######## block 1 ########
==> block_1/port_trees.png <==
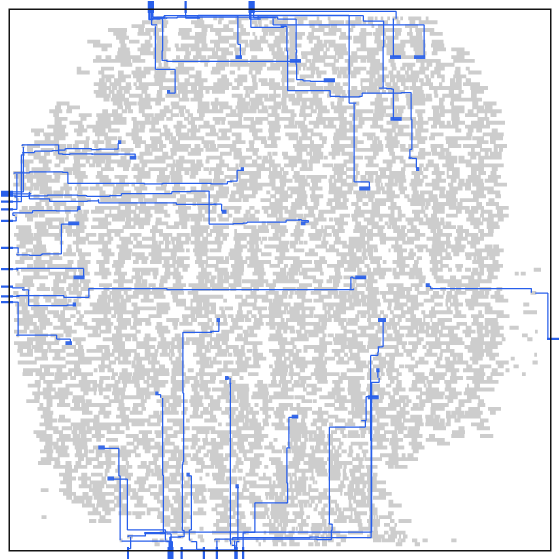

File: src/rtl/cpu_types_pkg.sv
// Shared CPU datapath types for the decode-stage register file and scoreboard.
package cpu_types_pkg;

    localparam int WORD_W = 32;

    typedef logic [WORD_W-1:0] word_t;
    typedef logic [4:0]        regbits_t;

    localparam regbits_t REG_ZERO = 5'd0;

endpackage

File: src/rtl/reg_scoreboard.sv
// Pending-writer flags, busy lookup and registered pending count.
// Optional REGFILE_BYPASS_EN: a same-cycle writeback to the read register masks busy.
module reg_scoreboard #(
    parameter int NREGS = 32
) (
    input  logic                       CLK,
    input  logic                       nRST,
    input  logic                       wen,
    input  logic [$clog2(NREGS)-1:0]   wsel,
    input  logic                       iss_en,
    input  logic [$clog2(NREGS)-1:0]   iss_sel,
    input  logic [$clog2(NREGS)-1:0]   rsel1,
    input  logic [$clog2(NREGS)-1:0]   rsel2,
    output logic                       busy1,
    output logic                       busy2,
    output logic [$clog2(NREGS):0]     pend_cnt
);
    import cpu_types_pkg::*;

    localparam int CNT_W = $clog2(NREGS) + 1;

    logic [NREGS-1:0] pending;
    logic             wr_hit;
    logic             iss_hit;
    logic             cnt_inc;
    logic             cnt_dec;

    assign wr_hit  = wen && (wsel != REG_ZERO);
    assign iss_hit = iss_en && (iss_sel != REG_ZERO);

    // A clear is cancelled when the same edge re-issues that register.
    assign cnt_inc = iss_hit && !pending[iss_sel];
    assign cnt_dec = wr_hit && pending[wsel] && !(iss_hit && (iss_sel == wsel));

    always_ff @(posedge CLK or negedge nRST) begin
        if (!nRST) begin
            pending  <= '0;
            pend_cnt <= '0;
        end else begin
            if (wr_hit) begin
                pending[wsel] <= 1'b0;
            end
            if (iss_hit) begin
                pending[iss_sel] <= 1'b1;
            end
            pend_cnt <= pend_cnt + CNT_W'(cnt_inc) - CNT_W'(cnt_dec);
        end
    end

    always_comb begin
        busy1 = pending[rsel1];
        busy2 = pending[rsel2];
`ifdef REGFILE_BYPASS_EN
        if (wr_hit && (rsel1 == wsel)) begin
            busy1 = 1'b0;
        end
        if (wr_hit && (rsel2 == wsel)) begin
            busy2 = 1'b0;
        end
`endif
    end

endmodule

File: src/rtl/register_file_sb.sv
// 2R1W MIPS register file (r0 hard-wired to zero) with pending-write scoreboard.
// Optional REGFILE_BYPASS_EN: write-first bypass of wdat onto matching read ports.
module register_file_sb #(
    parameter int NREGS  = 32,
    parameter int WORD_W = 32
) (
    input  logic                       CLK,
    input  logic                       nRST,
    input  logic                       WEN,
    input  logic [$clog2(NREGS)-1:0]   wsel,
    input  logic [WORD_W-1:0]          wdat,
    input  logic [$clog2(NREGS)-1:0]   rsel1,
    input  logic [$clog2(NREGS)-1:0]   rsel2,
    output logic [WORD_W-1:0]          rdat1,
    output logic [WORD_W-1:0]          rdat2,
    input  logic                       iss_en,
    input  logic [$clog2(NREGS)-1:0]   iss_sel,
    output logic                       busy1,
    output logic                       busy2,
    output logic [$clog2(NREGS):0]     pend_cnt
);
    import cpu_types_pkg::*;

    logic [WORD_W-1:0] regs [NREGS];
    logic              wr_hit;

    assign wr_hit = WEN && (wsel != REG_ZERO);

    always_ff @(posedge CLK or negedge nRST) begin
        if (!nRST) begin
            for (int i = 0; i < NREGS; i++) begin
                regs[i] <= '0;
            end
        end else if (wr_hit) begin
            regs[wsel] <= wdat;
        end
    end

    always_comb begin
        rdat1 = (rsel1 == REG_ZERO) ? '0 : regs[rsel1];
        rdat2 = (rsel2 == REG_ZERO) ? '0 : regs[rsel2];
`ifdef REGFILE_BYPASS_EN
        if (wr_hit && (rsel1 == wsel)) begin
            rdat1 = wdat;
        end
        if (wr_hit && (rsel2 == wsel)) begin
            rdat2 = wdat;
        end
`endif
    end

    reg_scoreboard #(
        .NREGS (NREGS)
    ) u_scoreboard (
        .CLK      (CLK),
        .nRST     (nRST),
        .wen      (WEN),
        .wsel     (wsel),
        .iss_en   (iss_en),
        .iss_sel  (iss_sel),
        .rsel1    (rsel1),
        .rsel2    (rsel2),
        .busy1    (busy1),
        .busy2    (busy2),
        .pend_cnt (pend_cnt)
    );

endmodule

File: config.mk
export PLATFORM = sky130hd
export DESIGN_NAME = register_file_sb
export DESIGN_NICKNAME = d
export VERILOG_FILES = /design/src/rtl/cpu_types_pkg.sv /design/src/rtl/reg_scoreboard.sv /design/src/rtl/register_file_sb.sv
export SDC_FILE = /design/constraint.sdc
export NUM_CORES = 2
export LEC_CHECK = 0
export CAP_MARGIN = 20
export CORE_MARGIN = 2
export CORE_UTILIZATION = 40
export CTS_CLUSTER_DIAMETER = 120
export DETAILED_ROUTE_END_ITERATION = 6
export PLACE_DENSITY = 0.56
export SLEW_MARGIN = 20
export SYNTH_ARGS = -nofsm -noshare
export SYNTH_HDL_FRONTEND = slang
export SYNTH_SLANG_ARGS = --single-unit
File: constraint.sdc
create_clock -name CLK -period 3 [get_ports CLK]
set_clock_uncertainty 0.2 [all_clocks]
set_input_delay 0.3 -clock CLK [delete_from_list [all_inputs] [get_ports CLK]]
set_output_delay 0.3 -clock CLK [all_outputs]
set_load 0.01 [all_outputs]
######## block 2 ########
$ cat src/rtl/pll_lock_detect_if.sv
// Signal bundle between the PLL core and the lock detector: synchronized
// feedback/VCO inputs in, phase/period measurements and lock status out.
interface pll_lock_detect_if;
   logic        fb;
   logic        vco;
   logic [15:0] phase_err;
   logic        err_valid;
   logic [15:0] period;
   logic        period_valid;
   logic        locked;
   logic        fb_lost;

   modport master (
      output fb, vco,
      input  phase_err, err_valid, period, period_valid, locked, fb_lost
   );

   modport slave (
      input  fb, vco,
      output phase_err, err_valid, period, period_valid, locked, fb_lost
   );
endinterface

$ cat src/rtl/pll_lock_detect.sv
// PLL lock detector: pairs fb/vco rising edges into signed phase-error samples,
// measures the fb period, debounces lock and flags a lost feedback clock.
//
// state       | meaning
// ------------+-------------------------------------------------------------
// ST_IDLE     | no edge pending; waiting for the first edge of a pair
// ST_WAIT_VCO | fb edge seen, counting skew until the matching vco edge
// ST_WAIT_FB  | vco edge seen, counting skew until the matching fb edge
module pll_lock_detect #(
   parameter int WIN          = 4,
   parameter int LOCK_COUNT   = 8,
   parameter int UNLOCK_COUNT = 3,
   parameter int MAX_ERR      = 255,
   parameter int TIMEOUT      = 1000
) (
   input  logic              clk_50,
   input  logic              rst_n,
   pll_lock_detect_if.slave  bus
);

   localparam int GW = $clog2(LOCK_COUNT + 1);
   localparam int BW = $clog2(UNLOCK_COUNT + 1);
   localparam int TW = $clog2(TIMEOUT + 1);

   localparam logic signed [15:0] MAX_ERR_S  = 16'(MAX_ERR);
   localparam logic        [15:0] MAX_ERR_M1 = 16'(MAX_ERR - 1);
   localparam logic signed [15:0] WIN_S      = 16'(WIN);
   localparam logic [GW-1:0]      LOCK_N     = GW'(LOCK_COUNT);
   localparam logic [BW-1:0]      UNLOCK_N   = BW'(UNLOCK_COUNT);
   localparam logic [TW-1:0]      TMO_LOAD   = TW'(TIMEOUT - 1);

   typedef enum logic [1:0] {
      ST_IDLE     = 2'd0,
      ST_WAIT_VCO = 2'd1,
      ST_WAIT_FB  = 2'd2
   } state_t;

   state_t             state_q, state_d;
   logic               fb_s_q, fb_s_d, fb_p_q, fb_p_d;
   logic               vco_s_q, vco_s_d, vco_p_q, vco_p_d;
   logic [15:0]        skew_q, skew_d;
   logic [15:0]        pcnt_q, pcnt_d;
   logic               hist_q, hist_d;
   logic [TW-1:0]      idle_q, idle_d;
   logic [GW-1:0]      good_q, good_d;
   logic [BW-1:0]      bad_q, bad_d;
   logic signed [15:0] phase_err_q, phase_err_d;
   logic               err_valid_q, err_valid_d;
   logic [15:0]        period_q, period_d;
   logic               period_valid_q, period_valid_d;
   logic               locked_q, locked_d;
   logic               fb_lost_q, fb_lost_d;

   logic               fb_rise, vco_rise;
   logic               emit, tmo, good;
   logic signed [15:0] emit_val;
   logic [GW-1:0]      good_inc;
   logic [BW-1:0]      bad_inc;

   always_comb begin
      state_d        = state_q;
      skew_d         = skew_q;
      pcnt_d         = pcnt_q;
      hist_d         = hist_q;
      idle_d         = idle_q;
      good_d         = good_q;
      bad_d          = bad_q;
      phase_err_d    = phase_err_q;
      err_valid_d    = 1'b0;
      period_d       = period_q;
      period_valid_d = 1'b0;
      locked_d       = locked_q;
      fb_lost_d      = fb_lost_q;
      emit           = 1'b0;
      emit_val       = '0;
      tmo            = 1'b0;

      fb_s_d  = bus.fb;
      fb_p_d  = fb_s_q;
      vco_s_d = bus.vco;
      vco_p_d = vco_s_q;

      fb_rise  = fb_s_q & ~fb_p_q;
      vco_rise = vco_s_q & ~vco_p_q;

      case (state_q)
         ST_IDLE: begin
            skew_d = '0;
            if (fb_rise && vco_rise) begin
               emit = 1'b1;
            end else if (fb_rise) begin
               state_d = ST_WAIT_VCO;
            end else if (vco_rise) begin
               state_d = ST_WAIT_FB;
            end
         end
         ST_WAIT_VCO: begin
            if (vco_rise) begin
               emit     = 1'b1;
               emit_val = $signed(skew_q + 16'd1);
               skew_d   = '0;
               state_d  = fb_rise ? ST_WAIT_VCO : ST_IDLE;
            end else if (fb_rise) begin
               // a second fb edge means the vco edge for the first was missed
               emit     = 1'b1;
               emit_val = MAX_ERR_S;
               skew_d   = '0;
            end else if (skew_q == MAX_ERR_M1) begin
               emit     = 1'b1;
               emit_val = MAX_ERR_S;
               skew_d   = '0;
               state_d  = ST_IDLE;
            end else begin
               skew_d = skew_q + 16'd1;
            end
         end
         ST_WAIT_FB: begin
            if (fb_rise) begin
               emit     = 1'b1;
               emit_val = -$signed(skew_q + 16'd1);
               skew_d   = '0;
               state_d  = vco_rise ? ST_WAIT_FB : ST_IDLE;
            end else if (vco_rise) begin
               emit     = 1'b1;
               emit_val = -MAX_ERR_S;
               skew_d   = '0;
            end else if (skew_q == MAX_ERR_M1) begin
               emit     = 1'b1;
               emit_val = -MAX_ERR_S;
               skew_d   = '0;
               state_d  = ST_IDLE;
            end else begin
               skew_d = skew_q + 16'd1;
            end
         end
         default: begin
            state_d = ST_IDLE;
            skew_d  = '0;
         end
      endcase

      pcnt_d = (pcnt_q == 16'hFFFF) ? pcnt_q : pcnt_q + 16'd1;
      if (fb_rise) begin
         if (hist_q) begin
            period_d       = (pcnt_q == 16'hFFFF) ? pcnt_q : pcnt_q + 16'd1;
            period_valid_d = 1'b1;
         end
         hist_d = 1'b1;
         pcnt_d = '0;
      end

      // idle timer counts down from TIMEOUT-1 and fires once at terminal count
      if (fb_rise) begin
         idle_d    = TMO_LOAD;
         fb_lost_d = 1'b0;
      end else if (idle_q != '0) begin
         idle_d = idle_q - TW'(1);
      end else if (!fb_lost_q) begin
         tmo = 1'b1;
      end

      if (emit && !tmo) begin
         phase_err_d = emit_val;
         err_valid_d = 1'b1;
      end

      good     = (phase_err_q <= WIN_S) && (phase_err_q >= -WIN_S);
      good_inc = (good_q == LOCK_N) ? good_q : good_q + GW'(1);
      bad_inc  = (bad_q == UNLOCK_N) ? bad_q : bad_q + BW'(1);
      if (err_valid_q) begin
         if (good) begin
            good_d = good_inc;
            bad_d  = '0;
            if (good_inc == LOCK_N) locked_d = 1'b1;
         end else begin
            good_d = '0;
            bad_d  = bad_inc;
            if (locked_q && (bad_inc == UNLOCK_N)) locked_d = 1'b0;
         end
      end

      if (tmo) begin
         fb_lost_d = 1'b1;
         locked_d  = 1'b0;
         good_d    = '0;
         bad_d     = '0;
         state_d   = ST_IDLE;
         skew_d    = '0;
         hist_d    = 1'b0;
      end
   end

   always_ff @(posedge clk_50 or negedge rst_n) begin
      if (!rst_n) begin
         state_q        <= ST_IDLE;
         fb_s_q         <= 1'b0;
         fb_p_q         <= 1'b0;
         vco_s_q        <= 1'b0;
         vco_p_q        <= 1'b0;
         skew_q         <= '0;
         pcnt_q         <= '0;
         hist_q         <= 1'b0;
         idle_q         <= TMO_LOAD;
         good_q         <= '0;
         bad_q          <= '0;
         phase_err_q    <= '0;
         err_valid_q    <= 1'b0;
         period_q       <= '0;
         period_valid_q <= 1'b0;
         locked_q       <= 1'b0;
         fb_lost_q      <= 1'b0;
      end else begin
         state_q        <= state_d;
         fb_s_q         <= fb_s_d;
         fb_p_q         <= fb_p_d;
         vco_s_q        <= vco_s_d;
         vco_p_q        <= vco_p_d;
         skew_q         <= skew_d;
         pcnt_q         <= pcnt_d;
         hist_q         <= hist_d;
         idle_q         <= idle_d;
         good_q         <= good_d;
         bad_q          <= bad_d;
         phase_err_q    <= phase_err_d;
         err_valid_q    <= err_valid_d;
         period_q       <= period_d;
         period_valid_q <= period_valid_d;
         locked_q       <= locked_d;
         fb_lost_q      <= fb_lost_d;
      end
   end

   assign bus.phase_err    = phase_err_q;
   assign bus.err_valid    = err_valid_q;
   assign bus.period       = period_q;
   assign bus.period_valid = period_valid_q;
   assign bus.locked       = locked_q;
   assign bus.fb_lost      = fb_lost_q;

endmodule

$ cat src/flat_wrapper.sv
// flat-port wrapper written by rule: the top's interface ports become plain ports
module pll_lock_detect_flat 
#(
   parameter int WIN          = 4,
   parameter int LOCK_COUNT   = 8,
   parameter int UNLOCK_COUNT = 3,
   parameter int MAX_ERR      = 255,
   parameter int TIMEOUT      = 1000
)
  (clk_50, rst_n, bus_fb, bus_vco, bus_phase_err, bus_err_valid, bus_period, bus_period_valid, bus_locked, bus_fb_lost);
  pll_lock_detect_if bus_i ();
  input  logic clk_50;
  input  logic rst_n;
  input wire logic [$bits(bus_i.fb)-1:0] bus_fb;
  input wire logic [$bits(bus_i.vco)-1:0] bus_vco;
  output wire logic [$bits(bus_i.phase_err)-1:0] bus_phase_err;
  output wire logic [$bits(bus_i.err_valid)-1:0] bus_err_valid;
  output wire logic [$bits(bus_i.period)-1:0] bus_period;
  output wire logic [$bits(bus_i.period_valid)-1:0] bus_period_valid;
  output wire logic [$bits(bus_i.locked)-1:0] bus_locked;
  output wire logic [$bits(bus_i.fb_lost)-1:0] bus_fb_lost;
  assign bus_i.fb = bus_fb;
  assign bus_i.vco = bus_vco;
  assign bus_phase_err = bus_i.phase_err;
  assign bus_err_valid = bus_i.err_valid;
  assign bus_period = bus_i.period;
  assign bus_period_valid = bus_i.period_valid;
  assign bus_locked = bus_i.locked;
  assign bus_fb_lost = bus_i.fb_lost;
  pll_lock_detect #(.WIN(WIN), .LOCK_COUNT(LOCK_COUNT), .UNLOCK_COUNT(UNLOCK_COUNT), .MAX_ERR(MAX_ERR), .TIMEOUT(TIMEOUT)) u_core (.clk_50(clk_50), .rst_n(rst_n), .bus(bus_i));
endmodule
$ cat config.mk
export PLATFORM = sky130hd
export DESIGN_NAME = pll_lock_detect_flat
export DESIGN_NICKNAME = d
export VERILOG_FILES = /design/src/rtl/pll_lock_detect_if.sv /design/src/rtl/pll_lock_detect.sv /design/src/flat_wrapper.sv
export SDC_FILE = /design/constraint.sdc
export NUM_CORES = 1
export LEC_CHECK = 0
export ABC_AREA = 1
export CORE_ASPECT_RATIO = 0.7
export CORE_MARGIN = 2
export CORE_UTILIZATION = 25
export CTS_CLUSTER_DIAMETER = 60
export DETAILED_ROUTE_END_ITERATION = 8
export SLEW_MARGIN = 15
export SYNTH_ARGS = -nofsm -noshare
export SYNTH_HDL_FRONTEND = slang
export SYNTH_SLANG_ARGS = --single-unit
$ cat constraint.sdc
create_clock -name clk_50 -period 5.5 [get_ports clk_50]
set_clock_uncertainty 0.05 [all_clocks]
set_input_delay 0.825 -clock clk_50 [delete_from_list [all_inputs] [get_ports clk_50]]
set_output_delay 0.825 -clock clk_50 [all_outputs]
set_load 0.01 [all_outputs]
######## block 3 ########
===== src/rtl/seq_shift_unit.sv =====
// seq_shift_unit: multi-cycle shifter (SLL / SRL / SRA / ROL) with a
// start/busy/done handshake, moving up to STEP bits per clock.
// Optional build macro SHIFT_CARRY_EN adds the carry_out port, which reports
// the last bit shifted out of the operand.
module seq_shift_unit #(
  parameter int WIDTH   = 16,
  parameter int SHAMT_W = 5,
  parameter int STEP    = 1
) (
  input  logic               clk,
  input  logic               reset,
  input  logic               start,
  input  logic [1:0]         op,
  input  logic [SHAMT_W-1:0] shamt,
  input  logic [WIDTH-1:0]   in,
  output logic               busy,
  output logic               done,
  output logic [WIDTH-1:0]   out
`ifdef SHIFT_CARRY_EN
  ,
  output logic               carry_out
`endif
);

  typedef enum logic [1:0] {
    S_IDLE  = 2'd0,
    S_SHIFT = 2'd1,
    S_DONE  = 2'd2
  } state_e;

  typedef enum logic [1:0] {
    OP_SLL = 2'b00,
    OP_SRL = 2'b01,
    OP_SRA = 2'b10,
    OP_ROL = 2'b11
  } op_e;

  state_e             state_q, state_d;
  op_e                op_q, op_d;
  logic [SHAMT_W-1:0] cnt_q, cnt_d;
  logic [WIDTH-1:0]   work_q, work_d;
  logic [WIDTH-1:0]   out_q, out_d;
  logic               busy_q, busy_d;
  logic               done_q, done_d;
`ifdef SHIFT_CARRY_EN
  logic               cwork_q, cwork_d;
  logic               carry_q, carry_d;
`endif

  // One-bit step of the selected shift; SRA keeps the MSB, which is the
  // original sign bit because SRA never changes it.
  function automatic logic [WIDTH-1:0] shift_word(input op_e op_v, input logic [WIDTH-1:0] w);
    case (op_v)
      OP_SLL:  return {w[WIDTH-2:0], 1'b0};
      OP_SRL:  return {1'b0, w[WIDTH-1:1]};
      OP_SRA:  return {w[WIDTH-1], w[WIDTH-1:1]};
      default: return {w[WIDTH-2:0], w[WIDTH-1]};
    endcase
  endfunction

`ifdef SHIFT_CARRY_EN
  // The bit that leaves the word on a one-bit step.
  function automatic logic shift_bit_out(input op_e op_v, input logic [WIDTH-1:0] w);
    case (op_v)
      OP_SRL, OP_SRA: return w[0];
      default:        return w[WIDTH-1];
    endcase
  endfunction
`endif

  int  k;
  logic last;

  // Next-state, datapath and registered-output computation.
  always_comb begin
    // NOTE: every signal assigned here gets a default first so no path leaves it unassigned (no latches).
    state_d = state_q;
    op_d    = op_q;
    cnt_d   = cnt_q;
    work_d  = work_q;
    out_d   = out_q;
`ifdef SHIFT_CARRY_EN
    cwork_d = cwork_q;
    carry_d = carry_q;
`endif
    k    = (int'(cnt_q) < STEP) ? int'(cnt_q) : STEP;
    last = (int'(cnt_q) <= STEP);

    case (state_q)
      S_IDLE: begin
        if (start) begin
          work_d  = in;
          cnt_d   = shamt;
          op_d    = op_e'(op);
          state_d = S_SHIFT;
`ifdef SHIFT_CARRY_EN
          cwork_d = 1'b0;
`endif
        end
      end
      S_SHIFT: begin
        for (int i = 0; i < STEP; i++) begin
          if (i < k) begin
`ifdef SHIFT_CARRY_EN
            cwork_d = shift_bit_out(op_q, work_d);
`endif
            work_d = shift_word(op_q, work_d);
          end
        end
        if (last) begin
          cnt_d   = '0;
          state_d = S_DONE;
          out_d   = work_d;
`ifdef SHIFT_CARRY_EN
          carry_d = cwork_d;
`endif
        end else begin
          cnt_d = cnt_q - SHAMT_W'(STEP);
        end
      end
      S_DONE:  state_d = S_IDLE;
      default: state_d = S_IDLE;
    endcase

    busy_d = (state_d != S_IDLE);
    done_d = (state_d == S_DONE);
  end

  // State and output registers with synchronous reset; reset aborts any operation.
  always_ff @(posedge clk) begin
    // NOTE: sequential state uses non-blocking assignments so all flops update together at the edge.
    if (reset) begin
      state_q <= S_IDLE;
      op_q    <= OP_SLL;
      cnt_q   <= '0;
      work_q  <= '0;
      out_q   <= '0;
      busy_q  <= 1'b0;
      done_q  <= 1'b0;
`ifdef SHIFT_CARRY_EN
      cwork_q <= 1'b0;
      carry_q <= 1'b0;
`endif
    end else begin
      state_q <= state_d;
      op_q    <= op_d;
      cnt_q   <= cnt_d;
      work_q  <= work_d;
      out_q   <= out_d;
      busy_q  <= busy_d;
      done_q  <= done_d;
`ifdef SHIFT_CARRY_EN
      cwork_q <= cwork_d;
      carry_q <= carry_d;
`endif
    end
  end

  assign busy = busy_q;
  assign done = done_q;
  assign out  = out_q;
`ifdef SHIFT_CARRY_EN
  assign carry_out = carry_q;
`endif

endmodule


===== config.mk =====
export PLATFORM = sky130hd
export DESIGN_NAME = seq_shift_unit
export DESIGN_NICKNAME = d
export VERILOG_FILES = /design/src/rtl/seq_shift_unit.sv
export SDC_FILE = /design/constraint.sdc
export NUM_CORES = 1
export LEC_CHECK = 0
export CORE_UTILIZATION = 30
export DETAILED_ROUTE_END_ITERATION = 8
export PLACE_DENSITY_LB_ADDON = 0.2
export SLEW_MARGIN = 20
export SYNTH_ARGS = -nofsm -noshare
export SYNTH_HDL_FRONTEND = slang
export SYNTH_SLANG_ARGS = --single-unit

===== constraint.sdc =====
create_clock -name clk -period 1.8 [get_ports clk]
set_clock_uncertainty 0.15 [all_clocks]
set_input_delay 0.36 -clock clk [delete_from_list [all_inputs] [get_ports clk]]
set_output_delay 0.36 -clock clk [all_outputs]
set_load 0.01 [all_outputs]

######## block 4 ########
`src/rtl/parallel_cmd_engine.sv`:
```
// Byte-oriented command engine behind the parallel pin transceiver.
// Pi write bursts go into a small register file, and read bursts stream it back out.
module parallel_cmd_engine #(
  parameter int ADDR_BITS = 4,
  parameter int DEPTH     = 2**ADDR_BITS
) (
  input  logic                 clock,
  input  logic                 reset_n,
  input  logic                 chip_select,
  input  logic [7:0]           rx_byte,
  output logic [7:0]           tx_byte,
  output logic [8*DEPTH-1:0]   regs_flat,
  output logic                 wr_pulse,
  output logic [ADDR_BITS-1:0] wr_addr,
  output logic                 busy
);

  // state   | meaning
  // IDLE    | waiting for a command byte
  // WR      | storing consumed bytes at pointer, auto-increment
  // RD_ARM  | read command seen, waiting for chip_select to drop
  // RD      | driving reg[pointer] each cycle chip_select is low
  // DISCARD | bad command, ignore the rest of the high phase
  typedef enum logic [2:0] {
    IDLE,
    WR,
    RD_ARM,
    RD,
    DISCARD
  } state_t;

  state_t               state;
  logic                 cs_q;
  logic [ADDR_BITS-1:0] ptr;
  logic [7:0]           regs [DEPTH];
  logic                 consume;

  // The transceiver latched rx_byte on the falling edge between these two high samples.
  assign consume = cs_q & chip_select;
  assign busy    = (state != IDLE);

  always_comb begin
    regs_flat = '0;
    for (int i = 0; i < DEPTH; i++) begin
      regs_flat[8*i +: 8] = regs[i];
    end
  end

  always_ff @(posedge clock) begin
    if (!reset_n) begin
      state    <= IDLE;
      cs_q     <= 1'b0;
      ptr      <= '0;
      tx_byte  <= 8'h00;
      wr_pulse <= 1'b0;
      wr_addr  <= '0;
      for (int i = 0; i < DEPTH; i++) begin
        regs[i] <= 8'h00;
      end
    end else begin
      cs_q     <= chip_select;
      wr_pulse <= 1'b0;
      case (state)
        IDLE: begin
          if (consume) begin
            ptr <= rx_byte[ADDR_BITS-1:0];
            if (rx_byte[6:ADDR_BITS] != '0) begin
              state <= DISCARD;
            end else if (rx_byte[7]) begin
              state <= WR;
            end else begin
              state <= RD_ARM;
            end
          end
        end
        WR: begin
          // chip_select edges take priority over byte consumption.
          if (!chip_select) begin
            state <= IDLE;
          end else if (consume) begin
            regs[ptr] <= rx_byte;
            wr_pulse  <= 1'b1;
            wr_addr   <= ptr;
            ptr       <= ptr + 1'b1;
          end
        end
        RD_ARM: begin
          if (!chip_select) begin
            tx_byte <= regs[ptr];
            ptr     <= ptr + 1'b1;
            state   <= RD;
          end
        end
        RD: begin
          if (chip_select) begin
            state <= IDLE;
          end else begin
            tx_byte <= regs[ptr];
            ptr     <= ptr + 1'b1;
          end
        end
        DISCARD: begin
          if (!chip_select) begin
            state <= IDLE;
          end
        end
        default: state <= IDLE;
      endcase
    end
  end

endmodule

```
`config.mk`:
```
export PLATFORM = sky130hd
export DESIGN_NAME = parallel_cmd_engine
export DESIGN_NICKNAME = d
export VERILOG_FILES = /design/src/rtl/parallel_cmd_engine.sv
export SDC_FILE = /design/constraint.sdc
export NUM_CORES = 1
export LEC_CHECK = 0
export CORE_ASPECT_RATIO = 0.5
export CORE_UTILIZATION = 50
export DETAILED_ROUTE_END_ITERATION = 10
export GPL_TIMING_DRIVEN = 1
export PLACE_DENSITY_LB_ADDON = 0.15
export RECOVER_POWER = 100
export SYNTH_ARGS = -nofsm -noshare
export SYNTH_HDL_FRONTEND = slang
export SYNTH_SLANG_ARGS = --single-unit
```
`constraint.sdc`:
```
create_clock -name clock -period 5.06 [get_ports clock]
set_input_delay 1.012 -clock clock [delete_from_list [all_inputs] [get_ports clock]]
set_output_delay 1.012 -clock clock [all_outputs]
set_load 0.05 [all_outputs]
```

==> screenshots <==
Routed clock nets over the placement.
Plate I
Scale bar: 20 um.
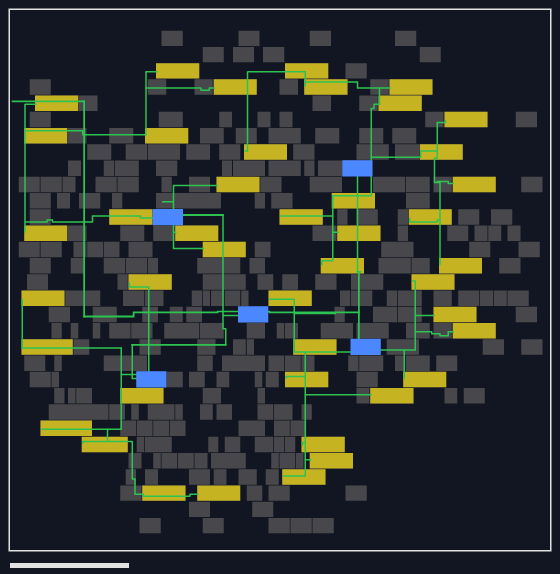
Plate II
Scale bar: 50 um.
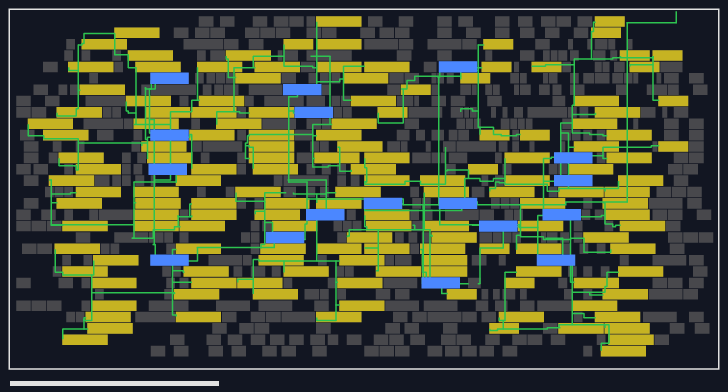
Plate III
Scale bar: 100 um.
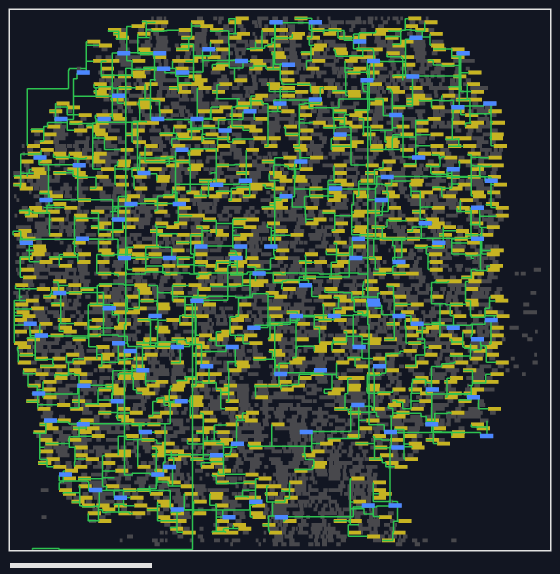
Plate IV
Scale bar: 50 um.
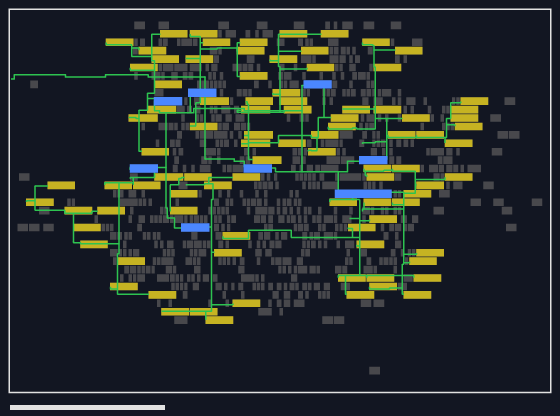
Plate III comes from block 1.
Plate I comes from block 3.
Plate IV comes from block 2.
Plate II comes from block 4.
Of these, fewest sequential cells: Plate I

==> block_3/layers.png <==
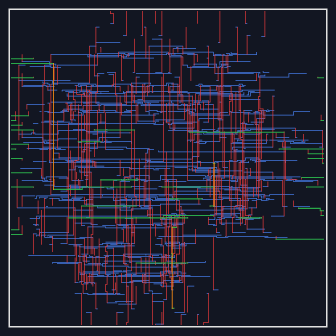
[M4] orange | wire length: 71.4 um
[M2] red | wire length: 2590 um
[M1] blue | wire length: 3070 um
[M3] green | wire length: 315 um

==> block_3/gates.png <==
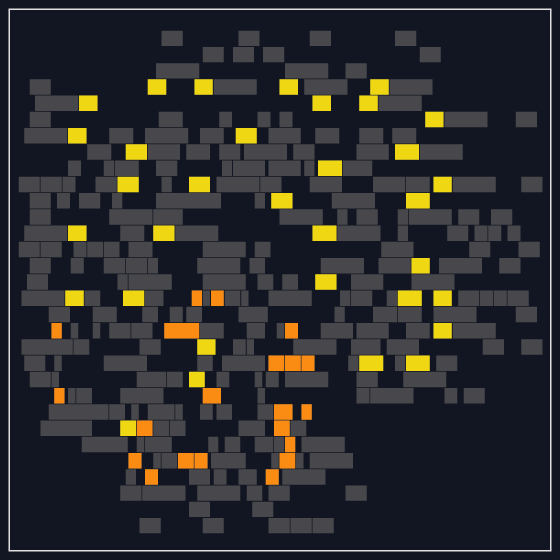
[aoi and oai cells] orange | cells: 21
[non-inverting ao/oa cells] yellow | cells: 33

==> metrics.json, block 3 <==
{
  "routing": {
    "totalWireLength_um": 6040,
    "dr_wl_met2_um": 2590,
    "route.layer.met1.wl_um": 3070,
    "drt-vias-per-instance": 5.02
  },
  "timing": {
    "grt_setup_unrepaired": "yes",
    "tightest_slew_ps": 506
  },
  "placement": {
    "dp_cells": 378
  },
  "global_route": {
    "wire_length_of_the_first_global_routing_pass_um": 10000,
    "gr-usage-met3_pct": 2.78,
    "via_count_of_the_first_global_routing_pass": 1916,
    "grt_start_max_net_pins": 19
  },
  "critical_path": {
    "regToRegSetupSlack_ps": 20,
    "cp.required_ps": 1850,
    "critical_path_arrival_ps": 1830,
    "rr_startpoint": "op_q[0]"
  },
  "final_layout": {
    "logic_area_um2": 1420,
    "final_layout_top_logic_cell": "clkdlybuf4s50_1",
    "inverters": 3,
    "count_of_buffers_not_belonging_to_the_clock_network_in_the_layout": 70
  },
  "yosys": {
    "compound_area_share_pct": 19.4,
    "netlist.top_cell.by_instances": "dfxtp_1",
    "xor_share_pct": 1.44
  },
  "clock_tree": {
    "tritoncts.num_buffers": 5
  },
  "outcome": {
    "run_status": "complete, no violations"
  },
  "floorplan": {
    "floorplan.tapcells": 99
  }
}
block 3: power breakdown:
part,switching [mW],total (mW),internal [mW]
Sequential,0.0944,1.13,1.04
Combinational,0.451,0.983,0.532
Clock,0.377,0.791,0.414
Total,0.922,2.91,1.98
block 3: logic make-up after synthesis:
kind of cell               Yosys count
AOI/OAI and AO/OA                   54
xor gates and xnor gates             3
DFF                                 43
adders and majority gates            2
buffers and inverters               19
muxes                               47
and+or+nand+nor                     58
block 3: through the flow:
stage	utilization (%)	setup slack, ps
after detailed placement	41.5	-221
after global placement	41.5	-179
after floorplan	-	3.17
after global routing	43.5	-23.9
final	43.5	20.6
after CTS	43.1	5.00
block 3: timing repair:
action	4_1_cts	5_1_grt
gates resized	1	7
setup buffers	0	1
endpoints found under the setup margin	15	31
cloned	0	0
pin swaps	0	1
block 3: critical path: stages, from the launching register on:
cell and delay [ps]:
dfxtp_4 370, xor2_4 180, buf_12 190, mux2_2 350, mux2_2 260, a22o_1 180
block 3: registers in the layout (all words and copies together), names as in the netlist:
register  cells
state_q       2
op_q          2
work_q       16
busy          1
out          16
cnt_q         5
done          1
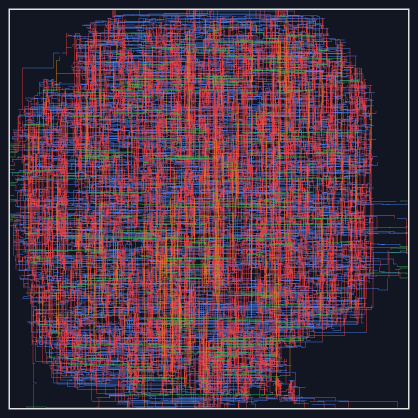
(block_1/layers.png)
[M5] purple | wire length: 29.4 um
[M3] green | wire length: 12000 um
[M2] red | wire length: 96.1 mm
[M1] blue | wire length: 87.7 mm
[M4] orange | wire length: 7800 um
total via count in the routed design: 38900
routed wire length: 204000 um

==> block_1/clock_nets.png <==
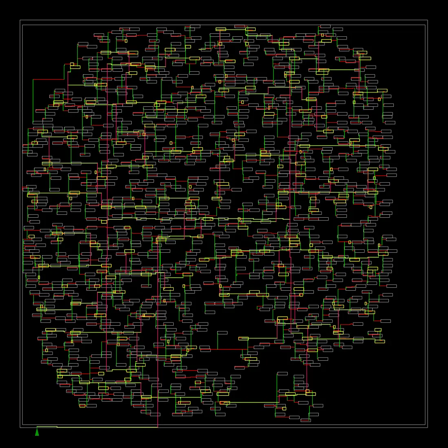
cts bufs inserted: 118
number of sinks handled by clock tree synthesis: 1062

About block_1/port_trees.png:
[rdat2] blue | bits: 32 | direction: output | edge: 11 south, 11 west, 9 north, 1 east | end cells: 32 | wire: 4820 um

==> metrics.json, block 1 <==
{
  "outcome": {
    "run_status": "finished, violations left",
    "failed_checks": "hold timing, setup timing"
  },
  "global_route": {
    "groute.usage.overall_pct": 28.1,
    "grt_antenna_before_repair": 7,
    "use_met2_pct": 44.5,
    "gr-usage-met3_pct": 4.25
  },
  "final_layout": {
    "sh_seq_area_pct": 37.6,
    "final_net_count": 4257,
    "num_antenna_cells": 3,
    "layout.sequential_cells": 1062,
    "utilization_pct": 50.5
  },
  "timing": {
    "worst_hold_slack_ps": -0.615,
    "postLayoutSetupSlackWorst_ps": -212,
    "timing_hold_violations_final": 1,
    "setup-violations-final": 22,
    "final_max_slew_viol_count": 0
  },
  "yosys": {
    "post_synth_main_area_contributors": "dfrtp_1 (47%), mux2_2 (21%), mux4_2 (17%)"
  },
  "pwr": {
    "cellLeakagePower_nw": 30.8,
    "share_seq_of_total_power_pct": 42.4,
    "leading_power_group": "registers"
  },
  "hold_path": {
    "classification_of_the_worst_slack_hold_path": "in2reg"
  },
  "routing": {
    "dr_wl_met2_um": 96100
  },
  "clock_tree": {
    "cts.root.buffer_cell": "clkbuf_16"
  },
  "floorplan": {
    "chipArea_um2": 144000
  },
  "critical_path": {
    "worst-path-max-fanout": 4
  }
}
==> block 1: kinds of logic after synthesis <==
kind of cell | after synthesis | share of synthesized area, %
buf+inv | 458 | 3.82
compound gates | 446 | 6.18
flops | 1062 | 47.0
mux | 1672 | 41.2
xor+xnor | 9 | 0.139
simple gates | 154 | 1.45
fa+ha+maj | 7 | 0.168
==> block 1: worst register-to-register path, cell delays in order (launching register included) <==
cell      delay, ps
dfrtp_1         400
buf_6           130
mux4_2          460
a22o_1          220
a221oi_2        230
a31oi_2         180
ha_4            300
inv_2            30
ha_4            150
a21o_1          150
a21o_1          180
a2111o_1        370
o211ai_1         90
==> block 1: how the worst max path moves through the flow <==
stage	start	end	slack, ps	cells past startpoint
2_1_floorplan	wsel[0]	u_scoreboard.pend_cnt[5]	-30	12
3_3_place_gp	iss_sel[0]	u_scoreboard.pend_cnt[4]	-840	12
3_5_place_dp	iss_sel[0]	u_scoreboard.pend_cnt[4]	-830	12
4_1_cts	u_scoreboard.pending[11]	busy2	-240	5
5_1_grt	u_scoreboard.pending[10]	u_scoreboard.pend_cnt[5]	-270	12
6_report	u_scoreboard.pending[12]	busy2	-210	5
==> block_2/port_trees.png <==
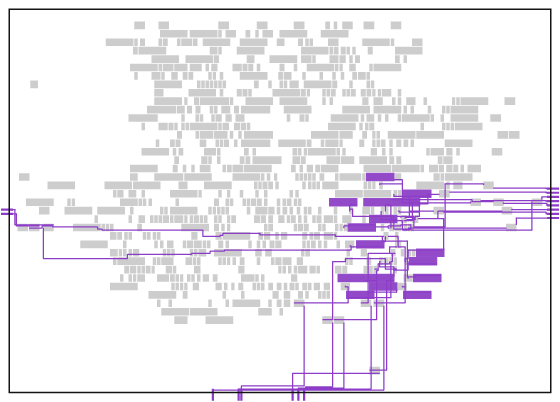
[bus_phase_err] purple | bits: 16 | direction: output | edge: 8 east, 6 south, 2 west | end cells: 16 | wire: 1460 um

==> metrics.json, block 2 <==
{
  "clock_tree": {
    "postCtsSetupBuffers": 0,
    "tritoncts.num_buffers": 9
  },
  "pwr": {
    "power_density_nw_per_um2": 368,
    "cellLeakagePower_nw": 2.81
  },
  "global_route": {
    "via_count_of_the_first_global_routing_pass": 4039,
    "overflow": 0
  },
  "placement": {
    "detailed_placement_hpwl_um": 9920
  },
  "critical_path": {
    "rr_startpoint": "u_core.fb_p_d",
    "worst_path_most_repeated_cell": "inv_1"
  },
  "yosys": {
    "largest_non_sequential_cell_family_by_area": "simple AND/OR/NAND/NOR gates",
    "synthSimpleGateAreaFrac_pct": 30.2,
    "compound_area_share_pct": 11.3,
    "synth.avg_cell_area_um2": 7.71,
    "ys_seq_share_pct": 45.0
  },
  "final_layout": {
    "final_net_count": 717
  },
  "outcome": {
    "run_status": "complete, no violations"
  },
  "hold_path": {
    "classification_of_the_worst_slack_hold_path": "reg2reg"
  }
}
==> block 2: power breakdown <==
group / internal [mW] / total (mW) / switching [mW]
clock: 0.314 / 0.603 / 0.289
combinational: 0.291 / 0.719 / 0.428
sequential: 0.784 / 0.902 / 0.118
total: 1.39 / 2.22 / 0.834
==> block 2: flip-flops by register name (all words and copies together) (netlist names), 2 cells and up <==
name	count
u_core.bus.period	16
u_core.pcnt_q	16
u_core.bus.phase_err	16
u_core.bad_q	2
u_core.state_q	2
u_core.skew_q	16
u_core.good_q	4
u_core.idle_q	10
==> block 2: cell type report <==
cell class              instances  area [um2]  share of cell area [%]
multi-input cells             470        2410                    39.8
inverters                      88         333                    5.50
clock inverters                 7        57.6                   0.951
well taps                     270         338                    5.58
clock buffers                   9         225                    3.72
flip-flops and latches         91        2290                    37.8
repair buffers                 41         403                    6.66
==> block 2: worst max-delay path, delay by kind of cell, from the launching register on <==
kind                   cells  cell delay, ps
AND-OR/OR-AND              1             450
AND/OR/NAND/NOR            4             610
buffers and inverters      5             930
flip-flops                 1             380
==> block_4/layers.png <==
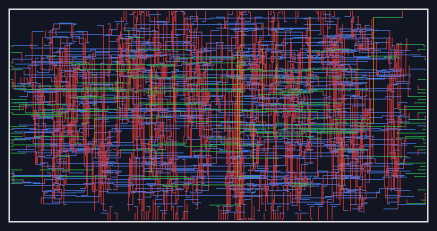
[M4] orange | wire length: 447 um
[M3] green | wire length: 2040 um
[M2] red | wire length: 9560 um
[M1] blue | wire length: 8520 um

==> block_4/gates.png <==
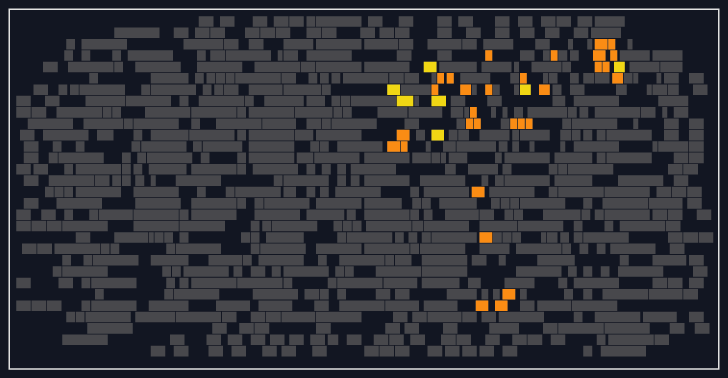
[non-inverting ao/oa cells] yellow | cells: 7 | where: north
[aoi and oai cells] orange | cells: 30
Final Instance Count excl. Fillers: 833
logic share of the area: 27.3%
most frequent logic cell in the layout: dlygate4sd3_1

==> metrics.json, block 4 <==
{
  "clock_tree": {
    "number_of_buffers_inserted_by_hold_repair_at_cts": 0,
    "cts.root.buffer_cell": "clkbuf_16",
    "clock_path_buffers": 2,
    "clock_latency_ps": 420
  },
  "final_layout": {
    "inverters": 4
  },
  "routing": {
    "drt-vias-per-instance": 5.89
  },
  "pwr": {
    "internal_power_mw": 2.30,
    "share_seq_of_total_power_pct": 45.5
  },
  "global_route": {
    "use_met2_pct": 46.1
  },
  "yosys": {
    "synth.avg_cell_area_um2": 14.1,
    "synth.cell_area_um2": 7010,
    "yosys-top-cells-count": "and2_1 (130), edfxtp_1 (128), clkbuf_1 (24), dfxtp_1 (21), mux4_2 (21)"
  },
  "placement": {
    "gp_congestion": 0.852,
    "detailed_placement_hpwl_um": 14500,
    "io_buffer_count": 152
  },
  "timing": {
    "worst_hold_slack_ps": 467,
    "setup_tns_ps": 0,
    "maxClockFrequency_mhz": 264
  },
  "critical_path": {
    "setup.worst_path.class": "reg2reg",
    "worst_setup_endpoint": "tx_byte[6]"
  },
  "outcome": {
    "run_status": "complete, no violations"
  },
  "floorplan": {
    "floorplan.tapcells": 192,
    "fp.dieH_um": 85.7
  },
  "flow_run": {
    "warning_count": 29
  }
}
block 4: worst min-delay path, stage by stage, from the launching register on:
cell and delay (ps):
dfxtp_1 310, nand2_1 60, a21oi_1 50
block 4: power by group through the flow:
| stage | Combinational, mW | Sequential [mW] | Clock (mW) |
|---|---|---|---|
| final | 0.435 | 1.43 | 1.28 |
| after global placement | 0.443 | 1.46 | 0 |
| after floorplan | 0.177 | 1.56 | 0 |
| after CTS | 0.447 | 1.43 | 1.28 |
| after global routing | 0.452 | 1.44 | 1.33 |
| after detailed placement | 0.445 | 1.46 | 0 |
block 4: cells in the final DEF, fill, tap and decap left out, types with 9 or more instances in the layout:
cell	n
edfxtp_1	128
clkbuf_16	17
mux4_1	9
mux2i_1	19
dfxtp_1	21
a21oi_1	9
and2_0	66
dlygate4sd3_1	145
nor2_1	12
mux4_2	21
nand2b_1	18
and3_1	16
and2_1	65
block 4: registers in the layout, summed over array words and instances (netlist names):
register,count
cs_q,1
ptr,4
regs,128
wr_pulse,1
wr_addr,4
state,3
tx_byte,8
block 4: per-layer routing:
metal  wire [um]  part of all wire (%)
met3        2040                   9.9
met5           0                     0
met1        8520                    41
met4         447                   2.2
met2        9560                    46

######## block 5 ########
--- src/rtl/gray_counter_ext.sv ---
// Parametrised up/down Gray-code counter with load, wrap/saturate boundary handling,
// sticky overflow/underflow flags and a terminal-count pulse. All outputs are registered.
module gray_counter_ext #(
    parameter int unsigned WIDTH    = 3,
    parameter bit          SATURATE = 1'b0
) (
    input  logic             Clk,
    input  logic             ResetN,
    input  logic             En,
    input  logic             Up,
    input  logic             Load,
    input  logic [WIDTH-1:0] LoadGray,
    input  logic             ClrFlag,
    output logic [WIDTH-1:0] Output,
    output logic [WIDTH-1:0] Binary,
    output logic             Overflow,
    output logic             Underflow,
    output logic             Tc
);

    localparam logic [WIDTH-1:0] MAX = '1;

    logic [WIDTH-1:0] cnt_q, cnt_d;
    logic [WIDTH-1:0] gray_q, gray_d;
    logic             overflow_q, overflow_d;
    logic             underflow_q, underflow_d;
    logic             tc_q, tc_d;

    // Binary bit i is the XOR of all Gray bits from the MSB down to i.
    function automatic logic [WIDTH-1:0] gray_to_bin(input logic [WIDTH-1:0] g);
        logic [WIDTH-1:0] b;
        b[WIDTH-1] = g[WIDTH-1];
        for (int i = WIDTH - 2; i >= 0; i--) begin
            b[i] = b[i+1] ^ g[i];
        end
        return b;
    endfunction

    always_comb begin
        // NOTE: every signal assigned here gets a default first, so no branch can infer a latch.
        cnt_d       = cnt_q;
        overflow_d  = ClrFlag ? 1'b0 : overflow_q;
        underflow_d = ClrFlag ? 1'b0 : underflow_q;
        tc_d        = 1'b0;

        if (Load) begin
            cnt_d = gray_to_bin(LoadGray);
        end else if (En) begin
            if (Up) begin
                if (cnt_q == MAX) begin
                    overflow_d = 1'b1;
                    tc_d       = 1'b1;
                    cnt_d      = SATURATE ? MAX : '0;
                end else begin
                    cnt_d = cnt_q + 1'b1;
                end
            end else begin
                if (cnt_q == '0) begin
                    underflow_d = 1'b1;
                    tc_d        = 1'b1;
                    cnt_d       = SATURATE ? '0 : MAX;
                end else begin
                    cnt_d = cnt_q - 1'b1;
                end
            end
        end

        // Gray is registered alongside the binary count so Output never glitches.
        gray_d = cnt_d ^ (cnt_d >> 1);
    end

    // NOTE: state updates use non-blocking assignments so every flop samples pre-edge values.
    always_ff @(posedge Clk or negedge ResetN) begin
        if (!ResetN) begin
            cnt_q       <= '0;
            gray_q      <= '0;
            overflow_q  <= 1'b0;
            underflow_q <= 1'b0;
            tc_q        <= 1'b0;
        end else begin
            cnt_q       <= cnt_d;
            gray_q      <= gray_d;
            overflow_q  <= overflow_d;
            underflow_q <= underflow_d;
            tc_q        <= tc_d;
        end
    end

    assign Output    = gray_q;
    assign Binary    = cnt_q;
    assign Overflow  = overflow_q;
    assign Underflow = underflow_q;
    assign Tc        = tc_q;

endmodule

--- config.mk ---
export PLATFORM = sky130hd
export DESIGN_NAME = gray_counter_ext
export DESIGN_NICKNAME = d
export VERILOG_FILES = /design/src/rtl/gray_counter_ext.sv
export SDC_FILE = /design/constraint.sdc
export NUM_CORES = 1
export LEC_CHECK = 0
export ABC_AREA = 1
export CORE_MARGIN = 4
export CORE_UTILIZATION = 44
export DETAILED_ROUTE_END_ITERATION = 16
export PLACE_DENSITY = 0.84
export RECOVER_POWER = 100
export SYNTH_ARGS = -nofsm -noshare
export SYNTH_HDL_FRONTEND = slang
export SYNTH_SLANG_ARGS = --single-unit
--- constraint.sdc ---
create_clock -name Clk -period 2.14 [get_ports Clk]
set_clock_uncertainty 0.15 [all_clocks]
set_input_delay 0.321 -clock Clk [delete_from_list [all_inputs] [get_ports Clk]]
set_output_delay 0.321 -clock Clk [all_outputs]
set_load 0.05 [all_outputs]
######## block 6 ########
==> config.mk <==
export PLATFORM = sky130hd
export DESIGN_NAME = sr_cmd_sequencer
export DESIGN_NICKNAME = d
export VERILOG_FILES = /design/src/rtl/sr_cmd_sequencer.sv
export SDC_FILE = /design/constraint.sdc
export NUM_CORES = 1
export LEC_CHECK = 0
export CORE_MARGIN = 1.5
export CORE_UTILIZATION = 57
export DETAILED_ROUTE_END_ITERATION = 16
export PLACE_DENSITY = 0.82
export SLEW_MARGIN = 20
export SYNTH_ARGS = -nofsm -noshare
export SYNTH_HDL_FRONTEND = slang
export SYNTH_SLANG_ARGS = --single-unit
==> constraint.sdc <==
create_clock -name clk -period 4.1 [get_ports clk]
set_clock_uncertainty 0.1 [all_clocks]
set_input_delay 0.41 -clock clk [delete_from_list [all_inputs] [get_ports clk]]
set_output_delay 0.41 -clock clk [all_outputs]
set_load 0.05 [all_outputs]
==> src/rtl/sr_cmd_sequencer.sv <==
// Command stage in front of an SR flip-flop: synchronises and debounces set/clear
// requests, arbitrates them, and issues spaced, mutually exclusive s/r pulses.
module sr_cmd_sequencer #(
    parameter int unsigned DB_CYCLES    = 4,
    parameter int unsigned PULSE_LEN    = 1,
    parameter int unsigned GAP_LEN      = 2,
    parameter bit          CLR_PRIORITY = 1'b1,
    parameter int unsigned CNT_W        = 8
) (
    input  logic             clk,
    input  logic             rst,
    input  logic             set_req,
    input  logic             clr_req,
    input  logic             q_fb,
    output logic             s,
    output logic             r,
    output logic             busy,
    output logic             drop,
    output logic [CNT_W-1:0] cmd_cnt
);

    localparam int unsigned DW = $clog2(DB_CYCLES + 1);
    localparam int unsigned PW = $clog2(PULSE_LEN + 1);
    localparam int unsigned GW = $clog2(GAP_LEN + 2);

    typedef enum logic [1:0] {IDLE, PULSE, GAP} state_t;

    // Channel index 0 is set, index 1 is clear.
    logic [1:0]         req_raw;
    logic [1:0]         sync1;
    logic [1:0]         sync2;
    logic [1:0]         db_lvl;
    logic [1:0]         db_prev;
    logic [1:0][DW-1:0] db_cnt;
    logic [1:0]         pend;
    logic [1:0]         rise;

    state_t             state;
    logic [PW-1:0]      pcnt;
    logic [GW-1:0]      gcnt;

    logic               deciding;
    logic               pick_clr;
    logic               both;
    logic               redundant;

    assign req_raw = {clr_req, set_req};
    assign rise    = db_lvl & ~db_prev;

    always_ff @(posedge clk or negedge rst) begin
        if (!rst) begin
            sync1   <= '0;
            sync2   <= '0;
            db_lvl  <= '0;
            db_prev <= '0;
            db_cnt  <= '0;
        end else begin
            sync1   <= req_raw;
            sync2   <= sync1;
            db_prev <= db_lvl;
            for (int unsigned i = 0; i < 2; i++) begin
                if (sync2[i] == db_lvl[i]) begin
                    db_cnt[i] <= '0;
                end else if (db_cnt[i] == DW'(DB_CYCLES - 1)) begin
                    db_lvl[i] <= sync2[i];
                    db_cnt[i] <= '0;
                end else begin
                    db_cnt[i] <= db_cnt[i] + DW'(1);
                end
            end
        end
    end

    always_comb begin
        deciding  = (state == IDLE) && (pend != 2'b00);
        pick_clr  = pend[1] && (!pend[0] || CLR_PRIORITY);
        both      = pend[1] && pend[0];
        redundant = pick_clr ? !q_fb : q_fb;
    end

    // A decision consumes every pending flag; an event landing on that same edge survives.
    always_ff @(posedge clk or negedge rst) begin
        if (!rst) begin
            pend <= '0;
        end else begin
            pend <= (deciding ? 2'b00 : pend) | rise;
        end
    end

    always_ff @(posedge clk or negedge rst) begin
        if (!rst) begin
            state   <= IDLE;
            s       <= 1'b0;
            r       <= 1'b0;
            busy    <= 1'b0;
            drop    <= 1'b0;
            cmd_cnt <= '0;
            pcnt    <= '0;
            gcnt    <= '0;
        end else begin
            drop <= 1'b0;
            case (state)
                IDLE: begin
                    if (deciding) begin
                        drop <= both || redundant;
                        if (!redundant) begin
                            state <= PULSE;
                            busy  <= 1'b1;
                            s     <= !pick_clr;
                            r     <= pick_clr;
                            pcnt  <= '0;
                            if (cmd_cnt != '1) begin
                                cmd_cnt <= cmd_cnt + CNT_W'(1);
                            end
                        end
                    end
                end
                PULSE: begin
                    if (pcnt == PW'(PULSE_LEN - 1)) begin
                        s    <= 1'b0;
                        r    <= 1'b0;
                        gcnt <= '0;
                        if (GAP_LEN == 0) begin
                            state <= IDLE;
                            busy  <= 1'b0;
                        end else begin
                            state <= GAP;
                        end
                    end else begin
                        pcnt <= pcnt + PW'(1);
                    end
                end
                GAP: begin
                    if (gcnt == GW'(GAP_LEN - 1)) begin
                        state <= IDLE;
                        busy  <= 1'b0;
                    end else begin
                        gcnt <= gcnt + GW'(1);
                    end
                end
                default: begin
                    state <= IDLE;
                    busy  <= 1'b0;
                    s     <= 1'b0;
                    r     <= 1'b0;
                end
            endcase
        end
    end

endmodule

######## block 7 ########
**src/rtl/matmul_sequencer_if.sv**
```systemverilog
// Instruction handshake plus buffer, array and accumulator control bundle for matmul_sequencer.
// The master drives instructions in; the slave (the sequencer) drives every strobe and status line.
interface matmul_sequencer_if;
    logic        instr_valid;
    logic [63:0] instr;
    logic        instr_ready;
    logic        inp_buf_we;
    logic [14:0] inp_buf_addr;
    logic [31:0] inp_buf_data;
    logic        wt_buf_we;
    logic [14:0] wt_buf_addr;
    logic [31:0] wt_buf_data;
    logic        array_en;
    logic [7:0]  feed_idx;
    logic        acc_reset;
    logic        acc_store;
    logic [3:0]  acc_op_addr;
    logic        op_buf_rd_en;
    logic [3:0]  op_buf_rd_addr;
    logic        out_valid;
    logic        busy;
    logic        err_illegal;

    modport master (
        output instr_valid, instr,
        input  instr_ready, inp_buf_we, inp_buf_addr, inp_buf_data,
               wt_buf_we, wt_buf_addr, wt_buf_data, array_en, feed_idx,
               acc_reset, acc_store, acc_op_addr, op_buf_rd_en, op_buf_rd_addr,
               out_valid, busy, err_illegal
    );

    modport slave (
        input  instr_valid, instr,
        output instr_ready, inp_buf_we, inp_buf_addr, inp_buf_data,
               wt_buf_we, wt_buf_addr, wt_buf_data, array_en, feed_idx,
               acc_reset, acc_store, acc_op_addr, op_buf_rd_en, op_buf_rd_addr,
               out_valid, busy, err_illegal
    );
endinterface

```
**src/rtl/matmul_sequencer.sv**
```systemverilog
// Decodes 64-bit instructions into buffer writes, systolic compute sequences,
// accumulator strobes and output-buffer reads; one compute or read in flight at a time.
module matmul_sequencer #(
    parameter int ARR_SIZE  = 4,
    parameter int BUF_DEPTH = 32768,
    parameter int OPB_DEPTH = 16
) (
    input  logic              clk,
    input  logic              rst_n,
    matmul_sequencer_if.slave bus
);
    localparam logic [3:0] OP_NOP      = 4'd0;
    localparam logic [3:0] OP_LOAD_INP = 4'd1;
    localparam logic [3:0] OP_LOAD_WT  = 4'd2;
    localparam logic [3:0] OP_COMPUTE  = 4'd3;
    localparam logic [3:0] OP_READ_OUT = 4'd4;
    localparam logic [3:0] OP_CLR_ACC  = 4'd5;

    localparam logic [2:0] S_IDLE    = 3'd0;
    localparam logic [2:0] S_COMPUTE = 3'd1;
    localparam logic [2:0] S_DRAIN   = 3'd2;
    localparam logic [2:0] S_RD_REQ  = 3'd3;
    localparam logic [2:0] S_RD_WAIT = 3'd4;

    localparam logic [7:0] FEED_LAST = 8'(3 * ARR_SIZE - 3);

    function automatic logic addr_ok(input logic [14:0] a, input int unsigned depth);
        return {17'd0, a} < depth;
    endfunction

    logic [2:0]  state_q;
    logic [3:0]  dest_q;
    logic        ready_q;
    logic        inp_we_q;
    logic [14:0] inp_addr_q;
    logic [31:0] inp_data_q;
    logic        wt_we_q;
    logic [14:0] wt_addr_q;
    logic [31:0] wt_data_q;
    logic        array_en_q;
    logic [7:0]  feed_idx_q;
    logic        acc_reset_q;
    logic        acc_store_q;
    logic [3:0]  acc_op_addr_q;
    logic        rd_en_q;
    logic [3:0]  rd_addr_q;
    logic        out_valid_q;
    logic        busy_q;
    logic        err_q;

    // Stage p0: field extraction and decode of the accepted instruction
    logic        accept_p0;
    logic [3:0]  op_p0;
    logic [14:0] addr_p0;
    logic        keep_p0;
    logic [31:0] data_p0;
    logic        unused_rsvd_p0;
    logic        ld_inp_p0;
    logic        ld_wt_p0;
    logic        clr_p0;
    logic        comp_p0;
    logic        rd_p0;
    logic        illegal_p0;

    assign accept_p0      = bus.instr_valid & ready_q;
    assign op_p0          = bus.instr[63:60];
    assign addr_p0        = bus.instr[59:45];
    assign keep_p0        = bus.instr[32];
    assign data_p0        = bus.instr[31:0];
    assign unused_rsvd_p0 = ^bus.instr[44:33];

    always_comb begin
        ld_inp_p0  = 1'b0;
        ld_wt_p0   = 1'b0;
        clr_p0     = 1'b0;
        comp_p0    = 1'b0;
        rd_p0      = 1'b0;
        illegal_p0 = 1'b0;
        if (accept_p0) begin
            case (op_p0)
                OP_NOP: ;
                OP_LOAD_INP: begin
                    if (addr_ok(addr_p0, BUF_DEPTH)) ld_inp_p0 = 1'b1;
                    else                             illegal_p0 = 1'b1;
                end
                OP_LOAD_WT: begin
                    if (addr_ok(addr_p0, BUF_DEPTH)) ld_wt_p0 = 1'b1;
                    else                             illegal_p0 = 1'b1;
                end
                OP_COMPUTE: begin
                    if (addr_ok(addr_p0, OPB_DEPTH)) comp_p0 = 1'b1;
                    else                             illegal_p0 = 1'b1;
                end
                OP_READ_OUT: begin
                    if (addr_ok(addr_p0, OPB_DEPTH)) rd_p0 = 1'b1;
                    else                             illegal_p0 = 1'b1;
                end
                OP_CLR_ACC: clr_p0 = 1'b1;
                default:    illegal_p0 = 1'b1;
            endcase
        end
    end

    // Stage p1: registered sequencing state and every output strobe
    always_ff @(posedge clk or negedge rst_n) begin
        if (!rst_n) begin
            state_q       <= S_IDLE;
            dest_q        <= 4'd0;
            ready_q       <= 1'b0;
            inp_we_q      <= 1'b0;
            inp_addr_q    <= 15'd0;
            inp_data_q    <= 32'd0;
            wt_we_q       <= 1'b0;
            wt_addr_q     <= 15'd0;
            wt_data_q     <= 32'd0;
            array_en_q    <= 1'b0;
            feed_idx_q    <= 8'd0;
            acc_reset_q   <= 1'b0;
            acc_store_q   <= 1'b0;
            acc_op_addr_q <= 4'd0;
            rd_en_q       <= 1'b0;
            rd_addr_q     <= 4'd0;
            out_valid_q   <= 1'b0;
            busy_q        <= 1'b0;
            err_q         <= 1'b0;
        end else begin
            inp_we_q    <= ld_inp_p0;
            wt_we_q     <= ld_wt_p0;
            acc_reset_q <= clr_p0 | (comp_p0 & ~keep_p0);
            acc_store_q <= 1'b0;
            rd_en_q     <= 1'b0;
            out_valid_q <= 1'b0;
            if (ld_inp_p0) begin
                inp_addr_q <= addr_p0;
                inp_data_q <= data_p0;
            end
            if (ld_wt_p0) begin
                wt_addr_q <= addr_p0;
                wt_data_q <= data_p0;
            end
            if (illegal_p0) err_q <= 1'b1;

            case (state_q)
                S_IDLE: begin
                    ready_q <= 1'b1;
                    if (comp_p0) begin
                        state_q    <= S_COMPUTE;
                        array_en_q <= 1'b1;
                        feed_idx_q <= 8'd0;
                        dest_q     <= addr_p0[3:0];
                        ready_q    <= 1'b0;
                        busy_q     <= 1'b1;
                    end else if (rd_p0) begin
                        state_q   <= S_RD_REQ;
                        rd_en_q   <= 1'b1;
                        rd_addr_q <= addr_p0[3:0];
                        ready_q   <= 1'b0;
                        busy_q    <= 1'b1;
                    end
                end
                S_COMPUTE: begin
                    if (feed_idx_q == FEED_LAST) begin
                        state_q       <= S_DRAIN;
                        array_en_q    <= 1'b0;
                        feed_idx_q    <= 8'd0;
                        acc_store_q   <= 1'b1;
                        acc_op_addr_q <= dest_q;
                    end else begin
                        feed_idx_q <= feed_idx_q + 8'd1;
                    end
                end
                S_DRAIN: begin
                    state_q <= S_IDLE;
                    busy_q  <= 1'b0;
                    ready_q <= 1'b1;
                end
                S_RD_REQ: begin
                    state_q     <= S_RD_WAIT;
                    out_valid_q <= 1'b1;
                end
                S_RD_WAIT: begin
                    state_q <= S_IDLE;
                    busy_q  <= 1'b0;
                    ready_q <= 1'b1;
                end
                default: begin
                    state_q    <= S_IDLE;
                    array_en_q <= 1'b0;
                    feed_idx_q <= 8'd0;
                    busy_q     <= 1'b0;
                    ready_q    <= 1'b0;
                end
            endcase
        end
    end

    assign bus.instr_ready    = ready_q;
    assign bus.inp_buf_we     = inp_we_q;
    assign bus.inp_buf_addr   = inp_addr_q;
    assign bus.inp_buf_data   = inp_data_q;
    assign bus.wt_buf_we      = wt_we_q;
    assign bus.wt_buf_addr    = wt_addr_q;
    assign bus.wt_buf_data    = wt_data_q;
    assign bus.array_en       = array_en_q;
    assign bus.feed_idx       = feed_idx_q;
    assign bus.acc_reset      = acc_reset_q;
    assign bus.acc_store      = acc_store_q;
    assign bus.acc_op_addr    = acc_op_addr_q;
    assign bus.op_buf_rd_en   = rd_en_q;
    assign bus.op_buf_rd_addr = rd_addr_q;
    assign bus.out_valid      = out_valid_q;
    assign bus.busy           = busy_q;
    assign bus.err_illegal    = err_q;
endmodule

```
**src/flat_wrapper.sv**
```systemverilog
// flat-port wrapper written by rule: the top's interface ports become plain ports
module matmul_sequencer_flat 
#(
    parameter int ARR_SIZE  = 4,
    parameter int BUF_DEPTH = 32768,
    parameter int OPB_DEPTH = 16
)
  (clk, rst_n, bus_instr_valid, bus_instr, bus_instr_ready, bus_inp_buf_we, bus_inp_buf_addr, bus_inp_buf_data, bus_wt_buf_we, bus_wt_buf_addr, bus_wt_buf_data, bus_array_en, bus_feed_idx, bus_acc_reset, bus_acc_store, bus_acc_op_addr, bus_op_buf_rd_en, bus_op_buf_rd_addr, bus_out_valid, bus_busy, bus_err_illegal);
  matmul_sequencer_if bus_i ();
  input  logic clk;
  input  logic rst_n;
  input wire logic [$bits(bus_i.instr_valid)-1:0] bus_instr_valid;
  input wire logic [$bits(bus_i.instr)-1:0] bus_instr;
  output wire logic [$bits(bus_i.instr_ready)-1:0] bus_instr_ready;
  output wire logic [$bits(bus_i.inp_buf_we)-1:0] bus_inp_buf_we;
  output wire logic [$bits(bus_i.inp_buf_addr)-1:0] bus_inp_buf_addr;
  output wire logic [$bits(bus_i.inp_buf_data)-1:0] bus_inp_buf_data;
  output wire logic [$bits(bus_i.wt_buf_we)-1:0] bus_wt_buf_we;
  output wire logic [$bits(bus_i.wt_buf_addr)-1:0] bus_wt_buf_addr;
  output wire logic [$bits(bus_i.wt_buf_data)-1:0] bus_wt_buf_data;
  output wire logic [$bits(bus_i.array_en)-1:0] bus_array_en;
  output wire logic [$bits(bus_i.feed_idx)-1:0] bus_feed_idx;
  output wire logic [$bits(bus_i.acc_reset)-1:0] bus_acc_reset;
  output wire logic [$bits(bus_i.acc_store)-1:0] bus_acc_store;
  output wire logic [$bits(bus_i.acc_op_addr)-1:0] bus_acc_op_addr;
  output wire logic [$bits(bus_i.op_buf_rd_en)-1:0] bus_op_buf_rd_en;
  output wire logic [$bits(bus_i.op_buf_rd_addr)-1:0] bus_op_buf_rd_addr;
  output wire logic [$bits(bus_i.out_valid)-1:0] bus_out_valid;
  output wire logic [$bits(bus_i.busy)-1:0] bus_busy;
  output wire logic [$bits(bus_i.err_illegal)-1:0] bus_err_illegal;
  assign bus_i.instr_valid = bus_instr_valid;
  assign bus_i.instr = bus_instr;
  assign bus_instr_ready = bus_i.instr_ready;
  assign bus_inp_buf_we = bus_i.inp_buf_we;
  assign bus_inp_buf_addr = bus_i.inp_buf_addr;
  assign bus_inp_buf_data = bus_i.inp_buf_data;
  assign bus_wt_buf_we = bus_i.wt_buf_we;
  assign bus_wt_buf_addr = bus_i.wt_buf_addr;
  assign bus_wt_buf_data = bus_i.wt_buf_data;
  assign bus_array_en = bus_i.array_en;
  assign bus_feed_idx = bus_i.feed_idx;
  assign bus_acc_reset = bus_i.acc_reset;
  assign bus_acc_store = bus_i.acc_store;
  assign bus_acc_op_addr = bus_i.acc_op_addr;
  assign bus_op_buf_rd_en = bus_i.op_buf_rd_en;
  assign bus_op_buf_rd_addr = bus_i.op_buf_rd_addr;
  assign bus_out_valid = bus_i.out_valid;
  assign bus_busy = bus_i.busy;
  assign bus_err_illegal = bus_i.err_illegal;
  matmul_sequencer #(.ARR_SIZE(ARR_SIZE), .BUF_DEPTH(BUF_DEPTH), .OPB_DEPTH(OPB_DEPTH)) u_core (.clk(clk), .rst_n(rst_n), .bus(bus_i));
endmodule
```
**config.mk**
```make
export PLATFORM = sky130hd
export DESIGN_NAME = matmul_sequencer_flat
export DESIGN_NICKNAME = d
export VERILOG_FILES = /design/src/rtl/matmul_sequencer_if.sv /design/src/rtl/matmul_sequencer.sv /design/src/flat_wrapper.sv
export SDC_FILE = /design/constraint.sdc
export NUM_CORES = 1
export LEC_CHECK = 0
export ABC_AREA = 1
export CAP_MARGIN = 40
export CORE_ASPECT_RATIO = 0.9
export CORE_UTILIZATION = 45
export DETAILED_ROUTE_END_ITERATION = 8
export PLACE_DENSITY = 0.8
export RECOVER_POWER = 25
export REMOVE_ABC_BUFFERS = 1
export SYNTH_ARGS = -nofsm -noshare
export SYNTH_HDL_FRONTEND = slang
export SYNTH_SLANG_ARGS = --single-unit
```
**constraint.sdc**
```tcl
create_clock -name clk -period 1.81 [get_ports clk]
set_input_delay 0.4525 -clock clk [delete_from_list [all_inputs] [get_ports clk]]
set_output_delay 0.4525 -clock clk [all_outputs]
set_load 0.05 [all_outputs]
```
==> block_7/clock_nets.png <==
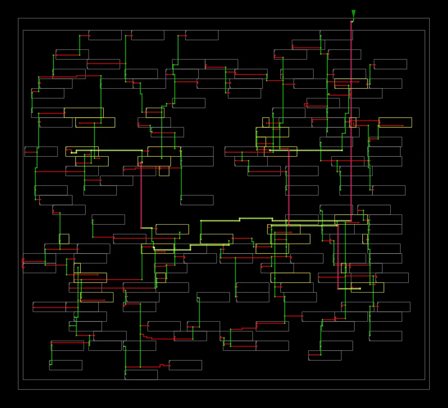
Layout Skew: 6.24 ps
power in the clock group: 3.50 mW

==> block_7/layers.png <==
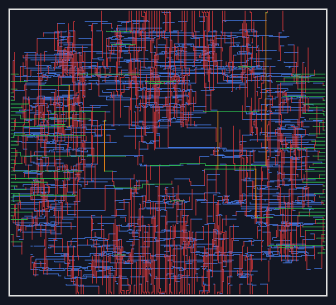
[M4] orange | wire length: 128 um
[M3] green | wire length: 810 um
[M1] blue | wire length: 5310 um
[M2] red | wire length: 6210 um

==> metrics.json, block 7 <==
{
  "outcome": {
    "run_status": "complete, no violations"
  },
  "timing": {
    "max-slew-margin-rel_pct": 6.71
  },
  "pwr": {
    "worst_ir_drop_vdd_mv": 1.34
  },
  "final_layout": {
    "count_of_buffers_not_belonging_to_the_clock_network_in_the_layout": 195,
    "sh_seq_area_pct": 42.4
  },
  "yosys": {
    "ys_seq_share_pct": 61.1,
    "postSynth.asyncResetShare_pct": 100,
    "synth_cells": 536,
    "yosysWarningCount": 0,
    "netlist-cell-type-count": 27
  },
  "clock_tree": {
    "clock_latency_ps": 400,
    "ctsResizeCount": 0,
    "cts_tree": "done"
  },
  "critical_path": {
    "regToRegSetupSlack_ps": 270,
    "rr_startpoint": "u_core.bus.feed_idx[1]",
    "worst-path-max-fanout": 8,
    "timing.critical_path.slowest_stage_cell": "clkdlybuf4s50_1"
  },
  "placement": {
    "io_buffer_count": 174
  },
  "global_route": {
    "overflow": 0
  },
  "floorplan": {
    "floorplan.tapcells": 152,
    "boundaryPins": 187,
    "chipArea_um2": 12000
  },
  "routing": {
    "antenna_violating_nets_post_route": 0
  }
}
-- block 7: where the power goes --
group          switching [mW]  internal (mW)
Clock                    1.18           2.32
Sequential              0.568           3.73
Combinational            4.47           1.85
-- block 7: routing by layer --
metal,track usage (%),vias up,wire length [um]
li1,-,2081,-
met1,27.1,2035,5310
met2,37.5,127,6210
met3,6.76,10,809
met4,6.86,0,127
met5,0,-,0
-- block 7: kinds of logic after synthesis --
group                      count (synthesis)  share of synthesized area, %
adders and majority gates                  2                         0.481
xor gates and xnor gates                   3                         0.505
and+or+nand+nor                          211                          17.9
AOI/OAI and AO/OA                        112                          12.3
buffers and inverters                     81                          7.74
DFF                                      127                          61.1
-- block 7: how the worst max path moves through the flow --
stage | from | end | slack [ps]
after floorplan | u_core.bus.instr_ready | u_core.bus.inp_buf_addr[3] | -330
after global placement | bus_instr[63] | u_core.bus.busy | -150
after detailed placement | bus_instr[51] | u_core.bus.feed_idx[6] | -220
after CTS | bus_instr[51] | u_core.bus.feed_idx[6] | 190
after global routing | bus_instr[59] | u_core.bus.feed_idx[6] | 50
final | bus_instr[63] | u_core.bus.feed_idx[1] | 180
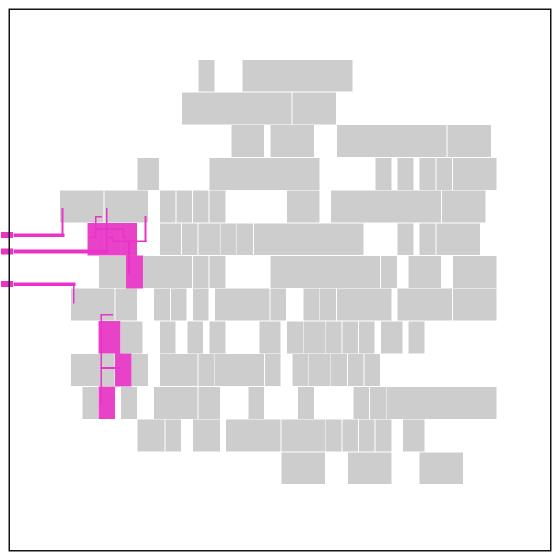
(block_5/port_trees.png)
[LoadGray] magenta | bits: 3 | direction: input | edge: west | end cells: 7 | wire: 47.9 um

==> block_5/clock_nets.png <==
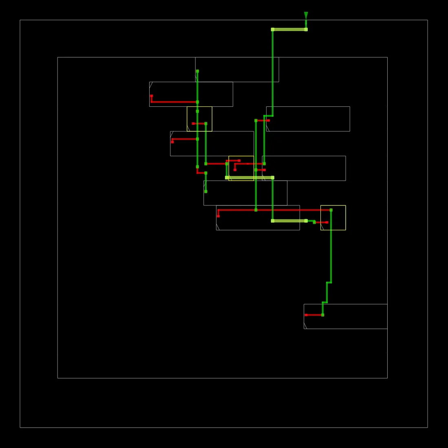
Skew-Pair Late Insertion Delay: 250 ps
clock tree buffer count of the final layout: 3

==> metrics.json, block 5 <==
{
  "critical_path": {
    "endpoint_kind": "primary output",
    "levels_on_crit_path": 1,
    "worst_setup_path_startpoint": "Binary[2]"
  },
  "clock_tree": {
    "clock_path_buffers": 2,
    "number_of_buffers_inserted_by_hold_repair_at_cts": 0
  },
  "routing": {
    "detailroute.via_count": 582,
    "antenna_violating_nets_post_route": 0,
    "detailedRoute.firstPassIterationCount": 4
  },
  "pwr": {
    "leading_power_group": "combinational logic"
  },
  "yosys": {
    "netlist.top_cell.by_instances": "nand2_1"
  },
  "final_layout": {
    "clock_area_share_pct": 2.89,
    "comb_area_share_pct": 39.9,
    "largest_class": "multi-input combinational cells",
    "logic_area_um2": 310
  },
  "floorplan": {
    "boundaryPins": 18,
    "num_rows": 13
  },
  "outcome": {
    "run_status": "complete, no violations"
  }
}
## block 5: routing by layer
| metal | track usage (%) | vias up | wire [um] |
|---|---|---|---|
| li1 | - | 299 | - |
| met5 | 0 | - | 0 |
| met2 | 24.6 | 37 | 683 |
| met4 | 5.85 | 0 | 16 |
| met1 | 14.9 | 244 | 505 |
| met3 | 5.18 | 2 | 116 |
## block 5: logic make-up (layout without fill, tap and decap cells)
family	Yosys count	in the layout	synth area share [%]
AND-OR/OR-AND	4	4	5.85
adder cells (fa/ha/maj)	4	4	8.35
buffers and inverters	17	35	12.5
flip-flops	8	8	33.4
AND/OR/NAND/NOR	54	54	39.9
## block 5: sequential cells by signal, indices dropped and copies added (netlist names)
name       flops
Overflow       1
Underflow      1
Output         2
Tc             1
Binary         3
## block 5: stage by stage
| step | cells | utilization (%) |
|---|---|---|
| 4_1_cts | 120 | 61.6 |
| 5_1_grt | 120 | 60.6 |
| 2_1_floorplan | 87 | - |
| 3_5_place_dp | 117 | 59.9 |
| 3_3_place_gp | 117 | 59.9 |
| 6_report | 120 | 60.6 |
==> block_6/port_trees.png <==
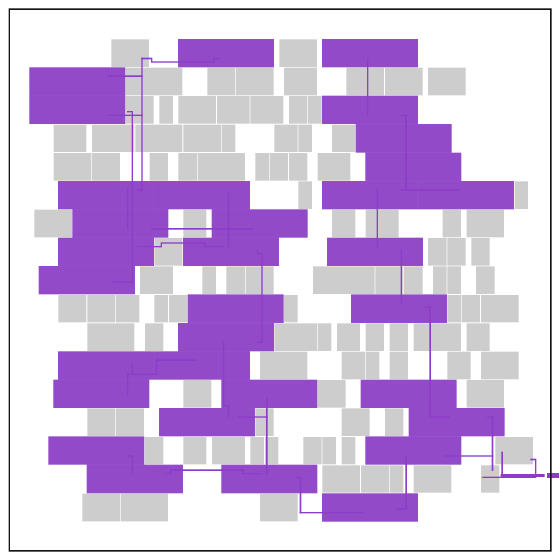
[rst] purple | bits: 1 | direction: input | edge: east | end cells: 32 | wire: 205 um

==> block_6/clock_wires.png <==
Scale bar: 20 um.
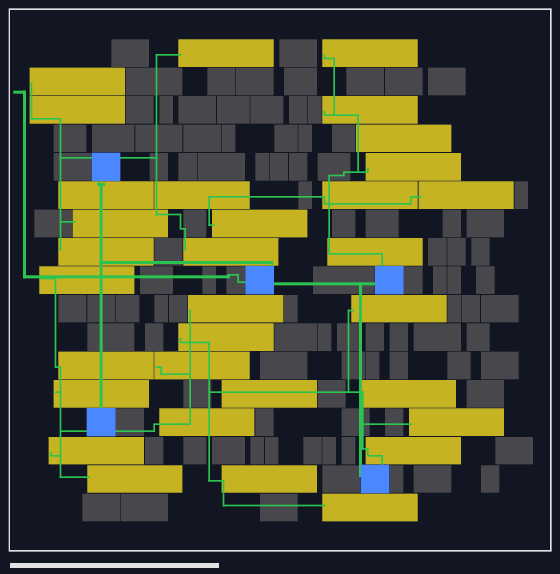
[flip-flops] yellow | count: 32
[clock-net drivers] blue | count: 5
[clock wires] green | length: 348 um
routed clock nets: 6
Skew-Pair Late Insertion Delay: 320 ps
part of the power in the clock network: 12.5%
power in the clock group: 147 uW

==> metrics.json, block 6 <==
{
  "outcome": {
    "run_status": "complete, no violations"
  },
  "yosys": {
    "fa_ha_area_share_pct": 3.70,
    "synth_largest_type_area_fraction_pct": 59.1,
    "netlist-cell-type-count": 33,
    "compound_area_share_pct": 13.6,
    "mux_cell_area_share_pct": 3.42
  },
  "critical_path": {
    "critical_path.cell_chain": "clkdlybuf4s50_1",
    "setup.worst_path.class": "reg2out",
    "endpoint_kind": "primary output"
  },
  "pwr": {
    "worst_ir_drop_vdd_mv": 0.470,
    "share_seq_of_total_power_pct": 43.9,
    "sequentialPower_uw": 516
  },
  "final_layout": {
    "final_layout_size_suffix_gt1_share_pct": 10.3,
    "count_of_buffers_not_belonging_to_the_clock_network_in_the_layout": 18
  },
  "timing": {
    "grt_setup_unrepaired": "no",
    "maxClockFrequency_mhz": 469
  },
  "floorplan": {
    "fp.dieH_um": 51.7,
    "core_util_floorplan_pct": 60.6
  }
}
[block 6: sequential cells by signal, indices dropped and copies added, names as in the netlist]
signal,count
drop,1
db_prev,2
db_cnt,6
gcnt,2
state,2
busy,1
r,1
sync1,2
cmd_cnt,8
sync2,2
pend,2
s,1
db_lvl,2
[block 6: metrics by stage]
| step | std cells | worst slack, ps | power (mW) | hold slack (ps) | instance area (um2) |
|---|---|---|---|---|---|
| after floorplan | 115 | 2130 | 0.885 | 14.4 | 1350 |
| after global placement | 158 | 1760 | 1.01 | 234 | 1540 |
| after detailed placement | 158 | 1730 | 1.03 | 250 | 1540 |
| after CTS | 164 | 1960 | 1.18 | 268 | 1580 |
| after global routing | 164 | 1900 | 1.26 | 273 | 1580 |
| final | 164 | 1970 | 1.17 | 267 | 1580 |
[block 6: routing by layer]
metal / share of wire, % / GRT usage [%] / vias to the layer above / wire [um]
met2: 49 / 34.2 / 14 / 1090
met5: 0 / 0 / - / 0
met4: 2.6 / 12.7 / 0 / 58
li1: - / - / 449 / -
met1: 45 / 26.8 / 459 / 1010
met3: 3.3 / 6.32 / 7 / 74

######## block 8 ########
==> block_8/gates.png <==
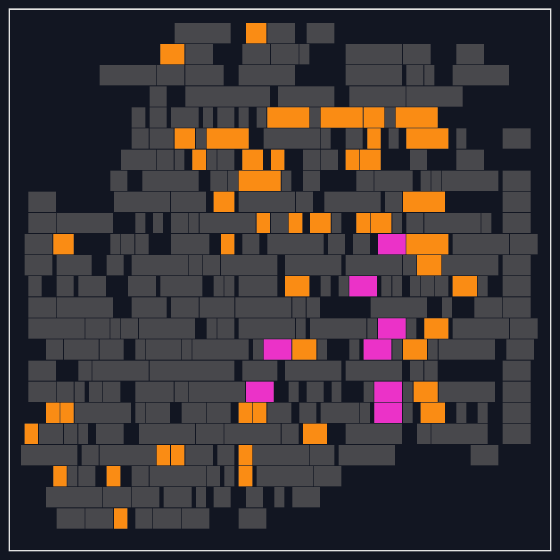

--- src/rtl/lab_pkg.sv ---
// Shared constants for the two-way stream demultiplexer.
// Holds the default widths and the per-port buffer depth.
package lab_pkg;
   localparam int W_DEF      = 8;
   localparam int CW_DEF     = 8;
   localparam int FIFO_DEPTH = 2;
   localparam int FIFO_CNT_W = $clog2(FIFO_DEPTH + 1);
endpackage : lab_pkg

--- src/rtl/demux_fifo2.sv ---
// Two-entry shifting FIFO: entry 0 is always the head, so the output needs no read mux.
// Push is ignored when full and pop is ignored when empty.
module demux_fifo2
   import lab_pkg::*;
#(
   parameter int W = W_DEF
) (
   input  logic         clk,
   input  logic         rst,
   input  logic         push_i,
   input  logic [W-1:0] din_i,
   input  logic         pop_i,
   output logic         full_o,
   output logic         empty_o,
   output logic [W-1:0] head_o
);

   logic [W-1:0]          ent_q [FIFO_DEPTH];
   logic [W-1:0]          ent_d [FIFO_DEPTH];
   logic [FIFO_CNT_W-1:0] count_q, count_d;
   logic [FIFO_CNT_W-1:0] wr_pos;
   logic                  do_push, do_pop;

   assign full_o  = (count_q == FIFO_CNT_W'(FIFO_DEPTH));
   assign empty_o = (count_q == '0);
   assign head_o  = ent_q[0];

   assign do_push = push_i && !full_o;
   assign do_pop  = pop_i && !empty_o;

   // A pop shifts entry 1 forward first; the push then lands behind whatever remains.
   assign wr_pos = count_q - FIFO_CNT_W'(do_pop);

   always_comb begin
      ent_d[0] = ent_q[0];
      ent_d[1] = ent_q[1];
      count_d  = count_q + FIFO_CNT_W'(do_push) - FIFO_CNT_W'(do_pop);
      if (do_pop) begin
         ent_d[0] = ent_q[1];
      end
      if (do_push) begin
         ent_d[wr_pos[0]] = din_i;
      end
   end

   always_ff @(posedge clk) begin
      if (rst) begin
         count_q  <= '0;
         ent_q[0] <= '0;
         ent_q[1] <= '0;
      end else begin
         count_q  <= count_d;
         ent_q[0] <= ent_d[0];
         ent_q[1] <= ent_d[1];
      end
   end

endmodule : demux_fifo2

--- src/rtl/stream_demux2.sv ---
// Routes one valid/ready input stream to two independently buffered output ports.
// Ready depends only on the selected FIFO's occupancy, never on the consumers' ready.
module stream_demux2
   import lab_pkg::*;
#(
   parameter int W  = W_DEF,
   parameter int CW = CW_DEF
) (
   input  logic          clk,
   input  logic          rst,
   input  logic          in_valid,
   output logic          in_ready,
   input  logic [W-1:0]  in_data,
   input  logic          in_sel,
   output logic          out0_valid,
   input  logic          out0_ready,
   output logic [W-1:0]  out0_data,
   output logic          out1_valid,
   input  logic          out1_ready,
   output logic [W-1:0]  out1_data,
   output logic [CW-1:0] cnt0,
   output logic [CW-1:0] cnt1
);

   logic          full0, full1, empty0, empty1;
   logic          push0, push1, xfer;
   logic [CW-1:0] cnt0_q, cnt0_d, cnt1_q, cnt1_d;

   assign in_ready = !rst && (in_sel ? !full1 : !full0);
   assign xfer     = in_valid && in_ready;
   assign push0    = xfer && !in_sel;
   assign push1    = xfer &&  in_sel;

   demux_fifo2 #(.W(W)) u_fifo0 (
      .clk     (clk),
      .rst     (rst),
      .push_i  (push0),
      .din_i   (in_data),
      .pop_i   (out0_ready),
      .full_o  (full0),
      .empty_o (empty0),
      .head_o  (out0_data)
   );

   demux_fifo2 #(.W(W)) u_fifo1 (
      .clk     (clk),
      .rst     (rst),
      .push_i  (push1),
      .din_i   (in_data),
      .pop_i   (out1_ready),
      .full_o  (full1),
      .empty_o (empty1),
      .head_o  (out1_data)
   );

   assign out0_valid = !empty0;
   assign out1_valid = !empty1;

   always_comb begin
      cnt0_d = cnt0_q + CW'(push0);
      cnt1_d = cnt1_q + CW'(push1);
   end

   always_ff @(posedge clk) begin
      if (rst) begin
         cnt0_q <= '0;
         cnt1_q <= '0;
      end else begin
         cnt0_q <= cnt0_d;
         cnt1_q <= cnt1_d;
      end
   end

   assign cnt0 = cnt0_q;
   assign cnt1 = cnt1_q;

endmodule : stream_demux2

--- config.mk ---
export PLATFORM = sky130hd
export DESIGN_NAME = stream_demux2
export DESIGN_NICKNAME = d
export VERILOG_FILES = /design/src/rtl/lab_pkg.sv /design/src/rtl/demux_fifo2.sv /design/src/rtl/stream_demux2.sv
export SDC_FILE = /design/constraint.sdc
export NUM_CORES = 1
export LEC_CHECK = 0
export CORE_UTILIZATION = 55
export DETAILED_ROUTE_END_ITERATION = 12
export PLACE_DENSITY = 0.95
export SYNTH_ARGS = -nofsm -noshare
export SYNTH_HDL_FRONTEND = slang
export SYNTH_SLANG_ARGS = --single-unit
--- constraint.sdc ---
create_clock -name clk -period 6.2 [get_ports clk]
set_input_delay 0.93 -clock clk [delete_from_list [all_inputs] [get_ports clk]]
set_output_delay 0.93 -clock clk [all_outputs]
set_load 0.02 [all_outputs]
######## block 9 ########
`src/rtl/oled_cmd_seq_if.sv`:
```
// Handshake bundle between the display controller, the command sequencer and the I2C byte-writer.
// The master modport is the controller/writer side; the slave modport is the sequencer.
interface oled_cmd_seq_if;
  logic        start;
  logic        mode;
  logic [7:0]  fill_byte;
  logic        abort;
  logic        write_done;
  logic        frame_valid;
  logic [23:0] frame_data;
  logic        busy;
  logic        done;

  modport master (
    output start, mode, fill_byte, abort, write_done,
    input  frame_valid, frame_data, busy, done
  );

  modport slave (
    input  start, mode, fill_byte, abort, write_done,
    output frame_valid, frame_data, busy, done
  );
endinterface

```
`src/rtl/oled_cmd_seq.sv`:
```
// SSD1306 I2C frame sequencer: 27-command init or page-addressed constant fill.
// Define OLED_FLIP_EN to rotate the panel 180 degrees (init entries 7/11 become A0/C0).
module oled_cmd_seq #(
  parameter logic [7:0]  DEV_ADDR = 8'h78,
  parameter logic [7:0]  CONTRAST = 8'hFF,
  parameter int unsigned PAGES    = 8,
  parameter int unsigned COLS     = 128
) (
  input logic             i_sys_clk,
  input logic             i_rst,
  oled_cmd_seq_if.slave   io_bus
);

  localparam int unsigned   CW        = (COLS > 1) ? $clog2(COLS) : 1;
  localparam logic [4:0]    INIT_LAST = 5'd26;
  localparam logic [2:0]    PAGE_LAST = 3'(PAGES - 1);
  localparam logic [CW-1:0] COL_LAST  = CW'(COLS - 1);
  localparam logic [7:0]    CTRL_CMD  = 8'h00;
  localparam logic [7:0]    CTRL_DATA = 8'h40;

  typedef enum logic [2:0] {
    StIdle,
    StInit,
    StFillCmd,
    StFillData,
    StFinish
  } state_e;

  state_e        r_state, w_state_d;
  logic [4:0]    r_idx, w_idx_d;
  logic [2:0]    r_page, w_page_d;
  logic [1:0]    r_sub, w_sub_d;
  logic [CW-1:0] r_col, w_col_d;
  logic [7:0]    r_fill, w_fill_d;
  logic          r_valid, w_valid_d;
  logic [23:0]   r_data, w_data_d;
  logic          r_busy, w_busy_d;
  logic          r_done, w_done_d;
  logic          w_ack;

  function automatic logic [7:0] init_payload(input logic [4:0] idx);
    logic [7:0] b;
    case (idx)
      5'd0:    b = 8'hAE;
      5'd1:    b = 8'h00;
      5'd2:    b = 8'h10;
      5'd3:    b = 8'h40;
      5'd4:    b = 8'hB0;
      5'd5:    b = 8'h81;
      5'd6:    b = CONTRAST;
`ifdef OLED_FLIP_EN
      5'd7:    b = 8'hA0;
`else
      5'd7:    b = 8'hA1;
`endif
      5'd8:    b = 8'hA6;
      5'd9:    b = 8'hA8;
      5'd10:   b = 8'h3F;
`ifdef OLED_FLIP_EN
      5'd11:   b = 8'hC0;
`else
      5'd11:   b = 8'hC8;
`endif
      5'd12:   b = 8'hD3;
      5'd13:   b = 8'h00;
      5'd14:   b = 8'hD5;
      5'd15:   b = 8'h80;
      5'd16:   b = 8'hD8;
      5'd17:   b = 8'h05;
      5'd18:   b = 8'hD9;
      5'd19:   b = 8'hF1;
      5'd20:   b = 8'hDA;
      5'd21:   b = 8'h12;
      5'd22:   b = 8'hDB;
      5'd23:   b = 8'h30;
      5'd24:   b = 8'h8D;
      5'd25:   b = 8'h14;
      5'd26:   b = 8'hAF;
      default: b = 8'h00;
    endcase
    return b;
  endfunction

  // Page header: set page, then column low/high nibble to 0.
  function automatic logic [7:0] page_cmd(input logic [2:0] page, input logic [1:0] sub);
    logic [7:0] b;
    case (sub)
      2'd0:    b = 8'hB0 + {5'b0, page};
      2'd1:    b = 8'h00;
      default: b = 8'h10;
    endcase
    return b;
  endfunction

  assign w_ack = r_valid & io_bus.write_done;

  always_comb begin
    w_state_d = r_state;
    w_idx_d   = r_idx;
    w_page_d  = r_page;
    w_sub_d   = r_sub;
    w_col_d   = r_col;
    w_fill_d  = r_fill;
    w_valid_d = r_valid;
    w_data_d  = r_data;
    w_busy_d  = r_busy;
    w_done_d  = 1'b0;

    case (r_state)
      StIdle: begin
        if (io_bus.start) begin
          w_fill_d  = io_bus.fill_byte;
          w_busy_d  = 1'b1;
          w_valid_d = 1'b1;
          w_idx_d   = '0;
          w_page_d  = '0;
          w_sub_d   = '0;
          w_col_d   = '0;
          if (io_bus.mode) begin
            w_state_d = StFillCmd;
            w_data_d  = {DEV_ADDR, CTRL_CMD, page_cmd(3'd0, 2'd0)};
          end else begin
            w_state_d = StInit;
            w_data_d  = {DEV_ADDR, CTRL_CMD, init_payload(5'd0)};
          end
        end
      end

      StInit: begin
        if (w_ack) begin
          if (r_idx == INIT_LAST) begin
            w_state_d = StFinish;
            w_valid_d = 1'b0;
            w_busy_d  = 1'b0;
            w_done_d  = 1'b1;
          end else begin
            w_idx_d  = r_idx + 5'd1;
            w_data_d = {DEV_ADDR, CTRL_CMD, init_payload(r_idx + 5'd1)};
          end
        end
      end

      StFillCmd: begin
        if (w_ack) begin
          if (r_sub == 2'd2) begin
            w_state_d = StFillData;
            w_col_d   = '0;
            w_data_d  = {DEV_ADDR, CTRL_DATA, r_fill};
          end else begin
            w_sub_d  = r_sub + 2'd1;
            w_data_d = {DEV_ADDR, CTRL_CMD, page_cmd(r_page, r_sub + 2'd1)};
          end
        end
      end

      StFillData: begin
        if (w_ack) begin
          if (r_col != COL_LAST) begin
            w_col_d = r_col + CW'(1);
          end else if (r_page != PAGE_LAST) begin
            w_state_d = StFillCmd;
            w_page_d  = r_page + 3'd1;
            w_sub_d   = '0;
            w_data_d  = {DEV_ADDR, CTRL_CMD, page_cmd(r_page + 3'd1, 2'd0)};
          end else begin
            w_state_d = StFinish;
            w_valid_d = 1'b0;
            w_busy_d  = 1'b0;
            w_done_d  = 1'b1;
          end
        end
      end

      StFinish: w_state_d = StIdle;

      default: w_state_d = StIdle;
    endcase

    // Abort wins over a same-cycle write_done; busy is low in IDLE/FINISH so it is a no-op there.
    if (io_bus.abort && r_busy) begin
      w_state_d = StIdle;
      w_valid_d = 1'b0;
      w_busy_d  = 1'b0;
      w_done_d  = 1'b0;
    end
  end

  always_ff @(posedge i_sys_clk or posedge i_rst) begin
    if (i_rst) begin
      r_state <= StIdle;
      r_idx   <= '0;
      r_page  <= '0;
      r_sub   <= '0;
      r_col   <= '0;
      r_fill  <= '0;
      r_valid <= 1'b0;
      r_data  <= '0;
      r_busy  <= 1'b0;
      r_done  <= 1'b0;
    end else begin
      r_state <= w_state_d;
      r_idx   <= w_idx_d;
      r_page  <= w_page_d;
      r_sub   <= w_sub_d;
      r_col   <= w_col_d;
      r_fill  <= w_fill_d;
      r_valid <= w_valid_d;
      r_data  <= w_data_d;
      r_busy  <= w_busy_d;
      r_done  <= w_done_d;
    end
  end

  assign io_bus.frame_valid = r_valid;
  assign io_bus.frame_data  = r_data;
  assign io_bus.busy        = r_busy;
  assign io_bus.done        = r_done;

endmodule

```
`src/flat_wrapper.sv`:
```
// flat-port wrapper written by rule: the top's interface ports become plain ports
module oled_cmd_seq_flat 
#(
  parameter logic [7:0]  DEV_ADDR = 8'h78,
  parameter logic [7:0]  CONTRAST = 8'hFF,
  parameter int unsigned PAGES    = 8,
  parameter int unsigned COLS     = 128
)
  (i_sys_clk, i_rst, io_bus_start, io_bus_mode, io_bus_fill_byte, io_bus_abort, io_bus_write_done, io_bus_frame_valid, io_bus_frame_data, io_bus_busy, io_bus_done);
  oled_cmd_seq_if io_bus_i ();
  input logic i_sys_clk;
  input logic i_rst;
  input wire logic [$bits(io_bus_i.start)-1:0] io_bus_start;
  input wire logic [$bits(io_bus_i.mode)-1:0] io_bus_mode;
  input wire logic [$bits(io_bus_i.fill_byte)-1:0] io_bus_fill_byte;
  input wire logic [$bits(io_bus_i.abort)-1:0] io_bus_abort;
  input wire logic [$bits(io_bus_i.write_done)-1:0] io_bus_write_done;
  output wire logic [$bits(io_bus_i.frame_valid)-1:0] io_bus_frame_valid;
  output wire logic [$bits(io_bus_i.frame_data)-1:0] io_bus_frame_data;
  output wire logic [$bits(io_bus_i.busy)-1:0] io_bus_busy;
  output wire logic [$bits(io_bus_i.done)-1:0] io_bus_done;
  assign io_bus_i.start = io_bus_start;
  assign io_bus_i.mode = io_bus_mode;
  assign io_bus_i.fill_byte = io_bus_fill_byte;
  assign io_bus_i.abort = io_bus_abort;
  assign io_bus_i.write_done = io_bus_write_done;
  assign io_bus_frame_valid = io_bus_i.frame_valid;
  assign io_bus_frame_data = io_bus_i.frame_data;
  assign io_bus_busy = io_bus_i.busy;
  assign io_bus_done = io_bus_i.done;
  oled_cmd_seq #(.DEV_ADDR(DEV_ADDR), .CONTRAST(CONTRAST), .PAGES(PAGES), .COLS(COLS)) u_core (.i_sys_clk(i_sys_clk), .i_rst(i_rst), .io_bus(io_bus_i));
endmodule
```
`config.mk`:
```
export PLATFORM = sky130hd
export DESIGN_NAME = oled_cmd_seq_flat
export DESIGN_NICKNAME = d
export VERILOG_FILES = /design/src/rtl/oled_cmd_seq_if.sv /design/src/rtl/oled_cmd_seq.sv /design/src/flat_wrapper.sv
export SDC_FILE = /design/constraint.sdc
export NUM_CORES = 1
export LEC_CHECK = 0
export CORE_AREA = 2 2 78 80
export CTS_BUF_LIST = sky130_fd_sc_hd__clkbuf_8
export DETAILED_ROUTE_END_ITERATION = 16
export DIE_AREA = 0 0 80 82
export PLACE_DENSITY = 0.78
export REMOVE_ABC_BUFFERS = 1
export SYNTH_ARGS = -nofsm -noshare
export SYNTH_HDL_FRONTEND = slang
export SYNTH_SLANG_ARGS = --single-unit
export TNS_END_PERCENT = 30
```
`constraint.sdc`:
```
create_clock -name i_sys_clk -period 3.45 [get_ports i_sys_clk]
set_input_delay 0.69 -clock i_sys_clk [delete_from_list [all_inputs] [get_ports i_sys_clk]]
set_output_delay 0.69 -clock i_sys_clk [all_outputs]
set_load 0.005 [all_outputs]
```
######## block 10 ########
`config.mk`:
```
export PLATFORM = sky130hd
export DESIGN_NAME = ex_mem_stage
export DESIGN_NICKNAME = d
export VERILOG_FILES = /design/src/rtl/pipe_pkg.sv /design/src/rtl/cond_check.sv /design/src/rtl/ex_mem_stage.sv
export SDC_FILE = /design/constraint.sdc
export NUM_CORES = 1
export LEC_CHECK = 0
export CAP_MARGIN = 20
export CORE_AREA = 3 3 165 167
export DETAILED_ROUTE_END_ITERATION = 16
export DIE_AREA = 0 0 168 170
export GPL_TIMING_DRIVEN = 0
export PLACE_DENSITY = 0.72
export SLEW_MARGIN = 20
export SYNTH_ARGS = -nofsm -noshare
export SYNTH_HDL_FRONTEND = slang
export SYNTH_SLANG_ARGS = --single-unit
```
`constraint.sdc`:
```
create_clock -name clk -period 8.3 [get_ports clk]
set_input_delay 0.83 -clock clk [delete_from_list [all_inputs] [get_ports clk]]
set_output_delay 0.83 -clock clk [all_outputs]
set_load 0.01 [all_outputs]
```
`src/rtl/pipe_pkg.sv`:
```
// Shared pipeline definitions: opcodes, branch condition codes and NZCV bit positions.
package pipe_pkg;

    localparam int PIPE_DATA_W     = 64;
    localparam int PIPE_REG_ADDR_W = 5;

    // ALU opcodes carried through EX.
    typedef enum logic [3:0] {
        OP_SUB = 4'b0010,
        OP_ADD = 4'b0100,
        OP_CMP = 4'b1010,
        OP_MOV = 4'b1101
    } opcode_e;

    // Branch condition codes that this pipeline resolves; anything else is never taken.
    typedef enum logic [3:0] {
        COND_EQ = 4'b0000,
        COND_NE = 4'b0001,
        COND_HI = 4'b1000,
        COND_LT = 4'b1011,
        COND_AL = 4'b1110
    } cond_e;

    // Bit positions inside the {N,Z,C,V} flag vector.
    localparam int NZCV_N = 3;
    localparam int NZCV_Z = 2;
    localparam int NZCV_C = 1;
    localparam int NZCV_V = 0;

endpackage

```
`src/rtl/cond_check.sv`:
```
// Combinational condition-code evaluator: decides whether a condition passes
// against a given NZCV flag set. Kept standalone for later predicated execution.
module cond_check
    import pipe_pkg::*;
(
    input  logic [3:0] cond_i,
    input  logic [3:0] nzcv_i,
    output logic       pass_o
);

    logic flag_n;
    logic flag_z;
    logic flag_c;
    logic flag_v;

    assign flag_n = nzcv_i[NZCV_N];
    assign flag_z = nzcv_i[NZCV_Z];
    assign flag_c = nzcv_i[NZCV_C];
    assign flag_v = nzcv_i[NZCV_V];

    // Decode the condition; unsupported codes fall through to "not taken".
    always_comb begin
        // NOTE: assign a default before the case so every path drives pass_o and no latch is inferred.
        pass_o = 1'b0;
        case (cond_i)
            COND_EQ: pass_o = flag_z;
            COND_NE: pass_o = ~flag_z;
            COND_HI: pass_o = flag_c & ~flag_z;
            COND_LT: pass_o = flag_n ^ flag_v;
            COND_AL: pass_o = 1'b1;
            default: pass_o = 1'b0;
        endcase
    end

endmodule

```
`src/rtl/ex_mem_stage.sv`:
```
// EX->MEM pipeline register. Latches the ALU result and EX control into MEM,
// owns the architectural NZCV flags and resolves conditional branches against
// them, producing a registered one-cycle redirect. Supports stall, flush and
// self-squash of the instruction sitting in the branch shadow.
module ex_mem_stage
    import pipe_pkg::*;
#(
    parameter int DATA_W     = PIPE_DATA_W,
    parameter int REG_ADDR_W = PIPE_REG_ADDR_W
) (
    input  logic                  clk,
    input  logic                  rst,
    input  logic                  stall,
    input  logic                  flush,
    input  logic                  ex_valid,
    input  logic [DATA_W-1:0]     ex_alu_result,
    input  logic                  ex_set_cond,
    input  logic                  ex_n,
    input  logic                  ex_z,
    input  logic                  ex_c,
    input  logic                  ex_v,
    input  logic [REG_ADDR_W-1:0] ex_rd,
    input  logic                  ex_reg_write,
    input  logic                  ex_mem_read,
    input  logic                  ex_mem_write,
    input  logic [DATA_W-1:0]     ex_store_data,
    input  logic                  ex_is_branch,
    input  logic [3:0]            ex_cond,
    input  logic [DATA_W-1:0]     ex_branch_target,
    output logic                  mem_valid,
    output logic [DATA_W-1:0]     mem_alu_result,
    output logic [REG_ADDR_W-1:0] mem_rd,
    output logic                  mem_reg_write,
    output logic                  mem_mem_read,
    output logic                  mem_mem_write,
    output logic [DATA_W-1:0]     mem_store_data,
    output logic [3:0]            cpsr_nzcv,
    output logic                  branch_taken,
    output logic [DATA_W-1:0]     branch_target
);

    logic                  valid_q,     valid_d;
    logic [DATA_W-1:0]     result_q,    result_d;
    logic [REG_ADDR_W-1:0] rd_q,        rd_d;
    logic                  reg_write_q, reg_write_d;
    logic                  mem_read_q,  mem_read_d;
    logic                  mem_write_q, mem_write_d;
    logic [DATA_W-1:0]     store_q,     store_d;
    logic [3:0]            nzcv_q,      nzcv_d;
    logic                  taken_q,     taken_d;
    logic [DATA_W-1:0]     target_q,    target_d;

    logic ev;
    logic cond_pass;

    // The instruction in EX is real unless flushed or sitting in the shadow of a
    // redirect that is leaving this stage right now.
    assign ev = ex_valid & ~flush & ~taken_q;

    // Branches resolve against the flags already committed, never the ones
    // being produced by the same instruction.
    cond_check u_cond_check (
        .cond_i (ex_cond),
        .nzcv_i (nzcv_q),
        .pass_o (cond_pass)
    );

    // Next-state: hold everything on stall, otherwise advance EX into MEM.
    always_comb begin
        valid_d     = valid_q;
        result_d    = result_q;
        rd_d        = rd_q;
        reg_write_d = reg_write_q;
        mem_read_d  = mem_read_q;
        mem_write_d = mem_write_q;
        store_d     = store_q;
        nzcv_d      = nzcv_q;
        taken_d     = taken_q;
        target_d    = target_q;

        if (!stall) begin
            valid_d     = ev;
            result_d    = ex_alu_result;
            rd_d        = ex_rd;
            store_d     = ex_store_data;
            reg_write_d = ex_reg_write & ev;
            mem_read_d  = ex_mem_read & ev;
            mem_write_d = ex_mem_write & ev;
            taken_d     = ev & ex_is_branch & cond_pass;

            if (ev && ex_set_cond) begin
                nzcv_d = {ex_n, ex_z, ex_c, ex_v};
            end
            if (ev && ex_is_branch && cond_pass) begin
                target_d = ex_branch_target;
            end
        end
    end

    // State registers; reset discards any in-flight instruction and pending redirect.
    always_ff @(posedge clk or posedge rst) begin
        if (rst) begin
            valid_q     <= 1'b0;
            result_q    <= '0;
            rd_q        <= '0;
            reg_write_q <= 1'b0;
            mem_read_q  <= 1'b0;
            mem_write_q <= 1'b0;
            store_q     <= '0;
            nzcv_q      <= 4'b0000;
            taken_q     <= 1'b0;
            target_q    <= '0;
        end else begin
            // NOTE: non-blocking assignments so every register samples the pre-edge values.
            valid_q     <= valid_d;
            result_q    <= result_d;
            rd_q        <= rd_d;
            reg_write_q <= reg_write_d;
            mem_read_q  <= mem_read_d;
            mem_write_q <= mem_write_d;
            store_q     <= store_d;
            nzcv_q      <= nzcv_d;
            taken_q     <= taken_d;
            target_q    <= target_d;
        end
    end

    assign mem_valid      = valid_q;
    assign mem_alu_result = result_q;
    assign mem_rd         = rd_q;
    assign mem_reg_write  = reg_write_q;
    assign mem_mem_read   = mem_read_q;
    assign mem_mem_write  = mem_write_q;
    assign mem_store_data = store_q;
    assign cpsr_nzcv      = nzcv_q;
    assign branch_taken   = taken_q;
    assign branch_target  = target_q;

endmodule

```
######## block 11 ########
$ cat src/rtl/rom_seq_ctrl_pkg.sv
// Shared types and constants for the ROM-driven instruction sequencer.
// Opcodes occupy the top three bits of every 9-bit instruction word.
package rom_seq_ctrl_pkg;

    localparam int ADDR_W = 5;
    localparam int DATA_W = 9;
    localparam int WDOG_W = 4;

    localparam logic [WDOG_W-1:0] WDOG_MAX = 4'd15;

    localparam logic [2:0] OP_MV   = 3'b000;
    localparam logic [2:0] OP_MVI  = 3'b001;
    localparam logic [2:0] OP_ADD  = 3'b010;
    localparam logic [2:0] OP_SUB  = 3'b011;
    localparam logic [2:0] OP_HALT = 3'b111;

    typedef enum logic [3:0] {
        ST_IDLE,
        ST_FETCH,
        ST_LATCH,
        ST_ISSUE,
        ST_IMM_FETCH,
        ST_IMM_LATCH,
        ST_IMM_ISSUE,
        ST_EXEC,
        ST_HALTED,
        ST_ERROR
    } state_e;

    function automatic logic [2:0] opcode_of(input logic [DATA_W-1:0] w);
        return w[DATA_W-1 -: 3];
    endfunction

endpackage

$ cat src/rtl/rom_seq_ctrl_if.sv
// Bundle of the sequencer's control, ROM and processor-side signals.
// The slave modport is the sequencer; the master modport is its environment.
interface rom_seq_ctrl_if;
    import rom_seq_ctrl_pkg::*;

    logic              start;
    logic              stop;
    logic              done;
    logic [DATA_W-1:0] rom_data;
    logic [ADDR_W-1:0] rom_addr;
    logic [DATA_W-1:0] din;
    logic              run;
    logic              busy;
    logic              halted;
    logic              err;

    modport master (
        output start, stop, done, rom_data,
        input  rom_addr, din, run, busy, halted, err
    );

    modport slave (
        input  start, stop, done, rom_data,
        output rom_addr, din, run, busy, halted, err
    );

endinterface

$ cat src/rtl/rom_seq_ctrl.sv
// Fetches instructions (and mvi immediates) from a ROM and issues them to a
// processor, with stop/resume, halt decode and an EXEC watchdog.
module rom_seq_ctrl
    import rom_seq_ctrl_pkg::*;
(
    input  logic          clk,
    input  logic          rst,
    rom_seq_ctrl_if.slave io_bus
);

    localparam logic [WDOG_W-1:0] WDOG_LAST = WDOG_MAX - 4'd1;

    state_e             r_state;
    state_e             w_next;
    logic [ADDR_W-1:0]  r_pc;
    logic [DATA_W-1:0]  r_instr;
    logic [DATA_W-1:0]  r_imm;
    logic [DATA_W-1:0]  r_din_hold;
    logic [WDOG_W-1:0]  r_wdog;
    logic               r_err;
    logic               r_stop_pend;

    logic               w_busy;
    logic               w_restart;
    logic               w_stop_now;
    logic [DATA_W-1:0]  w_din;

    assign w_busy     = (r_state != ST_IDLE) && (r_state != ST_HALTED) &&
                        (r_state != ST_ERROR);
    assign w_restart  = ((r_state == ST_HALTED) || (r_state == ST_ERROR)) &&
                        io_bus.start;
    assign w_stop_now = r_stop_pend || io_bus.stop;

    always_comb begin
        w_next = r_state;
        case (r_state)
            ST_IDLE:      if (io_bus.start) w_next = ST_FETCH;
            ST_FETCH:     w_next = ST_LATCH;
            ST_LATCH:     w_next = (opcode_of(io_bus.rom_data) == OP_HALT) ?
                                   ST_HALTED : ST_ISSUE;
            ST_ISSUE:     w_next = (opcode_of(r_instr) == OP_MVI) ?
                                   ST_IMM_FETCH : ST_EXEC;
            ST_IMM_FETCH: w_next = ST_IMM_LATCH;
            ST_IMM_LATCH: w_next = ST_IMM_ISSUE;
            ST_IMM_ISSUE: w_next = ST_EXEC;
            ST_EXEC: begin
                // done wins over a watchdog expiry in the same cycle
                if (io_bus.done)
                    w_next = w_stop_now ? ST_IDLE : ST_FETCH;
                else if (r_wdog == WDOG_LAST)
                    w_next = ST_ERROR;
            end
            ST_HALTED,
            ST_ERROR:     if (io_bus.start) w_next = ST_FETCH;
            default:      w_next = ST_IDLE;
        endcase
    end

    always_ff @(posedge clk or posedge rst) begin
        if (rst) begin
            r_state     <= ST_IDLE;
            r_pc        <= '0;
            r_instr     <= '0;
            r_imm       <= '0;
            r_din_hold  <= '0;
            r_wdog      <= '0;
            r_err       <= 1'b0;
            r_stop_pend <= 1'b0;
        end else begin
            r_state    <= w_next;
            r_din_hold <= w_din;

            if (r_state == ST_LATCH) begin
                r_instr <= io_bus.rom_data;
                r_pc    <= r_pc + 5'd1;
            end else if (r_state == ST_IMM_LATCH) begin
                r_imm   <= io_bus.rom_data;
                r_pc    <= r_pc + 5'd1;
            end else if (w_restart) begin
                r_pc    <= '0;
            end

            if ((w_next == ST_EXEC) && (r_state != ST_EXEC))
                r_wdog <= '0;
            else if ((r_state == ST_EXEC) && !io_bus.done && (r_wdog != WDOG_MAX))
                r_wdog <= r_wdog + 4'd1;

            if (w_next == ST_ERROR)
                r_err <= 1'b1;
            else if (w_restart)
                r_err <= 1'b0;

            if ((w_next == ST_IDLE) || w_restart)
                r_stop_pend <= 1'b0;
            else if (w_busy && io_bus.stop)
                r_stop_pend <= 1'b1;
        end
    end

    // The issued word stays on din after the issue cycle until the next issue.
    always_comb begin
        w_din = r_din_hold;
        if (r_state == ST_ISSUE)
            w_din = r_instr;
        else if (r_state == ST_IMM_ISSUE)
            w_din = r_imm;
    end

    assign io_bus.rom_addr = r_pc;
    assign io_bus.din      = w_din;
    assign io_bus.run      = (r_state == ST_ISSUE) || (r_state == ST_IMM_ISSUE);
    assign io_bus.busy     = w_busy;
    assign io_bus.halted   = (r_state == ST_HALTED);
    assign io_bus.err      = r_err;

endmodule
$ cat src/flat_wrapper.sv
// flat-port wrapper written by rule: the top's interface ports become plain ports
module rom_seq_ctrl_flat import rom_seq_ctrl_pkg::*;
  (clk, rst, io_bus_start, io_bus_stop, io_bus_done, io_bus_rom_data, io_bus_rom_addr, io_bus_din, io_bus_run, io_bus_busy, io_bus_halted, io_bus_err);
  rom_seq_ctrl_if io_bus_i ();
  input  logic clk;
  input  logic rst;
  input wire logic [$bits(io_bus_i.start)-1:0] io_bus_start;
  input wire logic [$bits(io_bus_i.stop)-1:0] io_bus_stop;
  input wire logic [$bits(io_bus_i.done)-1:0] io_bus_done;
  input wire logic [$bits(io_bus_i.rom_data)-1:0] io_bus_rom_data;
  output wire logic [$bits(io_bus_i.rom_addr)-1:0] io_bus_rom_addr;
  output wire logic [$bits(io_bus_i.din)-1:0] io_bus_din;
  output wire logic [$bits(io_bus_i.run)-1:0] io_bus_run;
  output wire logic [$bits(io_bus_i.busy)-1:0] io_bus_busy;
  output wire logic [$bits(io_bus_i.halted)-1:0] io_bus_halted;
  output wire logic [$bits(io_bus_i.err)-1:0] io_bus_err;
  assign io_bus_i.start = io_bus_start;
  assign io_bus_i.stop = io_bus_stop;
  assign io_bus_i.done = io_bus_done;
  assign io_bus_i.rom_data = io_bus_rom_data;
  assign io_bus_rom_addr = io_bus_i.rom_addr;
  assign io_bus_din = io_bus_i.din;
  assign io_bus_run = io_bus_i.run;
  assign io_bus_busy = io_bus_i.busy;
  assign io_bus_halted = io_bus_i.halted;
  assign io_bus_err = io_bus_i.err;
  rom_seq_ctrl u_core (.clk(clk), .rst(rst), .io_bus(io_bus_i));
endmodule
$ cat config.mk
export PLATFORM = sky130hd
export DESIGN_NAME = rom_seq_ctrl_flat
export DESIGN_NICKNAME = d
export VERILOG_FILES = /design/src/rtl/rom_seq_ctrl_pkg.sv /design/src/rtl/rom_seq_ctrl_if.sv /design/src/rtl/rom_seq_ctrl.sv /design/src/flat_wrapper.sv
export SDC_FILE = /design/constraint.sdc
export NUM_CORES = 1
export LEC_CHECK = 0
export CAP_MARGIN = 20
export CELL_PAD_IN_SITES_DETAIL_PLACEMENT = 0
export CELL_PAD_IN_SITES_GLOBAL_PLACEMENT = 1
export CORE_UTILIZATION = 25
export CTS_CLUSTER_DIAMETER = 100
export CTS_CLUSTER_SIZE = 40
export DETAILED_ROUTE_END_ITERATION = 7
export GPL_TIMING_DRIVEN = 0
export HOLD_SLACK_MARGIN = 0.06
export PLACE_DENSITY = 0.59
export SKIP_CTS_REPAIR_TIMING = 1
export SLEW_MARGIN = 30
export SYNTH_ARGS = -nofsm -noshare
export SYNTH_HDL_FRONTEND = slang
export SYNTH_SLANG_ARGS = --single-unit
$ cat constraint.sdc
create_clock -name clk -period 5.4 [get_ports clk]
set_clock_uncertainty 0.2 [all_clocks]
set_input_delay 1.08 -clock clk [delete_from_list [all_inputs] [get_ports clk]]
set_output_delay 1.08 -clock clk [all_outputs]
set_load 0.01 [all_outputs]
==> block_10/layers.png <==
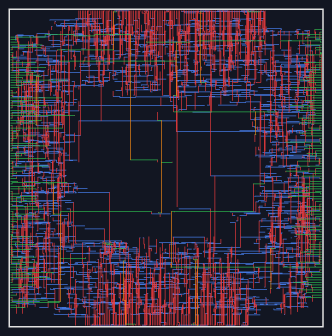
[M1] blue | wire length: 8750 um
[M2] red | wire length: 12200 um
[M4] orange | wire length: 461 um
[M3] green | wire length: 2250 um
total via count in the routed design: 5577
routed wire length: 23600 um
global routing usage summed across all routing layers: 16.0%
WL/cell: 18.7 um

==> metrics.json, block 10 <==
{
  "placement": {
    "postPlaceCellArea_um2": 12600,
    "place_worst_setup_slack_ps": 5320
  },
  "floorplan": {
    "num_rows": 59,
    "boundaryPins": 421,
    "fp.dieH_um": 170,
    "chipArea_um2": 28600
  },
  "critical_path": {
    "critical_path_arrival_ps": 2810,
    "worstRegToRegCells": 6
  },
  "final_layout": {
    "most-common-layout-cells": "clkdlybuf4s50_1 (419), dfrtp_1 (206), mux2_2 (152), mux2_4 (49), clkbuf_16 (25)",
    "num_antenna_cells": 0,
    "final_layout_size_suffix_gt1_share_pct": 28.2
  },
  "clock_tree": {
    "number_of_buffers_inserted_by_hold_repair_at_cts": 0,
    "cts_tree": "done",
    "ctsHtreeMaxLevel": 1
  },
  "outcome": {
    "run_status": "complete, no violations"
  },
  "hold_path": {
    "classification_of_the_worst_slack_hold_path": "reg2reg",
    "timing.hold.worst.start": "mem_reg_write",
    "hold_path_end": "mem_reg_write"
  },
  "pwr": {
    "p_comb_uw": 545
  },
  "yosys": {
    "yosysChipArea_um2": 7920,
    "yosys-top-cells-count": "dfrtp_1 (206), mux2_2 (152), mux2_4 (49), nand2_1 (11), buf_2 (9)"
  },
  "timing": {
    "setup-violations-final": 0
  }
}
[block 10: sequential cells by signal (all words and copies together), names as in the netlist]
register	count
cpsr_nzcv	4
mem_mem_write	1
mem_store_data	64
branch_target	64
mem_reg_write	1
mem_mem_read	1
branch_taken	1
mem_alu_result	64
mem_valid	1
mem_rd	5
[block 10: layer usage]
metal / vias up / routed length (um) / GRT usage [%] / share of wire [%]
met5: - / 0 / 0 / 0
met1: 2768 / 8750 / 18.0 / 37
met3: 32 / 2250 / 5.69 / 9.5
met2: 261 / 12200 / 28.9 / 52
li1: 2516 / - / - / -
met4: 0 / 461 / 3.98 / 1.9
[block 10: final cells by class]
class / count / share of cell area (%)
Multi-Input combinational cell: 231 / 19.4
Tap cell: 335 / 3.11
Clock buffer: 32 / 5.13
Sequential cell: 206 / 38.2
Buffer: 23 / 1.03
Timing Repair Buffer: 421 / 31.5
Clock inverter: 13 / 1.48
Inverter: 2 / 0.111
[block 10: worst max-delay path, cell delays in order]
cell and delay (ps):
clkdlybuf4s50_1 450, nor3b_2 390, and2b_1 280, o2111ai_1 140, buf_4 220, buf_6 190, mux2_4 310
==> block_8/port_trees.png <==
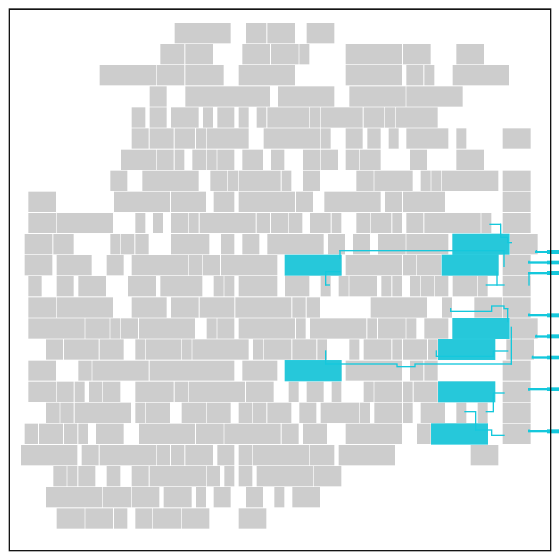
[out1_data] cyan | bits: 8 | direction: output | edge: east | end cells: 8 | wire: 123 um
Buffers on Ports: 48
I/O pin count: 49

Notes on block_8/gates.png above:
[aoi and oai cells] orange | cells: 47 | where: all over the die
[mux cells] magenta | cells: 8
logic share of the area: 41.5%
Final Instance Count excl. Fillers: 353
most frequent logic cell in the layout: dfxtp_1

==> metrics.json, block 8 <==
{
  "yosys": {
    "compound_area_share_pct": 14.9,
    "yosysChipArea_um2": 2510,
    "synth_largest_type_area_fraction_pct": 41.4,
    "synth.avg_cell_area_um2": 8.95,
    "post_synth_edffs": 0,
    "mux_cell_area_share_pct": 3.18
  },
  "floorplan": {
    "core_area_um2": 4380,
    "core_util_floorplan_pct": 57.4,
    "num_rows": 24
  },
  "clock_tree": {
    "cts_tree": "done",
    "tritoncts.num_buffers": 5
  },
  "global_route": {
    "via_count_of_the_first_global_routing_pass": 1923,
    "gr-usage-met3_pct": 4.22,
    "met1_usage_pct": 29.5,
    "groute.usage.overall_pct": 23.3
  },
  "critical_path": {
    "setup.worst_path.class": "in2out",
    "worst-path-max-fanout": 10,
    "timing.critical_path.from_type": "input pin"
  },
  "pwr": {
    "post-layout-total-power_uw": 966,
    "worst_ir_drop_vdd_mv": 0.225
  },
  "routing": {
    "totalWireLength_um": 5380
  },
  "final_layout": {
    "final_layout_size_suffix_gt1_share_pct": 7.64,
    "num-clock-buffers": 5
  },
  "outcome": {
    "run_status": "complete, no violations"
  },
  "timing": {
    "final_period_minus_worst_setup_slack_ps": 3470
  }
}
[block 8: Yosys cell counts (7+ instances only)]
cell / n
a21oi_1: 14
a311oi_1: 8
a311oi_2: 8
buf_4: 16
clkbuf_1: 7
dfxtp_1: 52
ha_1: 8
mux2i_1: 8
nand2_1: 36
nand4_1: 10
nor2_1: 18
nor2b_1: 9
nor3_1: 11
nor4_1: 8
o31ai_1: 8
or3_1: 7
[block 8: final timing paths]
check                startpoint                   to  slack [ps]  cells past startpoint
min reg2reg           flip-flop            flip-flop         480                      2
min                   flip-flop            flip-flop         480                      2
max                      in_sel             in_ready        2730                      4
max reg2reg  u_fifo0.count_q[0]  u_fifo0.ent_q[0][3]        3630                      6
[block 8: metal layers]
metal	part of all wire, %	wire length (um)
met5	0	0
met4	1.5	82
met3	4.5	240
met2	50	2700
met1	44	2350
[block 8: report_power, final]
part / switching, mW / total, mW / internal (mW)
combinational: 0.184 / 0.304 / 0.120
sequential: 0.0247 / 0.393 / 0.368
clock: 0.110 / 0.269 / 0.159
total: 0.319 / 0.966 / 0.647
[block 8: worst min-delay path, delay by kind of cell (launching register included)]
family,cells,cell delay [ps]
flip-flops,1,320
AND-OR/OR-AND,2,120
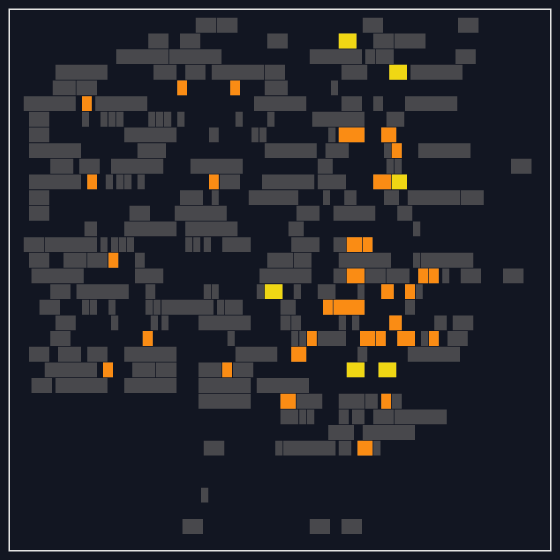
(block_11/gates.png)
[non-inverting ao/oa cells] yellow | cells: 6
[aoi and oai cells] orange | cells: 32

==> metrics.json, block 11 <==
{
  "final_layout": {
    "area_delta_synth_final_pct": 26.2,
    "num-multi-input-gates": 140,
    "final_layout_size_suffix_gt1_share_pct": 18.8,
    "num-clock-buffers": 5,
    "largest_class": "flip-flops and latches"
  },
  "timing": {
    "fin_crit_sh_pct": 71.2,
    "timing_hold_violations_final": 0,
    "max-slew-margin-rel_pct": 54.6
  },
  "pwr": {
    "worst_ir_drop_vdd_mv": 0.248,
    "switchingPower_uw": 585,
    "leading_power_group": "combinational logic"
  },
  "flow_run": {
    "maximum_capacitance_violations": 0
  },
  "routing": {
    "route.layer.met1.wl_um": 2300,
    "route.top_layer_used": "met4"
  },
  "clock_tree": {
    "clock_path_buffers": 2
  },
  "outcome": {
    "run_status": "complete, no violations"
  },
  "global_route": {
    "overflow": 0
  },
  "yosys": {
    "post-synth-top-area-cell": "dfrtp_1"
  },
  "critical_path": {
    "critical_path.cell_chain": "and4bb_2 -> clkbuf_1 -> buf_2 -> nand2_1 -> o21ai_0 -> clkdlybuf4s50_1",
    "slowest_delay_ps": 590
  },
  "floorplan": {
    "fp.dieH_um": 93.8,
    "chipArea_um2": 8790
  }
}
-- block 11: synth_stat cells, drive strengths merged --
master and n:
nor3 3, a21oi 5, inv 9, and3 2, o22ai 1, nand3 4, nand2 41, a211oi 4
dfrtp 42, or2 2, nor4b 1, buf 8, and2 1, nor2b 1, nand3b 3, mux2i 11
or3b 2, a31o 2, a21o 1, o32ai 1, nor2 9, xnor2 2, a22o 3, clkbuf 1
or4b 1, ha 3, and4bb 1, a221oi 1, and4b 1, o21ai 15, a311oi 1, o211ai 1
nor4 2, mux2 10, nand2b 2, a31oi 1, a22oi 2
-- block 11: final timing paths --
| kind | end | slack [ps] | from | cells after the start |
|---|---|---|---|---|
| min in group asynchronous | u_core.r_wdog[1] | 880 | rst | 2 |
| hold reg to reg | u_core.r_instr[0] | 280 | u_core.r_instr[0] | 2 |
| max in group asynchronous | u_core.io_bus.rom_addr[2] | 3640 | rst | 3 |
| setup / recovery | io_bus_din[2] | 1560 | u_core.r_state[2] | 6 |
| hold / removal | u_core.r_instr[0] | 280 | u_core.r_instr[0] | 2 |
| setup reg to reg | u_core.r_imm[4] | 3420 | u_core.r_state[2] | 4 |
==> block_9/port_trees.png <==
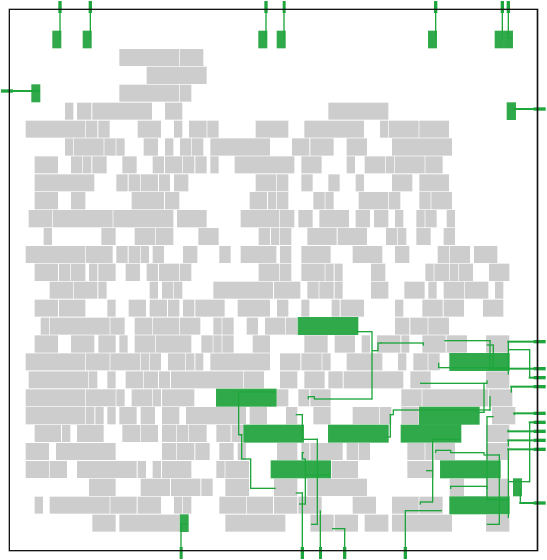
[io_bus_frame_data] green | bits: 24 | direction: output | edge: 11 east, 7 north, 5 south, 1 west | end cells: 21 | wire: 362 um
Buffers on Ports: 29
I/O pin count: 41

==> metrics.json, block 9 <==
{
  "yosys": {
    "fa_ha_area_share_pct": 6.60,
    "synth.ff_latch_count": 40,
    "synth.cell_area_um2": 3030,
    "synth_cells": 337,
    "synthSimpleGateAreaFrac_pct": 18.8
  },
  "global_route": {
    "grt-busiest-layer": "met2"
  },
  "timing": {
    "setup-violations-final": 0,
    "worst_hold_slack_ps": 514,
    "maxClockFrequency_mhz": 340,
    "final_period_minus_worst_setup_slack_ps": 2940,
    "final_max_slew_viol_count": 0
  },
  "final_layout": {
    "fin_area_um2": 3370,
    "num_antenna_cells": 0,
    "data_path_buffer_share_of_cell_area_in_the_final_layout_pct": 9.27,
    "count_of_buffers_not_belonging_to_the_clock_network_in_the_layout": 32,
    "num-multi-input-gates": 252
  },
  "outcome": {
    "run_status": "complete, no violations"
  },
  "flow_run": {
    "warning_count": 35
  },
  "pwr": {
    "cellLeakagePower_nw": 1.42,
    "power_density_nw_per_um2": 666
  },
  "routing": {
    "detailroute.via_count": 2614,
    "wl_per_cell_um": 16.9,
    "antenna_violating_nets_post_route": 0
  },
  "critical_path": {
    "endpoint_kind": "flip-flop"
  },
  "clock_tree": {
    "cts.root.buffer_cell": "clkbuf_8",
    "clock_sink_count": 40
  },
  "floorplan": {
    "fp.dieH_um": 82
  }
}
## block 9: path summary, 6_finish.rpt
kind,from,endpoint,depth (start not counted)
setup / recovery,u_core.r_idx[0],u_core.io_bus.frame_data[2],8
min in group asynchronous,i_rst,u_core.r_fill[4],3
hold reg to reg,u_core.r_col[1],u_core.r_col[1],2
max in group asynchronous,i_rst,u_core.io_bus.frame_data[3],3
hold / removal,u_core.r_col[1],u_core.r_col[1],2
setup reg to reg,u_core.r_idx[0],u_core.io_bus.frame_data[2],8
## block 9: worst register-to-register path, delay by kind of cell, from the launching register on
family | cells | cell delay [ps]
compound gates | 4 | 910
fa+ha+maj | 2 | 910
flops | 1 | 680
buf+inv | 2 | 320
## block 9: cell usage in the layout, fill, tap and decap left out, types with 10 or more instances in the layout
cell,count
ha_1,16
mux2i_1,11
inv_1,20
conb_1,11
o21ai_0,27
clkdlybuf4s50_1,29
dfrtp_1,40
mux2_2,10
nor2_1,18
nand3_1,11
nand2_1,25
a21oi_1,12
## block 9: power breakdown
part / total [mW] / internal, mW / switching, mW
registers: 0.787 / 0.608 / 0.179
clock network: 0.405 / 0.218 / 0.187
logic: 1.05 / 0.490 / 0.565
total: 2.25 / 1.32 / 0.931


==> gallery <==
Selected gate families.
panel A
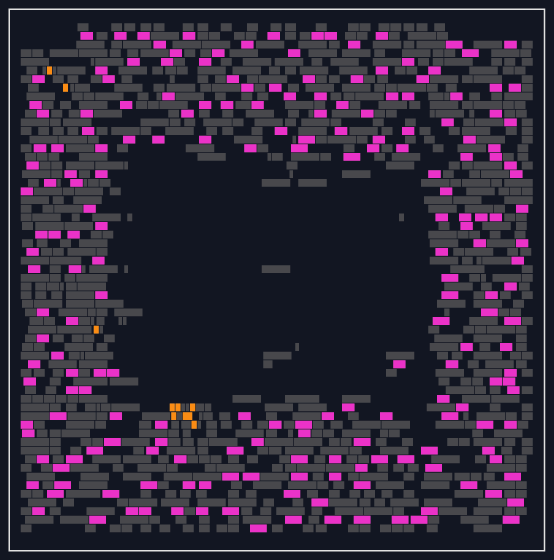
panel B
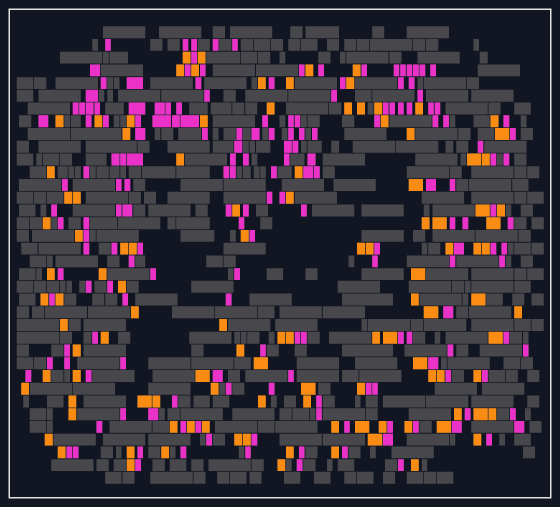
panel C
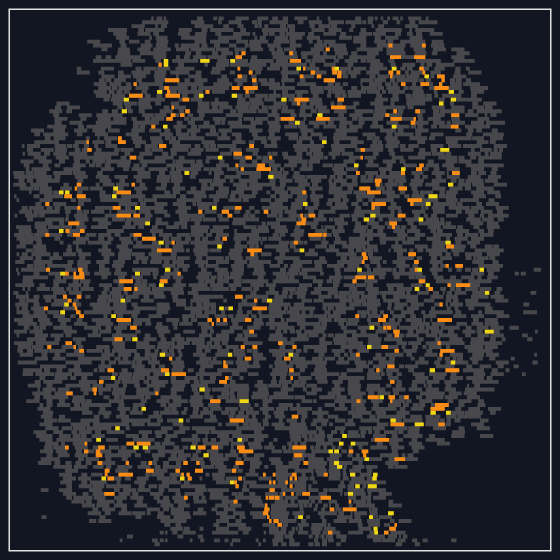
panel D
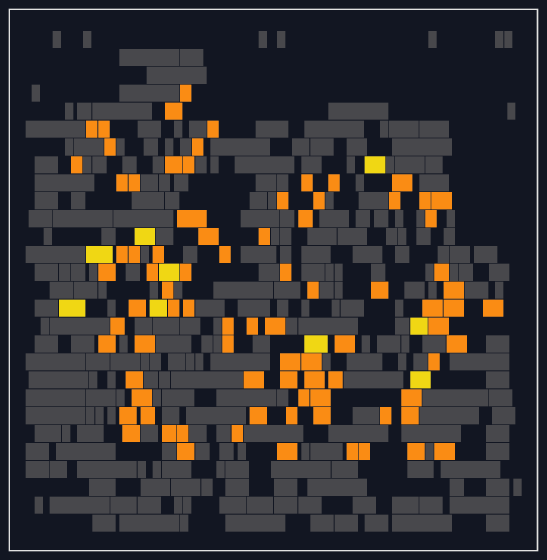
panel E
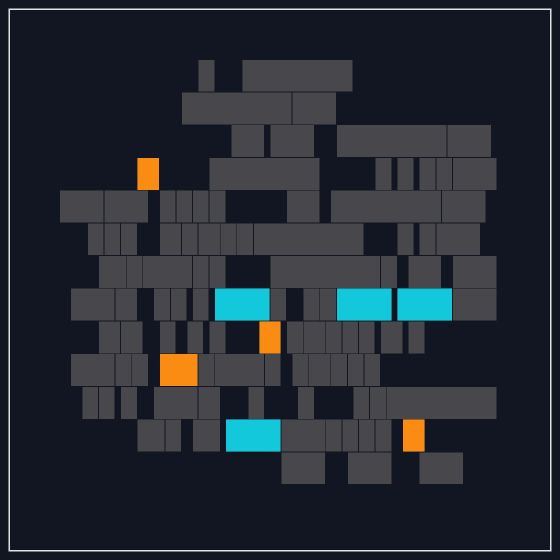
panel F
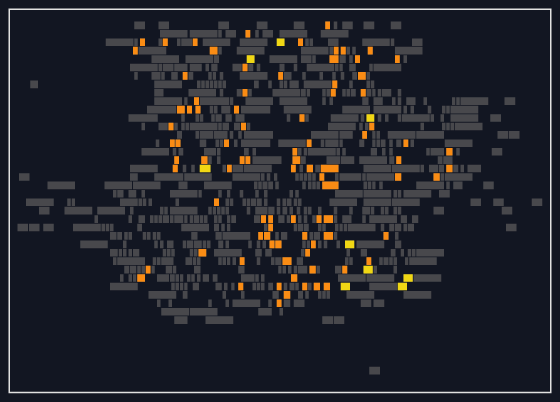
Of these, most cells: panel C
Of these, fewest cells: panel E
panel D -> block 9
panel C -> block 1
panel E -> block 5
panel F -> block 2
panel A -> block 10
panel B -> block 7

Key to panel F:
[non-inverting ao/oa cells] yellow | cells: 9
[aoi and oai cells] orange | cells: 87


==> layout pictures side by side <==
Metal layers overlaid.
image #1
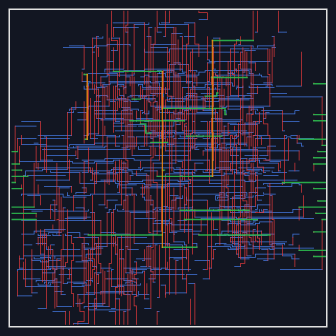
image #2
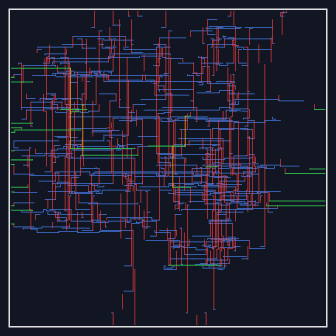
image #3
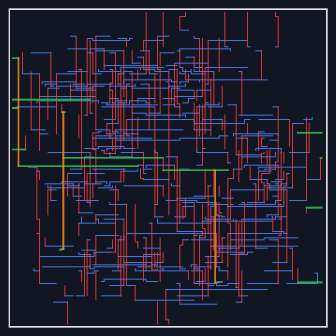
image #4
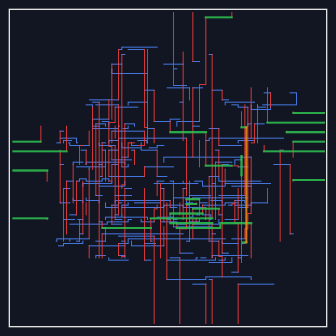
image #5
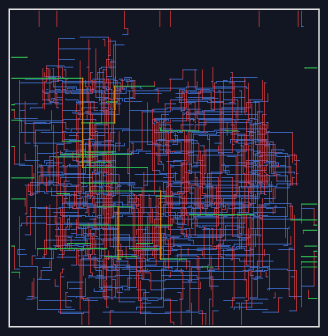
image #6
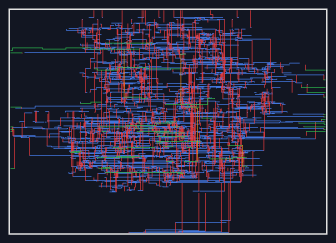
- most wire: image #6
- least wire: image #4
Image #6 comes from block 2.
Image #2 comes from block 11.
Image #3 comes from block 6.
Image #5 comes from block 9.
Image #1 comes from block 8.
Image #4 comes from block 5.

Key to image #2:
[M2] red | wire length: 2170 um
[M3] green | wire length: 210 um
[M4] orange | wire length: 59.8 um
[M1] blue | wire length: 2300 um

Power and IR drop assume default switching activity.
